==================== design 1
`src/rtl/knn_topk_collector.sv`:
```
// Top-K nearest-neighbour collector: keeps a sorted insertion list of the K closest candidates.
// Optional feature: define KNN_TOPK_DEDUP_EN to drop candidates whose addr is already in the list.

`ifndef BIT_WIDTH
`define BIT_WIDTH 16
`endif
`ifndef K
`define K 4
`endif

package knn_pkg;
    localparam int BIT_WIDTH = `BIT_WIDTH;
    localparam int K         = `K;
    localparam int ADDR_W    = 16;

    typedef struct packed {
        logic [BIT_WIDTH-1:0]   x;
        logic [BIT_WIDTH-1:0]   y;
        logic [BIT_WIDTH-1:0]   z;
        logic [ADDR_W-1:0]      addr;
        logic [2*BIT_WIDTH-1:0] distance;
        logic                   valid;
    } knn_entry_t;
endpackage

module knn_topk_collector #(
    parameter int BIT_WIDTH = knn_pkg::BIT_WIDTH,
    parameter int K         = knn_pkg::K
) (
    input  logic                           clk,
    input  logic                           reset_n,
    input  logic                           start,
    input  logic                           cand_valid,
    output logic                           cand_ready,
    input  logic                           cand_last,
    input  knn_pkg::knn_entry_t            cand_in,
    output knn_pkg::knn_entry_t [0:K-1]    knn_out,
    output logic [$clog2(K+1)-1:0]         knn_count,
    output logic                           busy,
    output logic                           done
);
    localparam int CW = $clog2(K+1);
    localparam int DW = 2*BIT_WIDTH;

    localparam logic [1:0] S_IDLE    = 2'd0;
    localparam logic [1:0] S_COLLECT = 2'd1;
    localparam logic [1:0] S_DONE    = 2'd2;

    logic [1:0]                       state_q, state_d;
    knn_pkg::knn_entry_t [0:K-1]      list_q, list_d, ins_list, shifted;
    logic [CW-1:0]                    count_q, count_d;
    logic [K-1:0]                     le, at_p;
    logic [DW-1:0]                    cand_dist;
    logic                             dup, drop;

    assign cand_dist = cand_in.distance;

    // le[] is a contiguous prefix (list is sorted, valid entries packed at the front),
    // so slot i is the insert point exactly when le[i] is clear and le[i-1] is set.
    always_comb begin
        dup = 1'b0;
        for (int i = 0; i < K; i++) begin
            le[i] = list_q[i].valid && (list_q[i].distance <= cand_dist);
`ifdef KNN_TOPK_DEDUP_EN
            if (list_q[i].valid && (list_q[i].addr == cand_in.addr)) dup = 1'b1;
`endif
        end
        at_p[0]    = 1'b1;
        shifted[0] = '0;
        for (int i = 1; i < K; i++) begin
            at_p[i]    = le[i-1];
            shifted[i] = list_q[i-1];
        end
        for (int i = 0; i < K; i++) begin
            ins_list[i] = le[i] ? list_q[i] : (at_p[i] ? cand_in : shifted[i]);
        end
        drop = !cand_in.valid || le[K-1] || dup;
    end

    always_comb begin
        state_d = state_q;
        list_d  = list_q;
        count_d = count_q;
        if (start) begin
            // Restart wins over any same-cycle transfer or cand_last.
            state_d = S_COLLECT;
            list_d  = '0;
            count_d = '0;
        end else begin
            case (state_q)
                S_COLLECT: begin
                    if (cand_valid) begin
                        if (!drop) begin
                            list_d = ins_list;
                            if (count_q != CW'(K)) count_d = count_q + 1'b1;
                        end
                        if (cand_last) state_d = S_DONE;
                    end
                end
                S_DONE:  state_d = S_IDLE;
                default: state_d = state_q;
            endcase
        end
    end

    always_ff @(posedge clk or negedge reset_n) begin
        if (!reset_n) begin
            state_q <= S_IDLE;
            list_q  <= '0;
            count_q <= '0;
        end else begin
            state_q <= state_d;
            list_q  <= list_d;
            count_q <= count_d;
        end
    end

    assign cand_ready = (state_q == S_COLLECT);
    assign busy       = (state_q == S_COLLECT);
    assign done       = (state_q == S_DONE);
    assign knn_out    = list_q;
    assign knn_count  = count_q;

endmodule
```
`config.mk`:
```
export PLATFORM = sky130hd
export DESIGN_NAME = knn_topk_collector
export DESIGN_NICKNAME = d
export VERILOG_FILES = /design/src/rtl/knn_topk_collector.sv
export SDC_FILE = /design/constraint.sdc
export NUM_CORES = 1
export LEC_CHECK = 0
export CORE_AREA = 2 2 272 274
export CTS_BUF_LIST = sky130_fd_sc_hd__clkbuf_4
export DETAILED_ROUTE_END_ITERATION = 6
export DIE_AREA = 0 0 274 276
export GPL_TIMING_DRIVEN = 0
export PLACE_DENSITY = 0.6
export SETUP_SLACK_MARGIN = 0.1
export SYNTH_ARGS = -nofsm -noshare
export SYNTH_HDL_FRONTEND = slang
export SYNTH_SLANG_ARGS = --single-unit
```
`constraint.sdc`:
```
create_clock -name clk -period 3.5 [get_ports clk]
set_input_delay 0.35 -clock clk [delete_from_list [all_inputs] [get_ports clk]]
set_output_delay 0.35 -clock clk [all_outputs]
set_load 0.02 [all_outputs]
```
==================== design 2
File: src/rtl/pipe_ctrl_unit_pkg.sv
// Shared constants for the ID-stage pipeline controller: opcode/func codes,
// ALU operation codes, muxctrl bit positions, the NOP bundle and FSM states.
package pipe_ctrl_unit_pkg;

    // Primary opcodes
    localparam logic [5:0] OP_RTYPE = 6'b000000;
    localparam logic [5:0] OP_J     = 6'b000010;
    localparam logic [5:0] OP_BEQ   = 6'b000100;
    localparam logic [5:0] OP_ADDI  = 6'b001000;
    localparam logic [5:0] OP_LW    = 6'b100011;
    localparam logic [5:0] OP_SW    = 6'b101011;

    // R-type function codes
    localparam logic [5:0] F_SLL  = 6'b000000;
    localparam logic [5:0] F_SRL  = 6'b000010;
    localparam logic [5:0] F_SRA  = 6'b000011;
    localparam logic [5:0] F_JR   = 6'b001000;
    localparam logic [5:0] F_ADD  = 6'b100000;
    localparam logic [5:0] F_ADDU = 6'b100001;
    localparam logic [5:0] F_SUB  = 6'b100010;
    localparam logic [5:0] F_SUBU = 6'b100011;
    localparam logic [5:0] F_AND  = 6'b100100;
    localparam logic [5:0] F_OR   = 6'b100101;
    localparam logic [5:0] F_NOR  = 6'b100111;
    localparam logic [5:0] F_SLT  = 6'b101010;

    // ALU operation codes
    localparam logic [4:0] ALU_AND = 5'b00000;
    localparam logic [4:0] ALU_OR  = 5'b00001;
    localparam logic [4:0] ALU_ADD = 5'b00010;
    localparam logic [4:0] ALU_SUB = 5'b00110;
    localparam logic [4:0] ALU_NOR = 5'b01100;
    localparam logic [4:0] ALU_SLL = 5'b01101;
    localparam logic [4:0] ALU_SRL = 5'b01110;
    localparam logic [4:0] ALU_SRA = 5'b01111;
    localparam logic [4:0] ALU_SLT = 5'b10000;
    localparam logic [4:0] ALU_NOP = 5'b01101;

    // muxctrl bit positions; the decoder only produces the low MUX_USED_W bits
    localparam int MUX_USED_W   = 10;
    localparam int MUX_MEM2REG  = 2;   // write-back from memory
    localparam int MUX_SRC_A    = 6;   // ALU A from shamt / jump target from register
    localparam int MUX_JUMP     = 7;
    localparam int MUX_ALU_IMM  = 8;   // ALU B from sign-extended immediate
    localparam int MUX_BRANCH   = 9;

    // memctrl = {mem_read, mem_write, reg_write}
    localparam int MEM_RD  = 2;
    localparam int MEM_WR  = 1;
    localparam int MEM_REG = 0;

    localparam logic [MUX_USED_W-1:0] MUX_NOP = '0;
    localparam logic [2:0]            MEM_NOP = 3'b000;

    typedef enum logic [1:0] {
        ST_RUN   = 2'd0,
        ST_STALL = 2'd1,
        ST_FLUSH = 2'd2
    } ctrl_state_e;

endpackage

File: src/rtl/pipe_ctrl_unit_if.sv
// ID-stage controller bus: instruction/EX status in, stall/flush and the
// registered ID/EX control bundle out. The pipeline side is the master.
interface pipe_ctrl_unit_if #(
    parameter int MUX_W = 16,
    parameter int ALU_W = 5,
    parameter int RA_W  = 5
);
    logic             id_valid;
    logic [31:0]      instr;
    logic             ex_zero;
    logic             ex_ready;
    logic             if_stall;
    logic             id_flush;
    logic             ex_valid;
    logic [MUX_W-1:0] ex_muxctrl;
    logic [2:0]       ex_memctrl;
    logic [ALU_W-1:0] ex_aluctrl;
    logic [RA_W-1:0]  ex_dst;
    logic             illegal;

    modport master (
        output id_valid, instr, ex_zero, ex_ready,
        input  if_stall, id_flush, ex_valid, ex_muxctrl, ex_memctrl,
               ex_aluctrl, ex_dst, illegal
    );

    modport slave (
        input  id_valid, instr, ex_zero, ex_ready,
        output if_stall, id_flush, ex_valid, ex_muxctrl, ex_memctrl,
               ex_aluctrl, ex_dst, illegal
    );
endinterface

File: src/rtl/pipe_ctrl_unit_ctrl_decode.sv
// Pure combinational instruction decoder: op/func -> control bundle plus
// the operand/destination usage flags the hazard logic needs.
module ctrl_decode
    import pipe_ctrl_unit_pkg::*;
(
    input  logic [5:0]            op_i,
    input  logic [5:0]            func_i,
    output logic [MUX_USED_W-1:0] muxctrl_o,
    output logic [2:0]            memctrl_o,
    output logic [4:0]            aluctrl_o,
    output logic                  reads_rt_o,
    output logic                  dst_rt_o,   // destination is rt (I-type) rather than rd
    output logic                  illegal_o
);

    // Decode the opcode, falling into the function field for R-type
    always_comb begin
        muxctrl_o  = MUX_NOP;
        memctrl_o  = MEM_NOP;
        aluctrl_o  = ALU_NOP;
        reads_rt_o = 1'b0;
        dst_rt_o   = 1'b0;
        illegal_o  = 1'b0;
        case (op_i)
            OP_RTYPE: begin
                reads_rt_o = 1'b1;
                memctrl_o  = 3'b001;
                case (func_i)
                    F_ADD, F_ADDU: aluctrl_o = ALU_ADD;
                    F_SUB, F_SUBU: aluctrl_o = ALU_SUB;
                    F_AND:         aluctrl_o = ALU_AND;
                    F_OR:          aluctrl_o = ALU_OR;
                    F_NOR:         aluctrl_o = ALU_NOR;
                    F_SLT:         aluctrl_o = ALU_SLT;
                    F_SLL: begin
                        aluctrl_o             = ALU_SLL;
                        muxctrl_o[MUX_SRC_A]  = 1'b1;
                    end
                    F_SRL: begin
                        aluctrl_o             = ALU_SRL;
                        muxctrl_o[MUX_SRC_A]  = 1'b1;
                    end
                    F_SRA: begin
                        aluctrl_o             = ALU_SRA;
                        muxctrl_o[MUX_SRC_A]  = 1'b1;
                    end
                    F_JR: begin
                        // Register jump: no write-back, rt unused
                        reads_rt_o            = 1'b0;
                        memctrl_o             = MEM_NOP;
                        muxctrl_o[MUX_JUMP]   = 1'b1;
                        muxctrl_o[MUX_SRC_A]  = 1'b1;
                    end
                    default: begin
                        reads_rt_o = 1'b0;
                        memctrl_o  = MEM_NOP;
                        illegal_o  = 1'b1;
                    end
                endcase
            end
            OP_ADDI: begin
                aluctrl_o               = ALU_ADD;
                muxctrl_o[MUX_ALU_IMM]  = 1'b1;
                memctrl_o               = 3'b001;
                dst_rt_o                = 1'b1;
            end
            OP_LW: begin
                aluctrl_o               = ALU_ADD;
                muxctrl_o[MUX_ALU_IMM]  = 1'b1;
                muxctrl_o[MUX_MEM2REG]  = 1'b1;
                memctrl_o               = 3'b101;
                dst_rt_o                = 1'b1;
            end
            OP_SW: begin
                aluctrl_o               = ALU_ADD;
                muxctrl_o[MUX_ALU_IMM]  = 1'b1;
                memctrl_o               = 3'b010;
                reads_rt_o              = 1'b1;
            end
            OP_BEQ: begin
                aluctrl_o               = ALU_SUB;
                muxctrl_o[MUX_BRANCH]   = 1'b1;
                reads_rt_o              = 1'b1;
            end
            OP_J: begin
                muxctrl_o[MUX_JUMP]     = 1'b1;
            end
            default: begin
                illegal_o = 1'b1;
            end
        endcase
    end

endmodule

File: src/rtl/pipe_ctrl_unit.sv
// ID-stage pipeline controller: decodes the IF/ID instruction into the
// registered ID/EX control bundle, inserts a one-cycle bubble on load-use
// hazards and squashes wrong-path instructions after taken branches/jumps.
module pipe_ctrl_unit
    import pipe_ctrl_unit_pkg::*;
#(
    parameter int MUX_W      = 16,
    parameter int ALU_W      = 5,
    parameter int RA_W       = 5,
    parameter int BR_PENALTY = 2
) (
    input  logic            clk,
    input  logic            reset,
    pipe_ctrl_unit_if.slave bus
);

    localparam int CNT_W = 2;
    // Squash count loaded on a taken branch; FLUSH lasts BR_PENALTY-1 cycles
    localparam logic [CNT_W-1:0] CNT_LOAD =
        (BR_PENALTY > 1) ? CNT_W'(BR_PENALTY - 2) : '0;

    // Instruction fields
    logic [5:0] op;
    logic [5:0] func;
    logic [4:0] rs;
    logic [4:0] rt;
    logic [4:0] rd;
    logic       unused_shamt;

    assign op           = bus.instr[31:26];
    assign rs           = bus.instr[25:21];
    assign rt           = bus.instr[20:16];
    assign rd           = bus.instr[15:11];
    assign func         = bus.instr[5:0];
    assign unused_shamt = ^bus.instr[10:6];

    // Decoder outputs
    logic [MUX_USED_W-1:0] dec_mux;
    logic [2:0]            dec_mem;
    logic [4:0]            dec_alu;
    logic                  dec_reads_rt;
    logic                  dec_dst_rt;
    logic                  dec_illegal;

    ctrl_decode u_decode (
        .op_i       (op),
        .func_i     (func),
        .muxctrl_o  (dec_mux),
        .memctrl_o  (dec_mem),
        .aluctrl_o  (dec_alu),
        .reads_rt_o (dec_reads_rt),
        .dst_rt_o   (dec_dst_rt),
        .illegal_o  (dec_illegal)
    );

    // ID/EX register and FSM state
    logic             ex_valid_q;
    logic [MUX_W-1:0] ex_muxctrl_q;
    logic [2:0]       ex_memctrl_q;
    logic [ALU_W-1:0] ex_aluctrl_q;
    logic [RA_W-1:0]  ex_dst_q;
    logic             illegal_q;
    ctrl_state_e      state_q, state_d;
    logic [CNT_W-1:0] cnt_q, cnt_d;

    // Hazard detection against the instruction currently in EX
    logic            ex_is_load;
    logic            br_taken;
    logic            load_use;
    logic [RA_W-1:0] dst_dec;

    assign ex_is_load = ex_valid_q & ex_memctrl_q[MEM_RD];
    assign br_taken   = ex_valid_q &
                        ((ex_muxctrl_q[MUX_BRANCH] & bus.ex_zero) | ex_muxctrl_q[MUX_JUMP]);
    assign load_use   = bus.id_valid & ex_is_load & (ex_dst_q != '0) &
                        ((ex_dst_q == RA_W'(rs)) | (dec_reads_rt & (ex_dst_q == RA_W'(rt))));
    assign dst_dec    = dec_mem[MEM_REG] ? (dec_dst_rt ? RA_W'(rt) : RA_W'(rd)) : '0;

    // Control outputs to the fetch side and the issue decision
    logic if_stall_s;
    logic id_flush_s;
    logic issue_s;

    // State register: FSM state and squash counter
    always_ff @(posedge clk) begin
        if (reset) begin
            state_q <= ST_RUN;
            cnt_q   <= '0;
        end else begin
            state_q <= state_d;
            cnt_q   <= cnt_d;
        end
    end

    // Next-state: taken branch beats load-use; nothing moves while EX is busy
    always_comb begin
        state_d = state_q;
        cnt_d   = cnt_q;
        if (bus.ex_ready) begin
            if (br_taken) begin
                state_d = (BR_PENALTY > 1) ? ST_FLUSH : ST_RUN;
                cnt_d   = CNT_LOAD;
            end else begin
                case (state_q)
                    ST_RUN:   if (load_use) state_d = ST_STALL;
                    ST_STALL: state_d = ST_RUN;
                    ST_FLUSH: begin
                        if (cnt_q == '0) state_d = ST_RUN;
                        else             cnt_d   = cnt_q - 1'b1;
                    end
                    default:  state_d = ST_RUN;
                endcase
            end
        end
    end

    // Outputs: flush cancels a coincident stall; squash while in FLUSH
    always_comb begin
        id_flush_s = bus.ex_ready & br_taken;
        if_stall_s = ~bus.ex_ready | (load_use & ~br_taken);
        issue_s    = bus.id_valid & ~br_taken & ~load_use & (state_q != ST_FLUSH);
    end

    // ID/EX register: load decoded bundle or a bubble; hold while EX is busy.
    // illegal is a single-cycle pulse, so it is cleared rather than held.
    always_ff @(posedge clk) begin
        if (reset) begin
            ex_valid_q   <= 1'b0;
            ex_muxctrl_q <= '0;
            ex_memctrl_q <= MEM_NOP;
            ex_aluctrl_q <= ALU_W'(ALU_NOP);
            ex_dst_q     <= '0;
            illegal_q    <= 1'b0;
        end else if (bus.ex_ready) begin
            ex_valid_q   <= issue_s;
            ex_muxctrl_q <= issue_s ? MUX_W'(dec_mux) : '0;
            ex_memctrl_q <= issue_s ? dec_mem : MEM_NOP;
            ex_aluctrl_q <= issue_s ? ALU_W'(dec_alu) : ALU_W'(ALU_NOP);
            ex_dst_q     <= issue_s ? dst_dec : '0;
            illegal_q    <= issue_s & dec_illegal;
        end else begin
            illegal_q    <= 1'b0;
        end
    end

    assign bus.if_stall   = if_stall_s;
    assign bus.id_flush   = id_flush_s;
    assign bus.ex_valid   = ex_valid_q;
    assign bus.ex_muxctrl = ex_muxctrl_q;
    assign bus.ex_memctrl = ex_memctrl_q;
    assign bus.ex_aluctrl = ex_aluctrl_q;
    assign bus.ex_dst     = ex_dst_q;
    assign bus.illegal    = illegal_q;

endmodule

File: src/flat_wrapper.sv
// flat-port wrapper written by rule: the top's interface ports become plain ports
module pipe_ctrl_unit_flat import pipe_ctrl_unit_pkg::*;
#(
    parameter int MUX_W      = 16,
    parameter int ALU_W      = 5,
    parameter int RA_W       = 5,
    parameter int BR_PENALTY = 2
)
  (clk, reset, bus_id_valid, bus_instr, bus_ex_zero, bus_ex_ready, bus_if_stall, bus_id_flush, bus_ex_valid, bus_ex_muxctrl, bus_ex_memctrl, bus_ex_aluctrl, bus_ex_dst, bus_illegal);
  pipe_ctrl_unit_if #(.MUX_W(MUX_W), .ALU_W(ALU_W), .RA_W(RA_W)) bus_i ();
  input  logic clk;
  input  logic reset;
  input wire logic [$bits(bus_i.id_valid)-1:0] bus_id_valid;
  input wire logic [$bits(bus_i.instr)-1:0] bus_instr;
  input wire logic [$bits(bus_i.ex_zero)-1:0] bus_ex_zero;
  input wire logic [$bits(bus_i.ex_ready)-1:0] bus_ex_ready;
  output wire logic [$bits(bus_i.if_stall)-1:0] bus_if_stall;
  output wire logic [$bits(bus_i.id_flush)-1:0] bus_id_flush;
  output wire logic [$bits(bus_i.ex_valid)-1:0] bus_ex_valid;
  output wire logic [$bits(bus_i.ex_muxctrl)-1:0] bus_ex_muxctrl;
  output wire logic [$bits(bus_i.ex_memctrl)-1:0] bus_ex_memctrl;
  output wire logic [$bits(bus_i.ex_aluctrl)-1:0] bus_ex_aluctrl;
  output wire logic [$bits(bus_i.ex_dst)-1:0] bus_ex_dst;
  output wire logic [$bits(bus_i.illegal)-1:0] bus_illegal;
  assign bus_i.id_valid = bus_id_valid;
  assign bus_i.instr = bus_instr;
  assign bus_i.ex_zero = bus_ex_zero;
  assign bus_i.ex_ready = bus_ex_ready;
  assign bus_if_stall = bus_i.if_stall;
  assign bus_id_flush = bus_i.id_flush;
  assign bus_ex_valid = bus_i.ex_valid;
  assign bus_ex_muxctrl = bus_i.ex_muxctrl;
  assign bus_ex_memctrl = bus_i.ex_memctrl;
  assign bus_ex_aluctrl = bus_i.ex_aluctrl;
  assign bus_ex_dst = bus_i.ex_dst;
  assign bus_illegal = bus_i.illegal;
  pipe_ctrl_unit #(.MUX_W(MUX_W), .ALU_W(ALU_W), .RA_W(RA_W), .BR_PENALTY(BR_PENALTY)) u_core (.clk(clk), .reset(reset), .bus(bus_i));
endmodule
File: config.mk
export PLATFORM = sky130hd
export DESIGN_NAME = pipe_ctrl_unit_flat
export DESIGN_NICKNAME = d
export VERILOG_FILES = /design/src/rtl/pipe_ctrl_unit_pkg.sv /design/src/rtl/pipe_ctrl_unit_if.sv /design/src/rtl/pipe_ctrl_unit_ctrl_decode.sv /design/src/rtl/pipe_ctrl_unit.sv /design/src/flat_wrapper.sv
export SDC_FILE = /design/constraint.sdc
export NUM_CORES = 1
export LEC_CHECK = 0
export CAP_MARGIN = 5
export CORE_ASPECT_RATIO = 1.25
export CORE_MARGIN = 4
export CORE_UTILIZATION = 44
export CTS_CLUSTER_SIZE = 20
export DETAILED_ROUTE_END_ITERATION = 10
export GPL_TIMING_DRIVEN = 0
export PLACE_DENSITY_LB_ADDON = 0.12
export SLEW_MARGIN = 20
export SYNTH_ARGS = -nofsm -noshare
export SYNTH_HDL_FRONTEND = slang
export SYNTH_SLANG_ARGS = --single-unit
File: constraint.sdc
create_clock -name clk -period 5 [get_ports clk]
set_input_delay 0.5 -clock clk [delete_from_list [all_inputs] [get_ports clk]]
set_output_delay 0.5 -clock clk [all_outputs]
set_load 0.1 [all_outputs]
==================== design 3
[config.mk]
export PLATFORM = sky130hd
export DESIGN_NAME = decoder_pipe
export DESIGN_NICKNAME = d
export VERILOG_FILES = /design/src/rtl/decoder_pkg.sv /design/src/rtl/decoder_onehot.sv /design/src/rtl/decoder_pipe.sv
export SDC_FILE = /design/constraint.sdc
export NUM_CORES = 1
export LEC_CHECK = 0
export ABC_AREA = 0
export CAP_MARGIN = 25
export CORE_MARGIN = 5
export CORE_UTILIZATION = 35
export DETAILED_ROUTE_END_ITERATION = 7
export SYNTH_ARGS = -nofsm -noshare
export SYNTH_HDL_FRONTEND = slang
export SYNTH_SLANG_ARGS = --single-unit
[constraint.sdc]
create_clock -name clk -period 2.1 [get_ports clk]
set_clock_uncertainty 0.05 [all_clocks]
set_input_delay 0.42 -clock clk [delete_from_list [all_inputs] [get_ports clk]]
set_output_delay 0.42 -clock clk [all_outputs]
set_load 0.02 [all_outputs]
[src/rtl/decoder_pkg.sv]
// decoder_pkg: shared types and constants for the decoder_pipe slice.
package decoder_pkg;

  // Command mode carried on in_mode.
  typedef enum logic {
    DEC_DIRECT = 1'b0,
    DEC_SWEEP  = 1'b1
  } dec_mode_e;

  // Control FSM states.
  typedef enum logic [0:0] {
    ST_IDLE  = 1'b0,
    ST_SWEEP = 1'b1
  } dec_state_e;

  // Width of the optional output-transfer counter.
  localparam int BEAT_CNT_W = 16;

endpackage

[src/rtl/decoder_onehot.sv]
// decoder_onehot: combinational IN_W-to-2^IN_W one-hot decoder with enable
// and selectable output polarity (inversion applied after decode).
module decoder_onehot #(
  parameter int IN_W       = 3,
  parameter int ACTIVE_LOW = 0
) (
  input  logic [IN_W-1:0]      code,
  input  logic                 en,
  output logic [(2**IN_W)-1:0] lines
);

  logic [(2**IN_W)-1:0] raw;

  // Decode the code to an active-high one-hot word, all-zero when disabled.
  always_comb begin
    raw = {(2**IN_W){1'b0}};
    if (en) begin
      raw[code] = 1'b1;
    end else begin
      raw = {(2**IN_W){1'b0}};
    end
  end

  // Apply output polarity; the inactive word is inverted along with the rest.
  always_comb begin
    if (ACTIVE_LOW != 0) begin
      lines = ~raw;
    end else begin
      lines = raw;
    end
  end

endmodule

[src/rtl/decoder_pipe.sv]
// decoder_pipe: registered binary-to-one-hot decoder with valid/ready on both
// sides and a sweep mode emitting one-hot(0)..one-hot(end) as separate beats.
// Optional feature macro: DECODER_BEAT_CNT_EN adds a 16-bit saturating
// count of output transfers on port beat_cnt.
module decoder_pipe
  import decoder_pkg::*;
#(
  parameter  int IN_W       = 3,
  parameter  int ACTIVE_LOW = 0,
  localparam int OUT_W      = 2**IN_W
) (
  input  logic                  clk,
  input  logic                  rst,
  input  logic                  in_valid,
  output logic                  in_ready,
  input  logic [IN_W-1:0]       in_code,
  input  logic                  in_en,
  input  logic                  in_mode,
  output logic                  out_valid,
  input  logic                  out_ready,
  output logic [OUT_W-1:0]      d_out,
`ifdef DECODER_BEAT_CNT_EN
  output logic [BEAT_CNT_W-1:0] beat_cnt,
`endif
  output logic                  sweep_last
);

  localparam logic [OUT_W-1:0] INACTIVE =
    (ACTIVE_LOW != 0) ? {OUT_W{1'b1}} : {OUT_W{1'b0}};

  dec_state_e       state;
  dec_state_e       next_state;
  logic [IN_W-1:0]  count;
  logic [IN_W-1:0]  count_inc;
  logic [IN_W-1:0]  end_code;
  logic             sweep_en;
  logic             in_xfer;
  logic             out_xfer;
  logic             sweep_cmd;
  logic             sweep_done;
  logic [IN_W-1:0]  dec_code;
  logic             dec_en;
  logic             load_last;
  logic [OUT_W-1:0] dec_lines;

  assign in_xfer    = in_valid & in_ready;
  assign out_xfer   = out_valid & out_ready;
  assign sweep_cmd  = (dec_mode_e'(in_mode) == DEC_SWEEP);
  assign count_inc  = count + IN_W'(1);
  assign sweep_done = (count == end_code);

  // FSM state register.
  always_ff @(posedge clk) begin
    if (rst) begin
      state <= ST_IDLE;
    end else begin
      state <= next_state;
    end
  end

  // FSM next-state: a sweep command enters SWEEP, the final beat's transfer exits.
  always_comb begin
    next_state = state;
    case (state)
      ST_IDLE: begin
        if (in_xfer && sweep_cmd) begin
          next_state = ST_SWEEP;
        end else begin
          next_state = ST_IDLE;
        end
      end
      ST_SWEEP: begin
        if (out_xfer && sweep_done) begin
          next_state = ST_IDLE;
        end else begin
          next_state = ST_SWEEP;
        end
      end
      default: next_state = ST_IDLE;
    endcase
  end

  // FSM outputs: input acceptance and the code/enable fed to the decoder.
  always_comb begin
    in_ready  = 1'b0;
    dec_code  = {IN_W{1'b0}};
    dec_en    = 1'b0;
    load_last = 1'b0;
    case (state)
      ST_IDLE: begin
        in_ready = !rst && (!out_valid || out_ready);
        dec_en   = in_en;
        if (sweep_cmd) begin
          // First sweep beat is always code 0; it is also the last when end=0.
          dec_code  = {IN_W{1'b0}};
          load_last = (in_code == {IN_W{1'b0}});
        end else begin
          dec_code  = in_code;
          load_last = 1'b0;
        end
      end
      ST_SWEEP: begin
        // Decode the beat that follows the one currently held.
        in_ready  = 1'b0;
        dec_code  = count_inc;
        dec_en    = sweep_en;
        load_last = (count_inc == end_code);
      end
      default: begin
        in_ready  = 1'b0;
        dec_code  = {IN_W{1'b0}};
        dec_en    = 1'b0;
        load_last = 1'b0;
      end
    endcase
  end

  decoder_onehot #(
    .IN_W       (IN_W),
    .ACTIVE_LOW (ACTIVE_LOW)
  ) u_onehot (
    .code  (dec_code),
    .en    (dec_en),
    .lines (dec_lines)
  );

  // Sweep bookkeeping: latch end code and enable, step the beat index per transfer.
  always_ff @(posedge clk) begin
    if (rst) begin
      count    <= {IN_W{1'b0}};
      end_code <= {IN_W{1'b0}};
      sweep_en <= 1'b0;
    end else if (in_xfer && sweep_cmd) begin
      count    <= {IN_W{1'b0}};
      end_code <= in_code;
      sweep_en <= in_en;
    end else if ((state == ST_SWEEP) && out_xfer) begin
      if (sweep_done) begin
        count <= {IN_W{1'b0}};
      end else begin
        count <= count_inc;
      end
    end else begin
      count <= count;
    end
  end

  // Single output register: loads when empty or when its beat leaves this cycle.
  always_ff @(posedge clk) begin
    if (rst) begin
      out_valid  <= 1'b0;
      d_out      <= INACTIVE;
      sweep_last <= 1'b0;
    end else if (in_xfer) begin
      out_valid  <= 1'b1;
      d_out      <= dec_lines;
      sweep_last <= load_last;
    end else if ((state == ST_SWEEP) && out_xfer) begin
      if (sweep_done) begin
        out_valid  <= 1'b0;
        sweep_last <= 1'b0;
      end else begin
        out_valid  <= 1'b1;
        d_out      <= dec_lines;
        sweep_last <= load_last;
      end
    end else if (out_xfer) begin
      out_valid  <= 1'b0;
      sweep_last <= 1'b0;
    end else begin
      out_valid  <= out_valid;
      sweep_last <= sweep_last;
    end
  end

`ifdef DECODER_BEAT_CNT_EN
  // Saturating count of output transfers, inactive beats included.
  always_ff @(posedge clk) begin
    if (rst) begin
      beat_cnt <= {BEAT_CNT_W{1'b0}};
    end else if (out_xfer && (beat_cnt != {BEAT_CNT_W{1'b1}})) begin
      beat_cnt <= beat_cnt + BEAT_CNT_W'(1);
    end else begin
      beat_cnt <= beat_cnt;
    end
  end
`endif

endmodule

==================== design 4
--- src/rtl/hazard_unit_pkg.sv ---
// Shared pipeline definitions for the hazard unit: forward-select encodings
// and the default register-index width.
package hazard_unit_pkg;

  localparam int unsigned REG_ADDR_WIDTH = 5;

  typedef enum logic [1:0] {
    FWD_RF  = 2'b00,
    FWD_WB  = 2'b01,
    FWD_MEM = 2'b10
  } fwd_sel_t;

endpackage

--- src/rtl/hazard_unit_fwd_sel.sv ---
// Forwarding source select for one ALU operand; the memory stage beats writeback.
module fwd_sel
  import hazard_unit_pkg::*;
#(
  parameter int unsigned ADDR_W = REG_ADDR_WIDTH
) (
  input  logic [ADDR_W-1:0] rs_e,
  input  logic [ADDR_W-1:0] rd_m,
  input  logic              reg_write_m,
  input  logic [ADDR_W-1:0] rd_w,
  input  logic              reg_write_w,
  output logic [1:0]        sel
);

  always_comb begin
    sel = FWD_RF;
    if (reg_write_m && (rd_m != '0) && (rd_m == rs_e)) begin
      sel = FWD_MEM;
    end else if (reg_write_w && (rd_w != '0) && (rd_w == rs_e)) begin
      sel = FWD_WB;
    end
  end

endmodule

--- src/rtl/hazard_unit.sv ---
// Pipeline hazard unit: shadows E/M/W register usage to drive operand
// forwarding, load-use stalls, branch flushes and a load-use stall counter.
module hazard_unit #(
  parameter int unsigned REG_ADDR_WIDTH = hazard_unit_pkg::REG_ADDR_WIDTH,
  parameter int unsigned CNT_WIDTH      = 32
) (
  input  logic                      clk,
  input  logic                      rst_n,
  input  logic [REG_ADDR_WIDTH-1:0] rs1_d,
  input  logic [REG_ADDR_WIDTH-1:0] rs2_d,
  input  logic                      use_rs1_d,
  input  logic                      use_rs2_d,
  input  logic [REG_ADDR_WIDTH-1:0] rd_d,
  input  logic                      reg_write_d,
  input  logic                      mem_read_d,
  input  logic                      pc_src_e,
  input  logic                      mem_busy,
  output logic [1:0]                forward_a,
  output logic [1:0]                forward_b,
  output logic                      stall_f,
  output logic                      stall_d,
  output logic                      flush_d,
  output logic                      flush_e,
  output logic [CNT_WIDTH-1:0]      lu_stall_count
);

  import hazard_unit_pkg::*;

  logic [REG_ADDR_WIDTH-1:0] rs1_e, rs2_e, rd_e, rd_m, rd_w;
  logic                      reg_write_e, mem_read_e, reg_write_m, reg_write_w;
  logic                      lu_hazard, lw_stall;

  always_comb begin
    lu_hazard = mem_read_e && (rd_e != '0) &&
                ((use_rs1_d && (rd_e == rs1_d)) || (use_rs2_d && (rd_e == rs2_d)));
    // A taken branch squashes the dependent instruction, so it overrides the stall.
    lw_stall  = lu_hazard && !pc_src_e;
  end

  assign stall_f = lw_stall || mem_busy;
  assign stall_d = lw_stall || mem_busy;
  assign flush_d = pc_src_e && !mem_busy;
  assign flush_e = (lw_stall || pc_src_e) && !mem_busy;

  always_ff @(posedge clk or negedge rst_n) begin
    if (!rst_n) begin
      rs1_e       <= '0;
      rs2_e       <= '0;
      rd_e        <= '0;
      reg_write_e <= 1'b0;
      mem_read_e  <= 1'b0;
      rd_m        <= '0;
      reg_write_m <= 1'b0;
      rd_w        <= '0;
      reg_write_w <= 1'b0;
    end else if (!mem_busy) begin
      if (flush_e) begin
        rs1_e       <= '0;
        rs2_e       <= '0;
        rd_e        <= '0;
        reg_write_e <= 1'b0;
        mem_read_e  <= 1'b0;
      end else begin
        rs1_e       <= rs1_d;
        rs2_e       <= rs2_d;
        rd_e        <= rd_d;
        reg_write_e <= reg_write_d;
        mem_read_e  <= mem_read_d;
      end
      rd_m        <= rd_e;
      reg_write_m <= reg_write_e;
      rd_w        <= rd_m;
      reg_write_w <= reg_write_m;
    end
  end

  always_ff @(posedge clk or negedge rst_n) begin
    if (!rst_n) begin
      lu_stall_count <= '0;
    end else if (lw_stall && !mem_busy && (lu_stall_count != '1)) begin
      lu_stall_count <= lu_stall_count + CNT_WIDTH'(1);
    end
  end

  fwd_sel #(.ADDR_W(REG_ADDR_WIDTH)) u_fwd_a (
    .rs_e        (rs1_e),
    .rd_m        (rd_m),
    .reg_write_m (reg_write_m),
    .rd_w        (rd_w),
    .reg_write_w (reg_write_w),
    .sel         (forward_a)
  );

  fwd_sel #(.ADDR_W(REG_ADDR_WIDTH)) u_fwd_b (
    .rs_e        (rs2_e),
    .rd_m        (rd_m),
    .reg_write_m (reg_write_m),
    .rd_w        (rd_w),
    .reg_write_w (reg_write_w),
    .sel         (forward_b)
  );

endmodule
--- config.mk ---
export PLATFORM = sky130hd
export DESIGN_NAME = hazard_unit
export DESIGN_NICKNAME = d
export VERILOG_FILES = /design/src/rtl/hazard_unit_pkg.sv /design/src/rtl/hazard_unit_fwd_sel.sv /design/src/rtl/hazard_unit.sv
export SDC_FILE = /design/constraint.sdc
export NUM_CORES = 1
export LEC_CHECK = 0
export CAP_MARGIN = 20
export CORE_ASPECT_RATIO = 1.5
export CORE_MARGIN = 2
export CORE_UTILIZATION = 50
export DETAILED_ROUTE_END_ITERATION = 10
export PLACE_DENSITY_LB_ADDON = 0.05
export SKIP_CTS_REPAIR_TIMING = 1
export SLEW_MARGIN = 25
export SYNTH_ARGS = -nofsm -noshare
export SYNTH_HDL_FRONTEND = slang
export SYNTH_SLANG_ARGS = --single-unit
--- constraint.sdc ---
create_clock -name clk -period 8.8 [get_ports clk]
set_input_delay 2.64 -clock clk [delete_from_list [all_inputs] [get_ports clk]]
set_output_delay 2.64 -clock clk [all_outputs]
set_load 0.02 [all_outputs]
Design 1, local utilization:
Scale: 1.5 px per um. 27 x 28 tiles, from dark blue (low) to red (high), 0 to 100% covered.
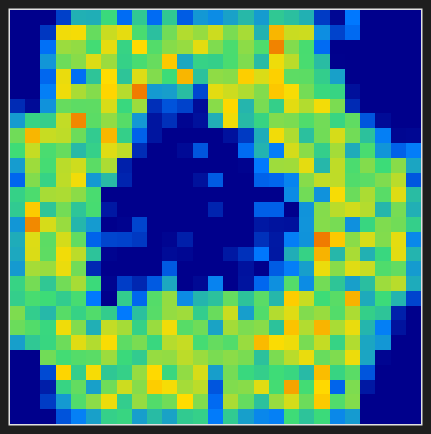
fullest tile	86%
emptiest ninth of the die	middle
nearly empty tiles	22%
mean over tiles	38%

==> run summary, design 1 <==
Area Overhead vs Synth: 38.9%
Pre-CTS setup slack: -1.87 ns
Mapped Cells: 2257
Hold crit path type: input port to async pin
CTS Hold Bufs: 4
Relative slew slack: 12.3%
1st-pass router iterations: 5
Ys flops: 393
Status: completed
Initial drt markers: 1776
Routability congestion estimate from global placement: 0.912
Final instance area: 0.0300 mm2
R2R cell count: 10
Final setup viols: 0
Most common logic cell in the routed design: clkdlybuf4s50_1
Final Max Tran Viols: 0
FMAX: 0.298 GHz
-- design 1: where the power goes --
| part | total, mW | internal (mW) | switching [mW] |
|---|---|---|---|
| Clock | 4.49 | 2.30 | 2.19 |
| Combinational | 2.73 | 1.08 | 1.66 |
| Sequential | 5.05 | 4.78 | 0.272 |
| Total | 12.3 | 8.16 | 4.12 |
-- design 1: cell families after synthesis --
kind of cell,synth area share [%]
AOI/OAI and AO/OA,25.4
adders and majority gates,7.54
buffers and inverters,4.90
DFF,45.6
muxes,4.45
and+or+nand+nor,12.1
Design 2, met1 routing:
Scale: 8 px per um. Supply wires on this layer in gray.
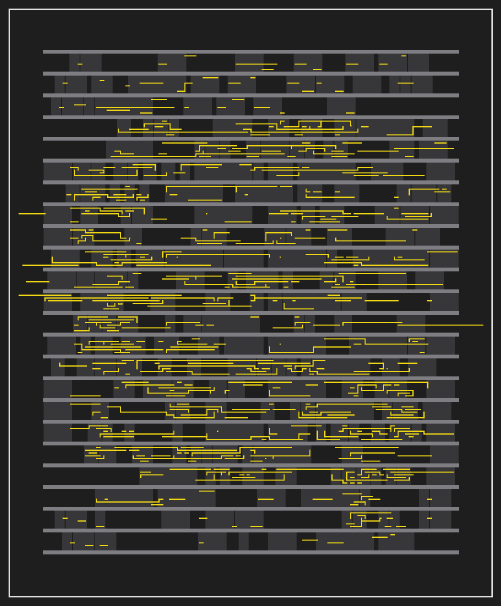
share of all routed wire	42%
nets with wire on the layer	235

Design 2, local utilization:
Scale: 4 px per um. 6 x 7 tiles, from dark blue (low) to red (high), 0 to 100% covered.
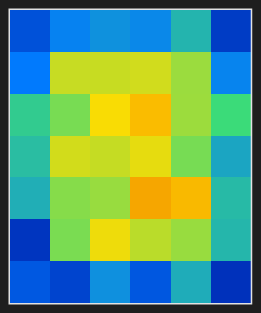
fullest tile	81%
tiles over 75% full	7.1%
mean over tiles	47%
emptiest ninth of the die	bottom left
densest ninth of the die	middle

==> run summary, design 2 <==
Status: completed
Horiz. Die Dim: 60.2 um
Die Y: 73.2 um
Worst Setup SP: bus_instr[27]
Area of the core: 0.00325 mm2
Routed met2 length: 1.90 mm
CTS Hold Bufs: 0
Diodes inserted: 0
Fin crit share: 84.4%
Pleak: 0.792 nW
CP peak stage delay: 1.18 ns
Adder share: 0.835%
FP Core Util: 46.1%
DIE AREA: 0.00441 mm2
Clock Pin Slew Worst Setup and Hold Paths: 0.08 ns
Comb pwr share: 28.0%
XORs/XNORs by Area: 5.85%
Main synth FF type: dfxtp_1
Placed cell areas: 0.00208 mm2
Hold crit path type: flop to flop
Cell row count: 23
Complex Gates by Area: 28.2%
Root Buffer: clkbuf_8
Number of H-tree levels: 1
Global Route met3 Usage: 1.59%
Pre-CTS setup slack: 0.808 ns
Top cells by area: dfxtp_1, o21ai_0, nand2_1
Seq power: 194 uW
Sw Ratio: 32.1%
Final nets: 291
Via density per instance: 5.28
Worst R2R End: u_core.bus.ex_aluctrl[3]$_SDFFE_PP1P_
Number of port buffers: 50
Area leader, netlist: dfxtp_1
Maximum VDD drop: 140 uV
Post-Route WL: 3.76 mm
Multiplexer share: 0.752%
## design 2: layout make-up
cell class / count / area [um2]
multi-input cells: 151 / 916
well taps: 37 / 46.3
flip-flops and latches: 24 / 480
inverters: 5 / 18.8
repair buffers: 50 / 500
fillers: 303 / 1110
clock buffers: 4 / 55.1
plain buffers: 18 / 120
## design 2: per-stage QoR
stage	instances	util, %	hold WS [ns]
after floorplan	198	-	0.439
after global placement	285	64.0	0.438
after detailed placement	285	64.0	0.451
after CTS	289	65.7	0.468
after global routing	289	65.7	0.475
final	289	65.7	0.463
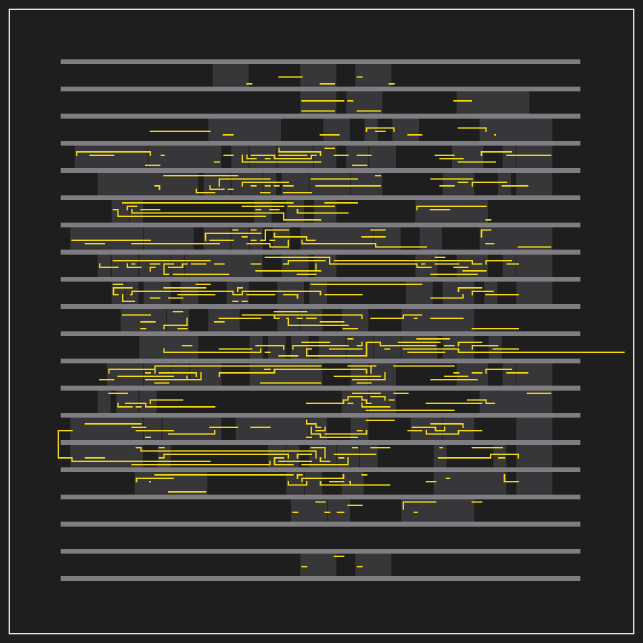
Design 3: met1 routing
Scale: 10 px per um. Supply wires on this layer in gray.
share of all routed wire	45%
wire length on this layer	966 um

Design 3, I/O nets highlighted:
Scale: 6 px per um.
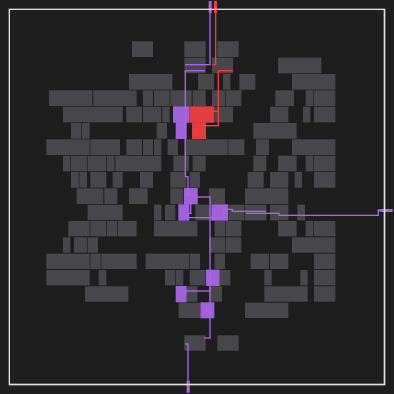
color	port	bits	direction	edge	end cells	buffers	wire
red	in_valid	1	input	top	2	1	28.6 um
purple	in_code	3	input	1 bottom, 1 top, 1 right	8	3	119 um

==> run summary, design 3 <==
Status: completed
Hold Path Origin: sweep_en$_SDFFE_PP0P_
Worst path depth: 4
Pint: 503 uW
Pleak: 0.417 nW
End of the critical path: in_ready
Max Cap Viol: 0
Top cells by area: dfxtp_1, o32ai_1, a21oi_1
Met2 Use GR: 18.9%
Number of H-tree levels: 1
Unrepaired setup endpoints after global routing: no
Final nets: 144
Simple share: 20.9%
Global routing usage on met1: 13.1%
Cells along the critical path: clkdlybuf4s50_1 > nand2b_1 > and2_1 > dlygate4sd2_1
Adder share: 1.31%
Mapped Area: 957 um2
TritonCTS Buffers: 3
Power density cells: 541 mW/mm2
Post-synth ARST share: 0%
Hold_ws: 0.434 ns
Top Layout Cells: dfxtp_1, clkdlybuf4s50_1, a21oi_1, inv_1, o32ai_1
P_clk: 220 uW
Final Hold Fails: 0
Pre-CTS setup slack: -0.0975 ns
Worst Max-Slew Pin Slew: 0.334 ns
Seq power: 354 uW
Commonest cells in the netlist: dfxtp_1, a21oi_1, inv_1, o32ai_1, nand3_1
FMAX: 0.521 GHz
Routability congestion estimate from global placement: 0.807
CP Launch Type: input port
Initial antenna violation count: 0
Global Route met3 Usage: 4.86%
1st-pass router iterations: 4
CTS Hold Bufs: 0
Initial drt markers: 17
## design 3: area by class of cell
class / count / area, um2 / share of cell area, %
inverters: 9 / 33.8 / 2.70
flip-flops and latches: 18 / 360 / 28.8
clock buffers: 4 / 36.3 / 2.90
repair buffers: 27 / 249 / 19.9
well taps: 31 / 38.8 / 3.10
multi-input cells: 75 / 532 / 42.5
## design 3: worst min-delay path, stage by stage, from the launching register on
cell     delay [ns]
dfxtp_1        0.34
nand2_1        0.06
a21oi_1        0.05
## design 3: sequential cells by signal, indices dropped and copies added, names as in the netlist
register    flops
d_out           8
count           3
out_valid       1
sweep_last      1
state           1
end_code        3
sweep_en        1
Design 4, met1 routing:
Scale: 6 px per um. Supply wires on this layer in gray.
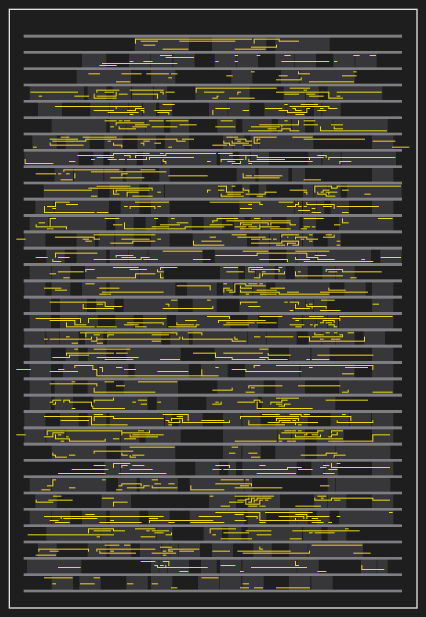
main direction	horizontal
longest straight run	20.2 um
wire length on this layer	2470 um
nets with wire on the layer	286

Design 4, local utilization:
Scale: 4 px per um. 7 x 10 tiles, from dark blue (low) to red (high), 0 to 100% covered.
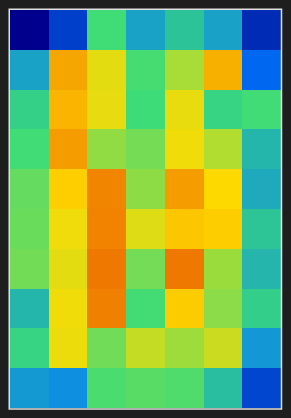
fullest tile	86%
mean over tiles	57%
tiles over 75% full	21%
nearly empty tiles	1.4%

==> run summary, design 4 <==
Status: completed
Power Total: 636 uW
Finished Layout Cells: 401
Delay-heaviest family, CP: buffers and inverters
Area Overhead vs Synth: 28.8%
Syn avg cell area: 11.8 um2
Wire length per cell: 16.4 um
Synth cell types: 35
Filler cell count: 490
Initial drt markers: 108
Die Y: 99.5 um
P_comb: 71.3 uW
Area leader, netlist: dfrtp_1
Max clock buf depth: 2
Placed cell areas: 0.00372 mm2
CP Launch Type: input port
Final setup viols: 0
R2r setup slk: 6.22 ns
Clock-cell share of area: 5.08%
Final nets: 349
CP arrival: 4.98 ns
Fin crit share: 86.6%
CP peak stage delay: 0.61 ns
Crit. End Element: output pin
Synth top cell by count: dfrtp_1
Comb pwr share: 11.2%
Power density cells: 162 mW/mm2
Number of enable flip-flop cells: 0
CP Max Fanout: 5
YS chip area: 0.00304 mm2
Min cycle time layout: 7.62 ns
CTS Sinks: 61
XORs/XNORs by Area: 17.3%
Dominant cell area share: 50.2%
## design 4: registers in the layout, indices dropped and copies added, names as in the netlist
register        count
rs1_e               5
reg_write_m         1
rs2_e               5
mem_read_e          1
lu_stall_count     32
reg_write_w         1
rd_e                5
rd_w                5
reg_write_e         1
rd_m                5
## design 4: metal layers
layer / track usage, % / part of all wire (%) / wire (um)
met1: 25.5 / 38 / 2470
met2: 39.4 / 56 / 3680
met3: 4.52 / 4.0 / 264
met4: 10.8 / 2.5 / 165
met5: 0 / 0 / 0

## Gallery

Cells by drive strength.
panel A
Scale: 1.5 px per um.
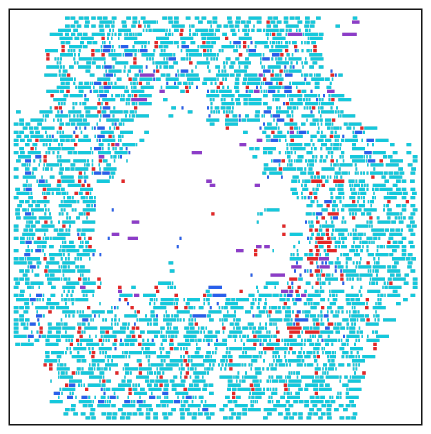
panel B
Scale: 4 px per um.
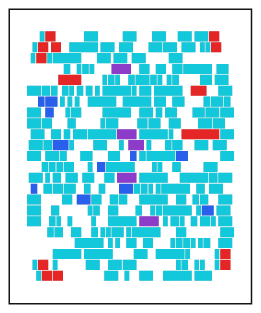
panel C
Scale: 6 px per um.
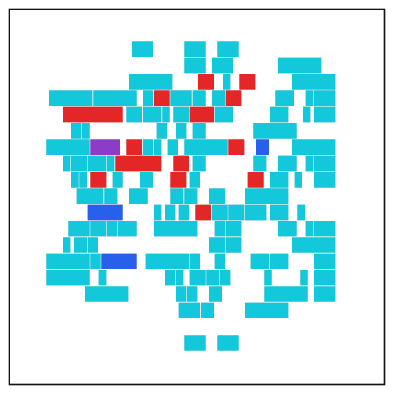
panel D
Scale: 4 px per um.
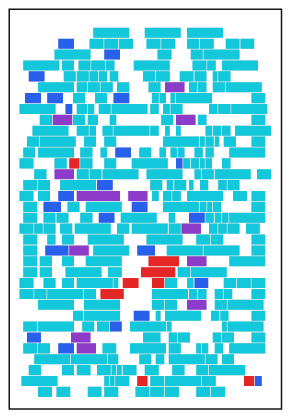
panel B -> design 2
panel D -> design 4
panel A -> design 1
panel C -> design 3
Of these, largest die: panel A
Of these, fewest cells: panel C


==================== design 5
Design 5, I/O nets highlighted:
Scale: 2 px per um.
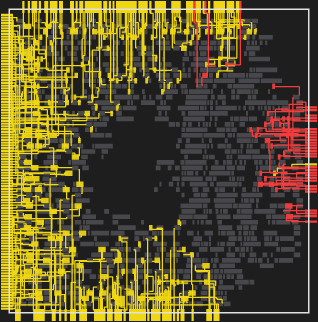

`config.mk`:
```
export PLATFORM = sky130hd
export DESIGN_NAME = endstop_event_arbiter_flat
export DESIGN_NICKNAME = d
export VERILOG_FILES = /design/src/rtl/endstop_event_arbiter_pkg.sv /design/src/rtl/endstop_event_arbiter_if.sv /design/src/rtl/endstop_event_arbiter_rr_arbiter.sv /design/src/rtl/endstop_event_arbiter.sv /design/src/flat_wrapper.sv
export SDC_FILE = /design/constraint.sdc
export NUM_CORES = 1
export LEC_CHECK = 0
export CORE_AREA = 2 2 147 149
export DETAILED_ROUTE_END_ITERATION = 12
export DIE_AREA = 0 0 149 151
export HOLD_SLACK_MARGIN = 0.03
export PLACE_DENSITY_LB_ADDON = 0.25
export SLEW_MARGIN = 30
export SYNTH_ARGS = -nofsm -noshare
export SYNTH_HDL_FRONTEND = slang
export SYNTH_SLANG_ARGS = --single-unit
```
`constraint.sdc`:
```
create_clock -name clk -period 9.9 [get_ports clk]
set_input_delay 1.98 -clock clk [delete_from_list [all_inputs] [get_ports clk]]
set_output_delay 1.98 -clock clk [all_outputs]
set_load 0.02 [all_outputs]
```
`src/rtl/endstop_event_arbiter_pkg.sv`:
```
//------------------------------------------------------------------------------
// Module      : endstop_pkg
// Description : Shared FSM state encoding and width constants for the endstop
//               event arbiter.
// Revision    : 1.0 - initial release
//------------------------------------------------------------------------------
`default_nettype none

package endstop_pkg;
    localparam int CYC_W = 8;
    localparam int TS_W  = 32;

    typedef enum logic [1:0] {
        IDLE    = 2'd0,
        PRESENT = 2'd1,
        UNLOCK  = 2'd2,
        SETTLE  = 2'd3
    } state_t;
endpackage

`default_nettype wire

```
`src/rtl/endstop_event_arbiter_if.sv`:
```
//------------------------------------------------------------------------------
// Module      : endstop_event_arbiter_if
// Description : Event valid/ready port between the arbiter and the host
//               register block. evt_time exists only with ENDSTOP_TIMESTAMP_EN.
// Revision    : 1.0 - initial release
//------------------------------------------------------------------------------
`default_nettype none

interface endstop_event_arbiter_if #(
    parameter int N_CH  = 4,
    parameter int POS_W = 64
);
    import endstop_pkg::*;

    logic                     evt_valid;
    logic                     evt_ready;
    logic [$clog2(N_CH)-1:0]  evt_ch;
    logic                     evt_value;
    logic [POS_W-1:0]         evt_pos;
    logic [CYC_W-1:0]         evt_missed;
`ifdef ENDSTOP_TIMESTAMP_EN
    logic [TS_W-1:0]          evt_time;

    modport master (output evt_valid, input evt_ready, output evt_ch,
                    output evt_value, output evt_pos, output evt_missed,
                    output evt_time);
    modport slave  (input evt_valid, output evt_ready, input evt_ch,
                    input evt_value, input evt_pos, input evt_missed,
                    input evt_time);
`else
    modport master (output evt_valid, input evt_ready, output evt_ch,
                    output evt_value, output evt_pos, output evt_missed);
    modport slave  (input evt_valid, output evt_ready, input evt_ch,
                    input evt_value, input evt_pos, input evt_missed);
`endif
endinterface

`default_nettype wire

```
`src/rtl/endstop_event_arbiter_rr_arbiter.sv`:
```
//------------------------------------------------------------------------------
// Module      : rr_arbiter
// Description : Combinational round-robin pick: first set request at or after
//               i_ptr, wrapping modulo N_CH. One-hot grant plus index.
// Revision    : 1.0 - initial release
//------------------------------------------------------------------------------
`default_nettype none

module rr_arbiter #(
    parameter int N_CH = 4,
    parameter int CH_W = $clog2(N_CH)
) (
    input  wire logic [N_CH-1:0] i_req,
    input  wire logic [CH_W-1:0] i_ptr,
    output logic      [N_CH-1:0] o_grant,
    output logic      [CH_W-1:0] o_grant_idx,
    output logic                 o_grant_vld
);
    int              w_sum;
    logic [CH_W-1:0] w_idx;

    // Walk offsets from farthest to nearest so the nearest hit is written last.
    always_comb begin
        o_grant     = '0;
        o_grant_idx = '0;
        o_grant_vld = 1'b0;
        w_sum       = 0;
        w_idx       = '0;
        for (int i = N_CH - 1; i >= 0; i--) begin
            w_sum = int'(i_ptr) + i;
            if (w_sum >= N_CH) begin
                w_sum = w_sum - N_CH;
            end
            w_idx = w_sum[CH_W-1:0];
            if (i_req[w_idx]) begin
                o_grant        = '0;
                o_grant[w_idx] = 1'b1;
                o_grant_idx    = w_idx;
                o_grant_vld    = 1'b1;
            end
        end
    end
endmodule

`default_nettype wire

```
`src/rtl/endstop_event_arbiter.sv`:
```
//------------------------------------------------------------------------------
// Module      : endstop_event_arbiter
// Description : Round-robin sequencer presenting latched endstop events to the
//               host and re-arming the channel after acceptance.
//               Optional capture timestamp: define ENDSTOP_TIMESTAMP_EN.
// Revision    : 1.0 - initial release
//------------------------------------------------------------------------------
`default_nettype none

module endstop_event_arbiter
    import endstop_pkg::*;
#(
    parameter int N_CH  = 4,
    parameter int POS_W = 64
) (
    input  wire logic                    clk,
    input  wire logic                    reset,
    input  wire logic [N_CH-1:0]         ch_enable,
    input  wire logic [N_CH-1:0]         ch_changed,
    input  wire logic [N_CH-1:0]         ch_value,
    input  wire logic [N_CH*POS_W-1:0]   ch_pos,
    input  wire logic [N_CH*CYC_W-1:0]   ch_cycles,
    output logic      [N_CH-1:0]         ch_unlock,
    endstop_event_arbiter_if.master      evt
);
    localparam int CH_W = $clog2(N_CH);

    state_t           r_state;
    logic [CH_W-1:0]  r_rr_ptr;
    logic [N_CH-1:0]  r_grant_oh;
    logic [CYC_W-1:0] r_last_cyc [N_CH];

    logic [N_CH-1:0]  w_pending;
    logic [N_CH-1:0]  w_grant;
    logic [CH_W-1:0]  w_grant_idx;
    logic             w_grant_vld;
    logic [CYC_W-1:0] w_grant_cyc;

    assign w_pending   = ch_changed & ch_enable;
    assign w_grant_cyc = ch_cycles[w_grant_idx*CYC_W +: CYC_W];

    rr_arbiter #(
        .N_CH (N_CH),
        .CH_W (CH_W)
    ) u_rr_arbiter (
        .i_req       (w_pending),
        .i_ptr       (r_rr_ptr),
        .o_grant     (w_grant),
        .o_grant_idx (w_grant_idx),
        .o_grant_vld (w_grant_vld)
    );

`ifdef ENDSTOP_TIMESTAMP_EN
    logic [TS_W-1:0] r_ts;

    always_ff @(posedge clk) begin
        if (reset) begin
            r_ts <= '0;
        end else begin
            r_ts <= r_ts + TS_W'(1);
        end
    end
`endif

    always_ff @(posedge clk) begin
        if (reset) begin
            r_state        <= IDLE;
            r_rr_ptr       <= '0;
            r_grant_oh     <= '0;
            ch_unlock      <= '0;
            evt.evt_valid  <= 1'b0;
            evt.evt_ch     <= '0;
            evt.evt_value  <= 1'b0;
            evt.evt_pos    <= '0;
            evt.evt_missed <= '0;
`ifdef ENDSTOP_TIMESTAMP_EN
            evt.evt_time   <= '0;
`endif
            for (int i = 0; i < N_CH; i++) begin
                r_last_cyc[i] <= '0;
            end
        end else begin
            ch_unlock <= '0;
            case (r_state)
                IDLE: begin
                    if (w_grant_vld) begin
                        evt.evt_valid  <= 1'b1;
                        evt.evt_ch     <= w_grant_idx;
                        evt.evt_value  <= ch_value[w_grant_idx];
                        evt.evt_pos    <= ch_pos[w_grant_idx*POS_W +: POS_W];
                        // Mod-256 difference; one expected change per event.
                        evt.evt_missed <= w_grant_cyc - r_last_cyc[w_grant_idx] - CYC_W'(1);
`ifdef ENDSTOP_TIMESTAMP_EN
                        evt.evt_time   <= r_ts;
`endif
                        r_last_cyc[w_grant_idx] <= w_grant_cyc;
                        r_grant_oh     <= w_grant;
                        r_rr_ptr       <= (w_grant_idx == CH_W'(N_CH - 1)) ?
                                          '0 : w_grant_idx + CH_W'(1);
                        r_state        <= PRESENT;
                    end
                end
                PRESENT: begin
                    if (evt.evt_ready) begin
                        evt.evt_valid <= 1'b0;
                        ch_unlock     <= r_grant_oh;
                        r_state       <= UNLOCK;
                    end
                end
                UNLOCK: begin
                    r_state <= SETTLE;
                end
                SETTLE: begin
                    r_state <= IDLE;
                end
                default: begin
                    r_state <= IDLE;
                end
            endcase
        end
    end
endmodule

`default_nettype wire

```
`src/flat_wrapper.sv`:
```
// flat-port wrapper written by rule: the top's interface ports become plain ports
module endstop_event_arbiter_flat import endstop_pkg::*;
#(
    parameter int N_CH  = 4,
    parameter int POS_W = 64
)
  (clk, reset, ch_enable, ch_changed, ch_value, ch_pos, ch_cycles, ch_unlock, evt_evt_valid, evt_evt_ready, evt_evt_ch, evt_evt_value, evt_evt_pos, evt_evt_missed);
  endstop_event_arbiter_if #(.N_CH(N_CH), .POS_W(POS_W)) evt_i ();
  input  wire logic clk;
  input  wire logic reset;
  input  wire logic [N_CH-1:0] ch_enable;
  input  wire logic [N_CH-1:0] ch_changed;
  input  wire logic [N_CH-1:0] ch_value;
  input  wire logic [N_CH*POS_W-1:0] ch_pos;
  input  wire logic [N_CH*CYC_W-1:0] ch_cycles;
  output logic      [N_CH-1:0] ch_unlock;
  output wire logic [$bits(evt_i.evt_valid)-1:0] evt_evt_valid;
  input wire logic [$bits(evt_i.evt_ready)-1:0] evt_evt_ready;
  output wire logic [$bits(evt_i.evt_ch)-1:0] evt_evt_ch;
  output wire logic [$bits(evt_i.evt_value)-1:0] evt_evt_value;
  output wire logic [$bits(evt_i.evt_pos)-1:0] evt_evt_pos;
  output wire logic [$bits(evt_i.evt_missed)-1:0] evt_evt_missed;
  assign evt_evt_valid = evt_i.evt_valid;
  assign evt_i.evt_ready = evt_evt_ready;
  assign evt_evt_ch = evt_i.evt_ch;
  assign evt_evt_value = evt_i.evt_value;
  assign evt_evt_pos = evt_i.evt_pos;
  assign evt_evt_missed = evt_i.evt_missed;
  endstop_event_arbiter #(.N_CH(N_CH), .POS_W(POS_W)) u_core (.clk(clk), .reset(reset), .ch_enable(ch_enable), .ch_changed(ch_changed), .ch_value(ch_value), .ch_pos(ch_pos), .ch_cycles(ch_cycles), .ch_unlock(ch_unlock), .evt(evt_i));
endmodule
```
==================== design 6
**src/rtl/pc_pkg.sv**
```systemverilog
// Shared types and constants for the program-counter control unit.
package pc_pkg;

    localparam int unsigned PC_W = 32;
    localparam logic [PC_W-1:0] PC_STEP = 32'd4;

    typedef enum logic {
        RUN,
        HALT
    } state_e;

    typedef enum logic [1:0] {
        SEL_SEQ,
        SEL_REL,
        SEL_RAS,
        SEL_HOLD
    } sel_e;

endpackage

```
**src/rtl/return_addr_stack.sv**
```systemverilog
// Circular return-address stack: a full push overwrites the oldest entry.
// The ovf/unf flags are sticky and cleared only by reset.
module return_addr_stack
    import pc_pkg::*;
#(
    parameter int unsigned DEPTH = 4
) (
    input  logic            clk,
    input  logic            rst,
    input  logic            push,
    input  logic            pop,
    input  logic [PC_W-1:0] din,
    output logic [PC_W-1:0] dout,
    output logic            full,
    output logic            empty,
    output logic            ovf,
    output logic            unf
);

    localparam int unsigned PTR_W = $clog2(DEPTH);
    localparam int unsigned CNT_W = $clog2(DEPTH + 1);

    logic [PC_W-1:0]  mem_q [DEPTH];
    logic [PC_W-1:0]  mem_d [DEPTH];
    logic [PTR_W-1:0] ptr_q, ptr_d;
    logic [CNT_W-1:0] cnt_q, cnt_d;
    logic             ovf_q, ovf_d;
    logic             unf_q, unf_d;

    assign full  = (cnt_q == CNT_W'(DEPTH));
    assign empty = (cnt_q == '0);
    assign dout  = mem_q[ptr_q - PTR_W'(1)];
    assign ovf   = ovf_q;
    assign unf   = unf_q;

    // ptr_q is the next write slot; the newest entry sits just below it.
    always_comb begin
        mem_d = mem_q;
        ptr_d = ptr_q;
        cnt_d = cnt_q;
        ovf_d = ovf_q;
        unf_d = unf_q;
        if (push) begin
            mem_d[ptr_q] = din;
            ptr_d        = ptr_q + PTR_W'(1);
            if (full) begin
                ovf_d = 1'b1;
            end else begin
                cnt_d = cnt_q + CNT_W'(1);
            end
        end else if (pop) begin
            if (empty) begin
                unf_d = 1'b1;
            end else begin
                ptr_d = ptr_q - PTR_W'(1);
                cnt_d = cnt_q - CNT_W'(1);
            end
        end
    end

    always_ff @(posedge clk or posedge rst) begin
        if (rst) begin
            for (int unsigned i = 0; i < DEPTH; i++) begin
                mem_q[i] <= '0;
            end
            ptr_q <= '0;
            cnt_q <= '0;
            ovf_q <= 1'b0;
            unf_q <= 1'b0;
        end else begin
            mem_q <= mem_d;
            ptr_q <= ptr_d;
            cnt_q <= cnt_d;
            ovf_q <= ovf_d;
            unf_q <= unf_d;
        end
    end

endmodule

```
**src/rtl/pc_control_unit.sv**
```systemverilog
// PC register, RUN/HALT FSM and prioritized next-PC selection
// (halt > ret > call > jump > branch > sequential).
module pc_control_unit
    import pc_pkg::*;
#(
    parameter logic [31:0] RESET_PC  = 32'h0000_0000,
    parameter int unsigned RAS_DEPTH = 4
) (
    input  logic        clk,
    input  logic        rst,
    input  logic        en,
    input  logic        halt,
    input  logic        resume,
    input  logic        br_taken,
    input  logic        jump,
    input  logic        call,
    input  logic        ret,
    input  logic [31:0] imm32,
    output logic [31:0] pc,
    output logic        pc_valid,
    output logic        halted,
    output logic        ras_ovf,
    output logic        ras_unf
);

    state_e          state_q, state_d;
    sel_e            sel;
    logic [PC_W-1:0] pc_q, pc_d;
    logic [PC_W-1:0] pc_seq, pc_rel;
    logic            ras_push, ras_pop;
    logic [PC_W-1:0] ras_dout;
    logic            ras_full, ras_empty;

    assign pc_seq = pc_q + PC_STEP;
    assign pc_rel = pc_q + (imm32 & 32'hFFFF_FFFC);

    return_addr_stack #(
        .DEPTH(RAS_DEPTH)
    ) u_ras (
        .clk  (clk),
        .rst  (rst),
        .push (ras_push),
        .pop  (ras_pop),
        .din  (pc_seq),
        .dout (ras_dout),
        .full (ras_full),
        .empty(ras_empty),
        .ovf  (ras_ovf),
        .unf  (ras_unf)
    );

    // Priority encoder and FSM next state; a stalled RUN holds everything.
    always_comb begin
        state_d  = state_q;
        sel      = SEL_HOLD;
        ras_push = 1'b0;
        ras_pop  = 1'b0;
        unique case (state_q)
            RUN: begin
                if (en) begin
                    if (halt) begin
                        sel     = SEL_SEQ;
                        state_d = HALT;
                    end else if (ret) begin
                        ras_pop = 1'b1;
                        sel     = ras_empty ? SEL_SEQ : SEL_RAS;
                    end else if (call) begin
                        ras_push = 1'b1;
                        sel      = SEL_REL;
                    end else if (jump || br_taken) begin
                        sel = SEL_REL;
                    end else begin
                        sel = SEL_SEQ;
                    end
                end
            end
            HALT: begin
                if (resume) begin
                    state_d = RUN;
                end
            end
            default: state_d = RUN;
        endcase
    end

    always_comb begin
        pc_d = pc_q;
        unique case (sel)
            SEL_SEQ:  pc_d = pc_seq;
            SEL_REL:  pc_d = pc_rel;
            SEL_RAS:  pc_d = ras_dout;
            SEL_HOLD: pc_d = pc_q;
            default:  pc_d = pc_q;
        endcase
    end

    always_ff @(posedge clk or posedge rst) begin
        if (rst) begin
            state_q <= RUN;
            pc_q    <= RESET_PC;
        end else begin
            state_q <= state_d;
            pc_q    <= pc_d;
        end
    end

    assign pc       = pc_q;
    assign pc_valid = (state_q == RUN);
    assign halted   = (state_q == HALT);

    // Occupancy can never be both zero and at capacity.
    a_full_empty_excl: assert property (@(posedge clk) disable iff (rst)
        !(ras_full && ras_empty));

endmodule

```
**config.mk**
```make
export PLATFORM = sky130hd
export DESIGN_NAME = pc_control_unit
export DESIGN_NICKNAME = d
export VERILOG_FILES = /design/src/rtl/pc_pkg.sv /design/src/rtl/return_addr_stack.sv /design/src/rtl/pc_control_unit.sv
export SDC_FILE = /design/constraint.sdc
export NUM_CORES = 1
export LEC_CHECK = 0
export CAP_MARGIN = 20
export CORE_MARGIN = 4
export CORE_UTILIZATION = 55
export DETAILED_ROUTE_END_ITERATION = 16
export PLACE_DENSITY = 0.76
export SYNTH_ARGS = -nofsm -noshare
export SYNTH_HDL_FRONTEND = slang
export SYNTH_SLANG_ARGS = --single-unit
export TNS_END_PERCENT = 20
```
**constraint.sdc**
```tcl
create_clock -name clk -period 6.42 [get_ports clk]
set_input_delay 1.284 -clock clk [delete_from_list [all_inputs] [get_ports clk]]
set_output_delay 1.284 -clock clk [all_outputs]
set_load 0.02 [all_outputs]
```
==================== design 7
## src/rtl/eth_sma_master_engine.sv

```systemverilog
// Ethernet SMA (MDIO Clause 22) master protocol engine.
// Pops 23-bit commands from the SMA tx FIFO, serialises each one as a
// management frame on MDC/MDIO, and pushes 16-bit read data to the rx FIFO.
//
// Ports:
//   clk, rst             engine clock, async active-high reset
//   r_sma_en             enables command fetch
//   r_sma_clk_div        MDC half-period = r_sma_clk_div+1 clk cycles
//   r_sma_phy_addr       PHYAD used for every frame
//   tx_fifo_empty/re     tx FIFO status / 1-cycle pop
//   tx_fifo_rdata        command: [22] read, [21] no preamble,
//                        [20:16] REGAD, [15:0] write data
//   rx_fifo_full/we      rx FIFO status / 1-cycle push
//   rx_fifo_wdata        read data
//   mdc, mdio_o, mdio_oe management clock and MDIO output/enable
//   mdio_i               MDIO input
//   busy                 high from FETCH through DONE
//   int_status_xfer_done 1-cycle pulse per completed frame

module eth_sma_master_engine (
   input  logic        clk,
   input  logic        rst,
   input  logic        r_sma_en,
   input  logic [7:0]  r_sma_clk_div,
   input  logic [4:0]  r_sma_phy_addr,
   input  logic        tx_fifo_empty,
   output logic        tx_fifo_re,
   input  logic [22:0] tx_fifo_rdata,
   input  logic        rx_fifo_full,
   output logic        rx_fifo_we,
   output logic [15:0] rx_fifo_wdata,
   output logic        mdc,
   output logic        mdio_o,
   output logic        mdio_oe,
   input  logic        mdio_i,
   output logic        busy,
   output logic        int_status_xfer_done
);

   typedef enum logic [2:0] {
      S_IDLE,
      S_FETCH,
      S_LOAD,
      S_SHIFT,
      S_DONE
   } state_t;

   state_t      state_q;
   state_t      state_d;

   logic [63:0] frame_q;
   logic [5:0]  bit_cnt_q;
   logic [7:0]  half_cnt_q;
   logic [7:0]  div_q;
   logic        phase_q;
   logic        rd_q;
   logic [15:0] rdata_q;

   logic        half_end;
   logic        last_bit;
   logic        rise_cyc;
   logic        cmd_rd;
   logic        cmd_nopre;
   logic [31:0] hdr;
   logic [63:0] frame_d;

   assign half_end = (half_cnt_q == 8'd0);
   assign last_bit = (bit_cnt_q == 6'd0);
   // First clk cycle of the high half: the cycle MDC goes high.
   assign rise_cyc = phase_q && (half_cnt_q == div_q);

   assign cmd_rd    = tx_fifo_rdata[22];
   assign cmd_nopre = tx_fifo_rdata[21];

   // ST, OP, PHYAD, REGAD, TA, data. Read TA/data carry ones, since
   // the line is released there and mdio_o just idles high.
   assign hdr = {2'b01,
                 cmd_rd ? 2'b10 : 2'b01,
                 r_sma_phy_addr,
                 tx_fifo_rdata[20:16],
                 cmd_rd ? 2'b11 : 2'b10,
                 cmd_rd ? 16'hFFFF : tx_fifo_rdata[15:0]};

   // Frame is left-aligned and shifted out of bit 63.
   assign frame_d = cmd_nopre ? {hdr, 32'hFFFF_FFFF}
                              : {32'hFFFF_FFFF, hdr};

   assign rx_fifo_wdata = rdata_q;

   always_ff @(posedge clk or posedge rst) begin
      if (rst) begin
         state_q <= S_IDLE;
      end else begin
         state_q <= state_d;
      end
   end

   always_comb begin
      state_d              = state_q;
      tx_fifo_re           = 1'b0;
      rx_fifo_we           = 1'b0;
      int_status_xfer_done = 1'b0;
      busy                 = 1'b1;
      mdc                  = 1'b0;
      mdio_o               = 1'b1;
      mdio_oe              = 1'b0;
      unique case (state_q)
         S_IDLE: begin
            busy = 1'b0;
            if (r_sma_en && !tx_fifo_empty && !rx_fifo_full)
               state_d = S_FETCH;
         end
         S_FETCH: begin
            tx_fifo_re = 1'b1;
            state_d    = S_LOAD;
         end
         S_LOAD: begin
            state_d = S_SHIFT;
         end
         S_SHIFT: begin
            mdc    = phase_q;
            mdio_o = frame_q[63];
            // Reads release the line for the last 18 bits (TA + data).
            mdio_oe = !rd_q || (bit_cnt_q > 6'd17);
            if (phase_q && half_end && last_bit)
               state_d = S_DONE;
         end
         S_DONE: begin
            int_status_xfer_done = 1'b1;
            rx_fifo_we           = rd_q;
            state_d              = S_IDLE;
         end
         default: begin
            state_d = S_IDLE;
         end
      endcase
   end

   always_ff @(posedge clk or posedge rst) begin
      if (rst) begin
         frame_q    <= '0;
         bit_cnt_q  <= '0;
         half_cnt_q <= '0;
         div_q      <= '0;
         phase_q    <= 1'b0;
         rd_q       <= 1'b0;
         rdata_q    <= '0;
      end else if (state_q == S_LOAD) begin
         frame_q    <= frame_d;
         bit_cnt_q  <= cmd_nopre ? 6'd31 : 6'd63;
         half_cnt_q <= r_sma_clk_div;
         div_q      <= r_sma_clk_div;
         phase_q    <= 1'b0;
         rd_q       <= cmd_rd;
      end else if (state_q == S_SHIFT) begin
         if (rise_cyc && rd_q && (bit_cnt_q < 6'd16))
            rdata_q <= {rdata_q[14:0], mdio_i};
         if (half_end) begin
            half_cnt_q <= div_q;
            phase_q    <= ~phase_q;
            // End of the high half: advance to the next bit.
            if (phase_q) begin
               frame_q <= {frame_q[62:0], 1'b1};
               if (!last_bit)
                  bit_cnt_q <= bit_cnt_q - 6'd1;
            end
         end else begin
            half_cnt_q <= half_cnt_q - 8'd1;
         end
      end
   end

endmodule

```

## config.mk

```make
export PLATFORM = sky130hd
export DESIGN_NAME = eth_sma_master_engine
export DESIGN_NICKNAME = d
export VERILOG_FILES = /design/src/rtl/eth_sma_master_engine.sv
export SDC_FILE = /design/constraint.sdc
export NUM_CORES = 1
export LEC_CHECK = 0
export ABC_AREA = 0
export CORE_ASPECT_RATIO = 0.8
export CORE_MARGIN = 2
export CORE_UTILIZATION = 35
export CTS_CLUSTER_DIAMETER = 30
export DETAILED_ROUTE_END_ITERATION = 16
export PLACE_DENSITY_LB_ADDON = 0.1
export RECOVER_POWER = 50
export SYNTH_ARGS = -nofsm -noshare
export SYNTH_HDL_FRONTEND = slang
export SYNTH_SLANG_ARGS = --single-unit
```

## constraint.sdc

```tcl
create_clock -name clk -period 9.5 [get_ports clk]
set_input_delay 2.375 -clock clk [delete_from_list [all_inputs] [get_ports clk]]
set_output_delay 2.375 -clock clk [all_outputs]
set_load 0.05 [all_outputs]
```

==================== design 8
--- src/rtl/avr_pkg.sv ---
// Shared definitions for the AVR program-side fetch path.
//   AVR_PC_W      : default program-word address width
//   AVR_NOP       : instruction word presented when nothing is valid
//   AVR_RESET_VEC : default fetch PC after reset
//   fifo_entry_t  : prefetch FIFO entry layout at the default address width
package avr_pkg;

    localparam int          AVR_PC_W      = 16;
    localparam logic [15:0] AVR_NOP       = 16'h0000;
    localparam int unsigned AVR_RESET_VEC = 32'd0;

    typedef struct packed {
        logic [AVR_PC_W-1:0] addr;
        logic [15:0]         word;
    } fifo_entry_t;

endpackage

--- src/rtl/avr_ifetch_fifo.sv ---
// Prefetch FIFO: DEPTH-entry synchronous FIFO with clear.
//   clk, rst_n : clock, asynchronous active-low reset
//   clear      : synchronous flush, dominates push and pop
//   push, din  : write request and entry at the tail
//   pop        : advance head
//   head       : entry at the head (undefined content when empty)
//   count      : current occupancy 0..DEPTH
//   empty      : count == 0
// A push on a full FIFO is accepted only together with a pop, and a pop on
// an empty FIFO is ignored, so occupancy can never leave 0..DEPTH.
module avr_ifetch_fifo
    import avr_pkg::*;
#(
    parameter int W     = 32,
    parameter int DEPTH = 2
) (
    input  logic                       clk,
    input  logic                       rst_n,
    input  logic                       clear,
    input  logic                       push,
    input  logic [W-1:0]               din,
    input  logic                       pop,
    output logic [W-1:0]               head,
    output logic [$clog2(DEPTH):0]     count,
    output logic                       empty
);

    localparam int AW = $clog2(DEPTH);
    localparam int CW = AW + 1;

    logic [W-1:0]  mem_r [DEPTH];
    logic [AW-1:0] wr_ptr_r;
    logic [AW-1:0] rd_ptr_r;
    logic [CW-1:0] count_r;
    logic          full_s;
    logic          push_ok_s;
    logic          pop_ok_s;

    // Qualify requests against current occupancy.
    always_comb begin
        full_s    = (count_r == CW'(DEPTH));
        pop_ok_s  = pop & (count_r != {CW{1'b0}});
        push_ok_s = push & (~full_s | pop_ok_s);
    end

    // Pointer and occupancy tracking.
    always_ff @(posedge clk or negedge rst_n) begin
        if (!rst_n) begin
            wr_ptr_r <= {AW{1'b0}};
            rd_ptr_r <= {AW{1'b0}};
            count_r  <= {CW{1'b0}};
        end else if (clear) begin
            wr_ptr_r <= {AW{1'b0}};
            rd_ptr_r <= {AW{1'b0}};
            count_r  <= {CW{1'b0}};
        end else begin
            if (push_ok_s) begin
                wr_ptr_r <= wr_ptr_r + AW'(1);
            end else begin
                wr_ptr_r <= wr_ptr_r;
            end
            if (pop_ok_s) begin
                rd_ptr_r <= rd_ptr_r + AW'(1);
            end else begin
                rd_ptr_r <= rd_ptr_r;
            end
            case ({push_ok_s, pop_ok_s})
                2'b10:   count_r <= count_r + CW'(1);
                2'b01:   count_r <= count_r - CW'(1);
                default: count_r <= count_r;
            endcase
        end
    end

    // Entry storage; written at the tail on an accepted push.
    always_ff @(posedge clk or negedge rst_n) begin
        if (!rst_n) begin
            for (int i = 0; i < DEPTH; i++) begin
                mem_r[i] <= {W{1'b0}};
            end
        end else if (push_ok_s && !clear) begin
            mem_r[wr_ptr_r] <= din;
        end else begin
            mem_r[wr_ptr_r] <= mem_r[wr_ptr_r];
        end
    end

    // Head and status outputs straight from registers.
    always_comb begin
        head  = mem_r[rd_ptr_r];
        count = count_r;
        empty = (count_r == {CW{1'b0}});
    end

endmodule

--- src/rtl/avr_ifetch.sv ---
// AVR instruction-fetch responder.
// Issues sequential reads to a 1-cycle-latency synchronous program ROM,
// buffers returned words in a prefetch FIFO and hands them to the core over
// a valid/ready handshake. A redirect flushes the FIFO, discards the return
// arriving in the redirect cycle, and issues the target read immediately.
//   CLK, RST   : clock, asynchronous active-low reset
//   p_addr     : redirect target, used when redir=1
//   redir      : redirect strobe
//   instr_rdy  : core accepts instr this cycle
//   instr      : word at FIFO head, AVR_NOP when nothing valid
//   instr_addr : word address of instr (holds last value when empty)
//   instr_vld  : instr/instr_addr valid
//   mem_addr   : ROM read address
//   mem_rd     : ROM read strobe
//   mem_rdata  : ROM data, valid the cycle after mem_rd
// Optional build macro AVR_IFETCH_BYPASS_EN: a return arriving while the
// FIFO is empty is presented to the core in the same cycle, and is not
// stored when the core takes it.
module avr_ifetch
    import avr_pkg::*;
#(
    parameter int          PC_W      = AVR_PC_W,
    parameter int          DEPTH     = 2,
    parameter int unsigned RESET_VEC = AVR_RESET_VEC
) (
    input  logic            CLK,
    input  logic            RST,
    input  logic [PC_W-1:0] p_addr,
    input  logic            redir,
    input  logic            instr_rdy,
    output logic [15:0]     instr,
    output logic [PC_W-1:0] instr_addr,
    output logic            instr_vld,
    output logic [PC_W-1:0] mem_addr,
    output logic            mem_rd,
    input  logic [15:0]     mem_rdata
);

    localparam int CW = $clog2(DEPTH) + 1;
    localparam int EW = PC_W + 16;

    typedef struct packed {
        logic [PC_W-1:0] addr;
        logic [15:0]     word;
    } entry_t;

    logic [PC_W-1:0] pc_r;
    logic            inflight_r;
    logic [PC_W-1:0] ret_addr_r;
    logic [PC_W-1:0] last_addr_r;

    entry_t          fifo_din_s;
    entry_t          fifo_head_s;
    logic [EW-1:0]   fifo_head_raw_s;
    logic [CW-1:0]   fifo_count_s;
    logic            fifo_empty_s;
    logic            fifo_push_s;
    logic            fifo_pop_s;

    logic            ret_vld_s;
    logic            byp_s;
    logic            pop_s;
    logic [CW:0]     occ_s;
    logic            issue_s;
    logic [PC_W-1:0] mem_addr_s;
    logic [15:0]     instr_s;
    logic [PC_W-1:0] instr_addr_s;
    logic            instr_vld_s;

    avr_ifetch_fifo #(
        .W     (EW),
        .DEPTH (DEPTH)
    ) u_fifo (
        .clk   (CLK),
        .rst_n (RST),
        .clear (redir),
        .push  (fifo_push_s),
        .din   (fifo_din_s),
        .pop   (fifo_pop_s),
        .head  (fifo_head_raw_s),
        .count (fifo_count_s),
        .empty (fifo_empty_s)
    );

    // Return qualification; a return in the redirect cycle belongs to the
    // abandoned stream and is dropped.
    always_comb begin
        ret_vld_s  = inflight_r & ~redir;
        fifo_din_s = '{addr: ret_addr_r, word: mem_rdata};
        fifo_head_s = entry_t'(fifo_head_raw_s);
`ifdef AVR_IFETCH_BYPASS_EN
        byp_s = ret_vld_s & fifo_empty_s;
`else
        byp_s = 1'b0;
`endif
    end

    // Core-facing word selection: bypassed return, FIFO head, or NOP.
    always_comb begin
        if (byp_s) begin
            instr_s      = mem_rdata;
            instr_addr_s = ret_addr_r;
            instr_vld_s  = 1'b1;
        end else if (!fifo_empty_s) begin
            instr_s      = fifo_head_s.word;
            instr_addr_s = fifo_head_s.addr;
            instr_vld_s  = 1'b1;
        end else begin
            instr_s      = AVR_NOP;
            instr_addr_s = last_addr_r;
            instr_vld_s  = 1'b0;
        end
    end

    // Handshake, FIFO control and issue decision.
    // occ_s is the occupancy after this edge if nothing new is issued; it
    // cannot go negative because a pop needs either a stored word or a
    // bypassed in-flight return. Redirect always issues: the FIFO is being
    // cleared and the in-flight return is discarded.
    always_comb begin
        pop_s       = instr_vld_s & instr_rdy;
        fifo_pop_s  = pop_s & ~fifo_empty_s & ~redir;
        fifo_push_s = ret_vld_s & ~(byp_s & instr_rdy);
        occ_s       = {1'b0, fifo_count_s} + (CW+1)'(inflight_r) - (CW+1)'(pop_s);
        mem_addr_s  = redir ? p_addr : pc_r;
        issue_s     = RST & (redir | (occ_s < (CW+1)'(DEPTH)));
    end

    // Fetch PC, in-flight tracking and held return address.
    always_ff @(posedge CLK or negedge RST) begin
        if (!RST) begin
            pc_r        <= PC_W'(RESET_VEC);
            inflight_r  <= 1'b0;
            ret_addr_r  <= {PC_W{1'b0}};
            last_addr_r <= {PC_W{1'b0}};
        end else begin
            inflight_r <= issue_s;
            if (issue_s) begin
                pc_r       <= mem_addr_s + PC_W'(1);
                ret_addr_r <= mem_addr_s;
            end else begin
                pc_r       <= pc_r;
                ret_addr_r <= ret_addr_r;
            end
            if (instr_vld_s) begin
                last_addr_r <= instr_addr_s;
            end else begin
                last_addr_r <= last_addr_r;
            end
        end
    end

    // Output drive.
    always_comb begin
        instr      = instr_s;
        instr_addr = instr_addr_s;
        instr_vld  = instr_vld_s;
        mem_addr   = mem_addr_s;
        mem_rd     = issue_s;
    end

endmodule

--- config.mk ---
export PLATFORM = sky130hd
export DESIGN_NAME = avr_ifetch
export DESIGN_NICKNAME = d
export VERILOG_FILES = /design/src/rtl/avr_pkg.sv /design/src/rtl/avr_ifetch_fifo.sv /design/src/rtl/avr_ifetch.sv
export SDC_FILE = /design/constraint.sdc
export NUM_CORES = 1
export LEC_CHECK = 0
export CORE_MARGIN = 2
export CORE_UTILIZATION = 54
export CTS_CLUSTER_SIZE = 16
export DETAILED_ROUTE_END_ITERATION = 8
export MAX_ROUTING_LAYER = met4
export PLACE_DENSITY = 0.82
export SYNTH_ARGS = -nofsm -noshare
export SYNTH_HDL_FRONTEND = slang
export SYNTH_SLANG_ARGS = --single-unit
--- constraint.sdc ---
create_clock -name CLK -period 4 [get_ports CLK]
set_input_delay 0.4 -clock CLK [delete_from_list [all_inputs] [get_ports CLK]]
set_output_delay 0.4 -clock CLK [all_outputs]
set_load 0.01 [all_outputs]
Design 8, cells by drive strength:
Scale: 4 px per um.
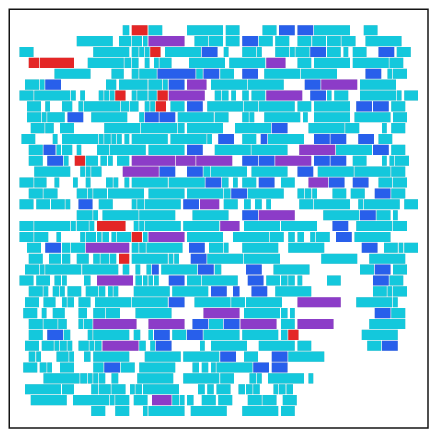
color	size	cells	share	most used
cyan	x1 and smaller	462	80%	dfrtp_1
purple	x6 and larger	27	4.7%	clkbuf_16
red	x3 and x4	12	2.1%	buf_4
blue	x2	77	13%	mux2_2

==> run summary, design 8 <==
Status: completed
Max power group: registers
DRC: 0
Post-synth ARST share: 100%
Hold crit path type: input port to async pin
Unrepaired setup endpoints after global routing: no
Die Y: 104 um
Horiz. Die Dim: 104 um
Root Buffer: clkbuf_8
CTS Hold Bufs: 1
Comb area share: 33.2%
Pint: 3.50 mW
CTS tree: done
Clock buffer count: 24
Ys flops: 117
CP peak stage delay: 0.56 ns
IO Pins: 86
Pre-CTS setup slack: 0.488 ns
Complex Gates by Area: 7.30%
Worst path required time: 3.60 ns
Final setup viols: 0
Critical-path top delay cell: clkdlybuf4s50_1
Area of the core: 0.00977 mm2
Clock-cell share of area: 9.13%
Final instance area: 0.00704 mm2
Final setup TNS: 0 ns
GRT Util Overall: 22.7%
Worst Setup SP: u_fifo.count[1]$_DFFE_PN0P_
R2r setup slk: 1.13 ns
TritonCTS Buffers: 17
Initial antenna violation count: 0
DIE AREA: 0.0109 mm2
Mapped Cells: 480
Final Max Tran Viols: 0
Dominant cell area share: 53.9%
-- design 8: sequential cells by signal (all words and copies together) (netlist names) --
signal           count
u_fifo.mem_r        64
last_addr_r         16
pc_r                16
ret_addr_r          16
u_fifo.count         2
inflight_r           1
u_fifo.rd_ptr_r      1
u_fifo.wr_ptr_r      1
-- design 8: metal layers --
metal | GRT usage, % | wire (um)
met4 | 8.20 | 179
met3 | 4.70 | 483
met5 | - | 0
met1 | 27.6 | 4900
met2 | 37.5 | 5790
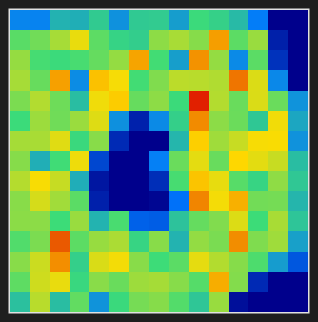
Design 5: local utilization
Scale: 2 px per um. 15 x 15 tiles, from dark blue (low) to red (high), 0 to 100% covered.
emptiest ninth of the die	middle
nearly empty tiles	8.4%
fullest tile	96%
tiles over 75% full	8.0%

## Picture notes: 'I/O nets highlighted' of design 5
color	port	bits	direction	edge	end cells	buffers	wire
yellow	ch_pos	256	input	109 left, 81 top, 65 bottom, 1 right	192	256	6640 um
red	ch_cycles	32	input	29 right, 3 top	30	32	890 um

==> run summary, design 5 <==
Dominant cell area share: 25.7%
Multi-input gates: 673
Final setup viols: 0
Latency at later pin: 0.42 ns
Sequential power share: 22.2%
Pre-CTS setup slack: 3.41 ns
Routed met2 length: 14.0 mm
Area Overhead vs Synth: 67.8%
Top Metal Used: met4
Worst Setup SP: ch_enable[0]
First-pass GRT wire length: 41.9 mm
Clock Pin Slew Worst Setup and Hold Paths: 0.06 ns
Initial antenna violation count: 0
Final setup TNS: 0 ns
CP Launch Type: input port
DRC: 0
DIE AREA: 0.0225 mm2
Met2 Use GR: 41.5%
Top Registers: u_core.evt.evt_pos: 64 flops, u_core.r_last_cyc: 32 flops, u_core.evt.evt_missed: 8 flops
Vias: 7735
Sw Ratio: 43.6%
Largest net degree at the start of global routing: 72
Ys cells: 865
Top Layout Cells: clkdlybuf4s50_1, nand2_1, nand3_1, dfxtp_1, a21oi_1
Hold depth: 1
Power density cells: 310 mW/mm2
P_comb: 2.10 mW
Clock buffer count: 17
Status: completed
Synth top cell by count: nand2_1
Setup Crit Path Kind: input port to flop
Seq/Total Area, Yosys: 39.7%
Post-synth net total: 1184
Maximum VDD drop: 207 uV
Vias in the first global route: 7376
Placed cells: 1469
Filler cell count: 1904
Clock-cell share of area: 5.56%
Unrepaired setup endpoints after global routing: no
Final instance area: 0.0115 mm2
IO Pins: 383
Fin crit share: 61.7%
Tap cells: 275
==> design 5: critical path: stages <==
cell and delay (ns):
clkdlybuf4s50_1 0.51, nand2_1 0.13, mux4_1 0.72, o21ai_1 0.27, a2bb2oi_4 0.10, buf_4 0.31, and3_1 0.24, a31oi_1 0.42
ha_1 0.33, a21o_1 0.15, a21oi_1 0.21, o21bai_1 0.09, a21oi_1 0.21, o21ai_0 0.15, xor2_1 0.23, nor2_1 0.08
a221o_1 0.26
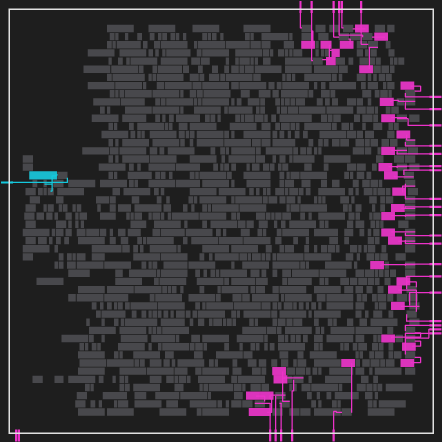
Design 6: I/O nets highlighted
Scale: 3 px per um.
color	port	bits	direction	edge	end cells	buffers	wire
cyan	halted	1	output	left	1	1	30.3 um
magenta	imm32	32	input	19 right, 7 bottom, 6 top	33	30	565 um

Design 6, cells by drive strength:
Scale: 3 px per um.
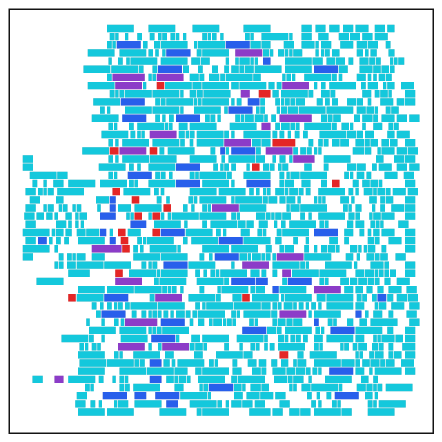
color	size	cells	share	most used
purple	x6 and larger	26	2.4%	clkbuf_16
red	x3 and x4	20	1.9%	buf_4
cyan	x1 and smaller	980	91%	dfrtp_1
blue	x2	51	4.7%	mux4_2

==> run summary, design 6 <==
OpenROAD warning count: 33
Cells along the critical path: clkdlybuf4s50_1 > ha_1 > fa_1 > a21o_1 > a21oi_1 > o21ai_0 > nand3_1 > a31oi_1 > a21oi_1 > xnor2_1 > a221oi_1 > a221oi_1
FMAX: 0.245 GHz
Power density cells: 490 mW/mm2
Vias: 7936
Diodes inserted: 0
GRT Util Overall: 25.0%
Top cells by area: dfrtp_1, o21ai_0, mux4_2
Post-Route WL: 24.4 mm
Most common logic cell in the routed design: dfrtp_1
P_clk: 1.04 mW
Routability congestion estimate from global placement: 0.846
Relative slew slack: 41.5%
XORs/XNORs by Area: 4.70%
Mapped Area: 0.00970 mm2
Filler cell count: 1409
Unrepaired setup endpoints after global routing: no
Final setup viols: 0
CTS Sinks: 168
Hold_ws: 0.466 ns
Largest cell class by area: logic gates
Max Cap Viol: 0
Commonest cells in the netlist: dfrtp_1, nand2_1, o21ai_0
Multi-input gates: 766
CP peak stage delay: 0.42 ns
Most Used Layer, Global Route: met2
Status: completed
Reg-to-reg critical path startpoint: pc[2]$_DFFE_PP0P_
First-pass GRT wire length: 39.5 mm
Pre-CTS setup slack: 1.95 ns
Pleak: 4.85 nW
Final core occ: 64.7%
P_comb: 2.59 mW
Setup ws final: 2.34 ns
Register area: 0.00420 mm2
CP Max Fanout: 4
R2r setup slk: 3.02 ns
Met2 Use GR: 39.3%
Adder share: 5.19%
Clock power frac: 19.1%
Simple share: 14.8%
Area leader, netlist: dfrtp_1
Max power group: combinational cells
==> design 6: registers in the layout, summed over array words and instances (netlist names) <==
signal       cells
u_ras.mem_q    128
pc              32
u_ras.ptr_q      2
halted           1
u_ras.cnt_q      3
u_ras.unf        1
u_ras.ovf        1
==> design 6: routing by layer <==
layer / vias up / share of wire, %
met5: - / 0
met1: 3879 / 46
li1: 3774 / -
met3: 31 / 6.3
met4: 0 / 1.1
met2: 252 / 47
Design 7, cells by drive strength:
Scale: 3 px per um.
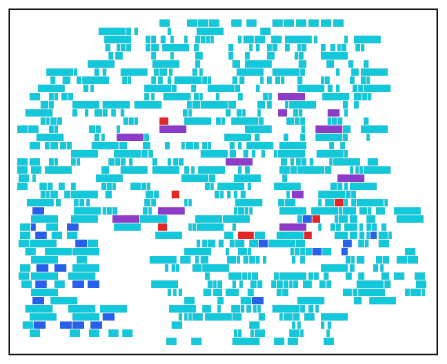
color	size	cells	share
red	x3 and x4	7	1.1%
blue	x2	23	3.6%
purple	x6 and larger	12	1.9%
cyan	x1 and smaller	592	93%

==> run summary, design 7 <==
Via density per instance: 5.17
Pleak: 2.68 nW
Resized Gates After CTS: 0
Mapped Cells: 595
CP Launch Type: flop
FP Core Util: 35.7%
OpenROAD warning count: 31
Post-synth ARST share: 100%
Hold depth: 2
Grt ovf: 0
Initial drt markers: 330
R2R cell count: 6
Final nets: 676
Sequential power share: 50.5%
Seq Cell Count: 107
Syn avg cell area: 8.99 um2
Worst path required time: 9.69 ns
Area Overhead vs Synth: 18.1%
Comb pwr share: 26.2%
Failing checks: max-capacitance violations, max-slew violations
DRC: 0
Horiz. Die Dim: 142 um
Max FFs per register: 64
Clk_skew: 0.0114 ns
Sw Ratio: 34.1%
GRT Util Overall: 16.6%
IO Pins: 65
Relative slew slack: -93.5%
Status: finished with violations
Initial antenna violation count: 0
Hold crit path type: flop to flop
Seq area share: 42.4%
Power Total: 1.56 mW
Simple share: 20.0%
Max Cap Viol: 5
Final Max Tran Viols: 210
[design 7: worst max-delay path, cell delays in order, from the launching register on]
cell	delay [ns]
dfrtp_1	0.46
nand2b_1	0.48
nor2_1	1.93
clkbuf_1	1.51
nand2_1	0.44
o22ai_1	0.35
o21ai_0	0.12
[design 7: metal layers]
metal  track usage [%]  vias to the layer above  routed length (um)
met5                 0                        -                   0
met4              3.20                        0                  44
met3              3.85                        6                 589
met2              24.2                       87                5480
met1              25.1                     2019                6460
li1                  -                     2139                   -


==> gallery <==
Met1 routing.
shot_01.png
Scale: 4 px per um. Supply wires on this layer in gray.
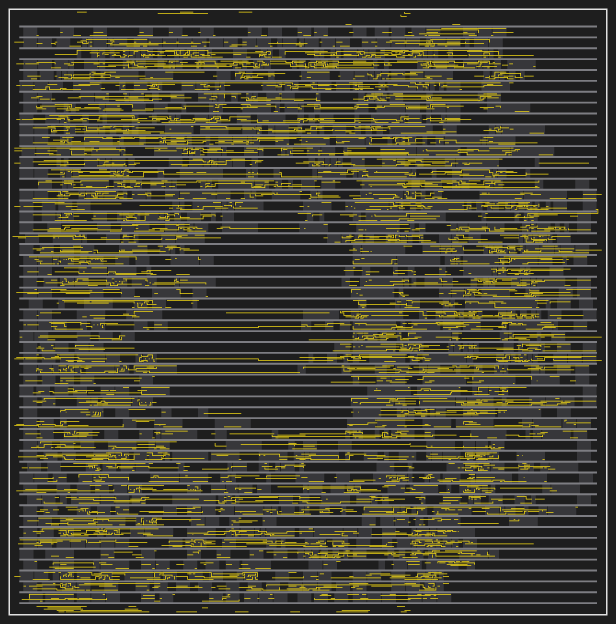
shot_02.png
Scale: 2 px per um. Supply wires on this layer in gray.
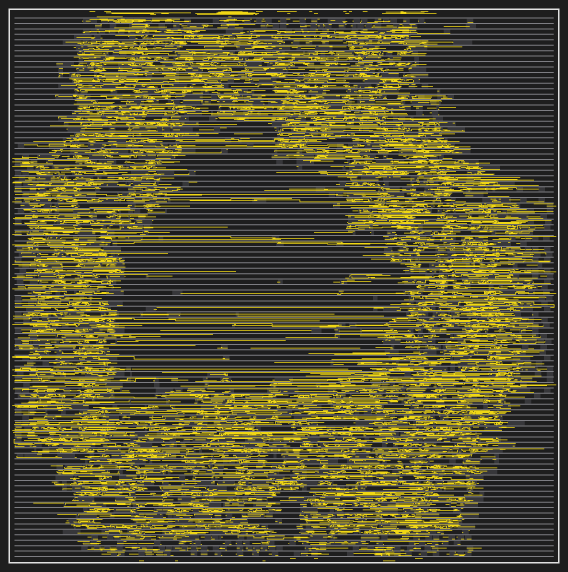
shot_03.png
Scale: 4 px per um. Supply wires on this layer in gray.
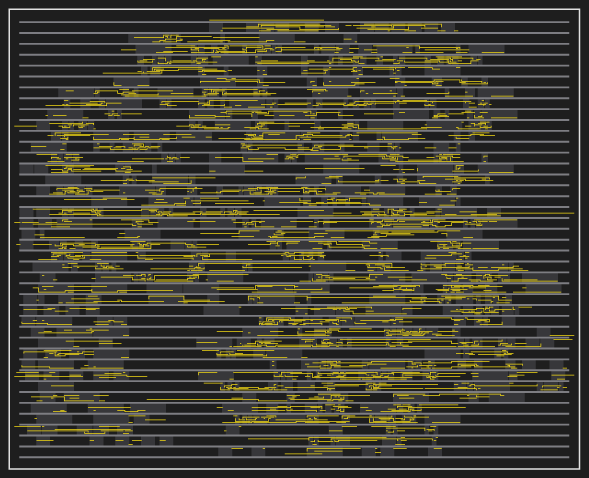
shot_04.png
Scale: 6 px per um. Supply wires on this layer in gray.
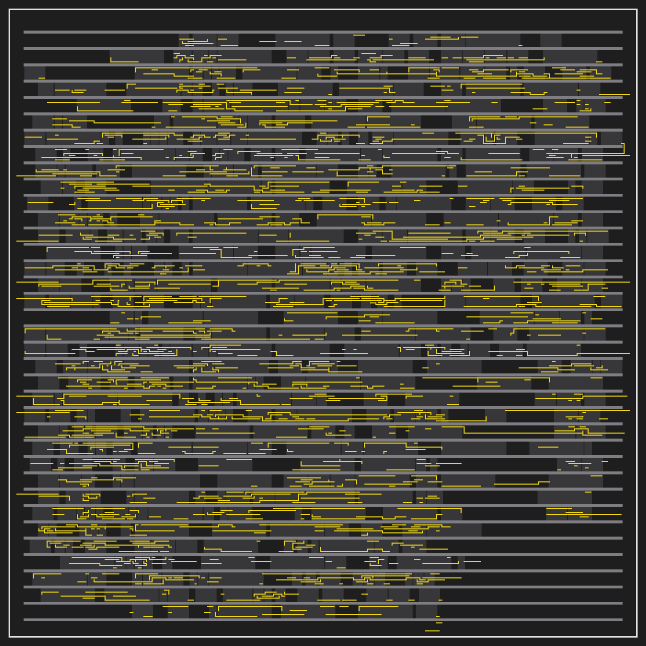
shot_05.png
Scale: 4 px per um. Supply wires on this layer in gray.
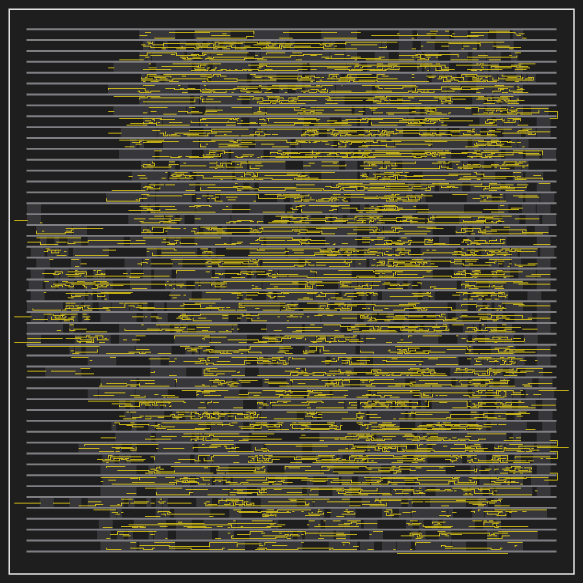
Of these, smallest die: shot_04.png
Of these, largest die: shot_02.png
design 5 -> shot_01.png
design 6 -> shot_05.png
design 7 -> shot_03.png
design 1 -> shot_02.png
design 8 -> shot_04.png

Key to shot_03.png:
share of all routed wire	51%
wire length on this layer	6460 um
longest straight run	48.3 um


==> gallery <==
I/O nets highlighted.
Plate I
Scale: 3 px per um.
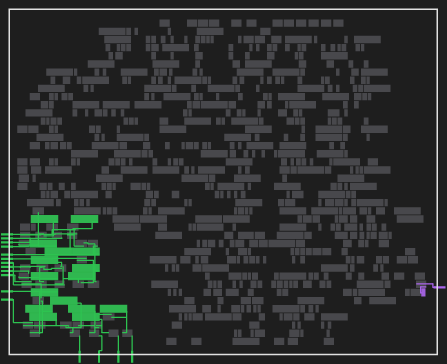
Plate II
Scale: 4 px per um.
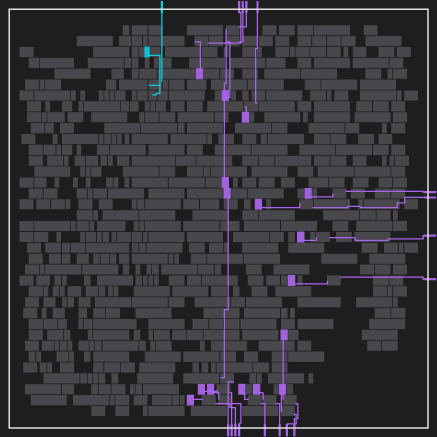
Plate III
Scale: 4 px per um.
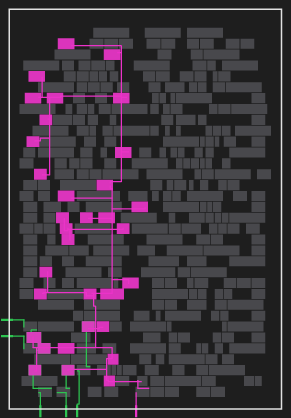
Plate IV
Scale: 1.5 px per um.
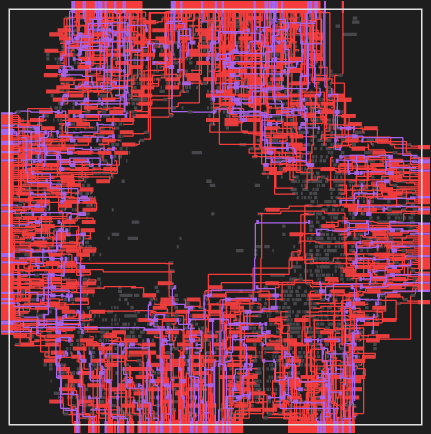
Plate V
Scale: 4 px per um.
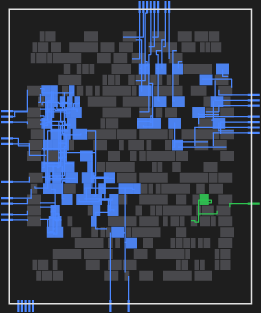
| from | picture |
|---|---|
| design 8 | Plate II |
| design 4 | Plate III |
| design 2 | Plate V |
| design 1 | Plate IV |
| design 7 | Plate I |
- smallest die: Plate V

Key to Plate IV:
color	port	bits	direction	edge	end cells	buffers	wire
purple	cand_in	97	input	32 top, 31 bottom, 22 left, 12 right	421	99	8710 um
red	knn_out	388	output	129 top, 120 bottom, 87 left, 52 right	388	388	28.6 mm

Power and IR drop assume default switching activity.
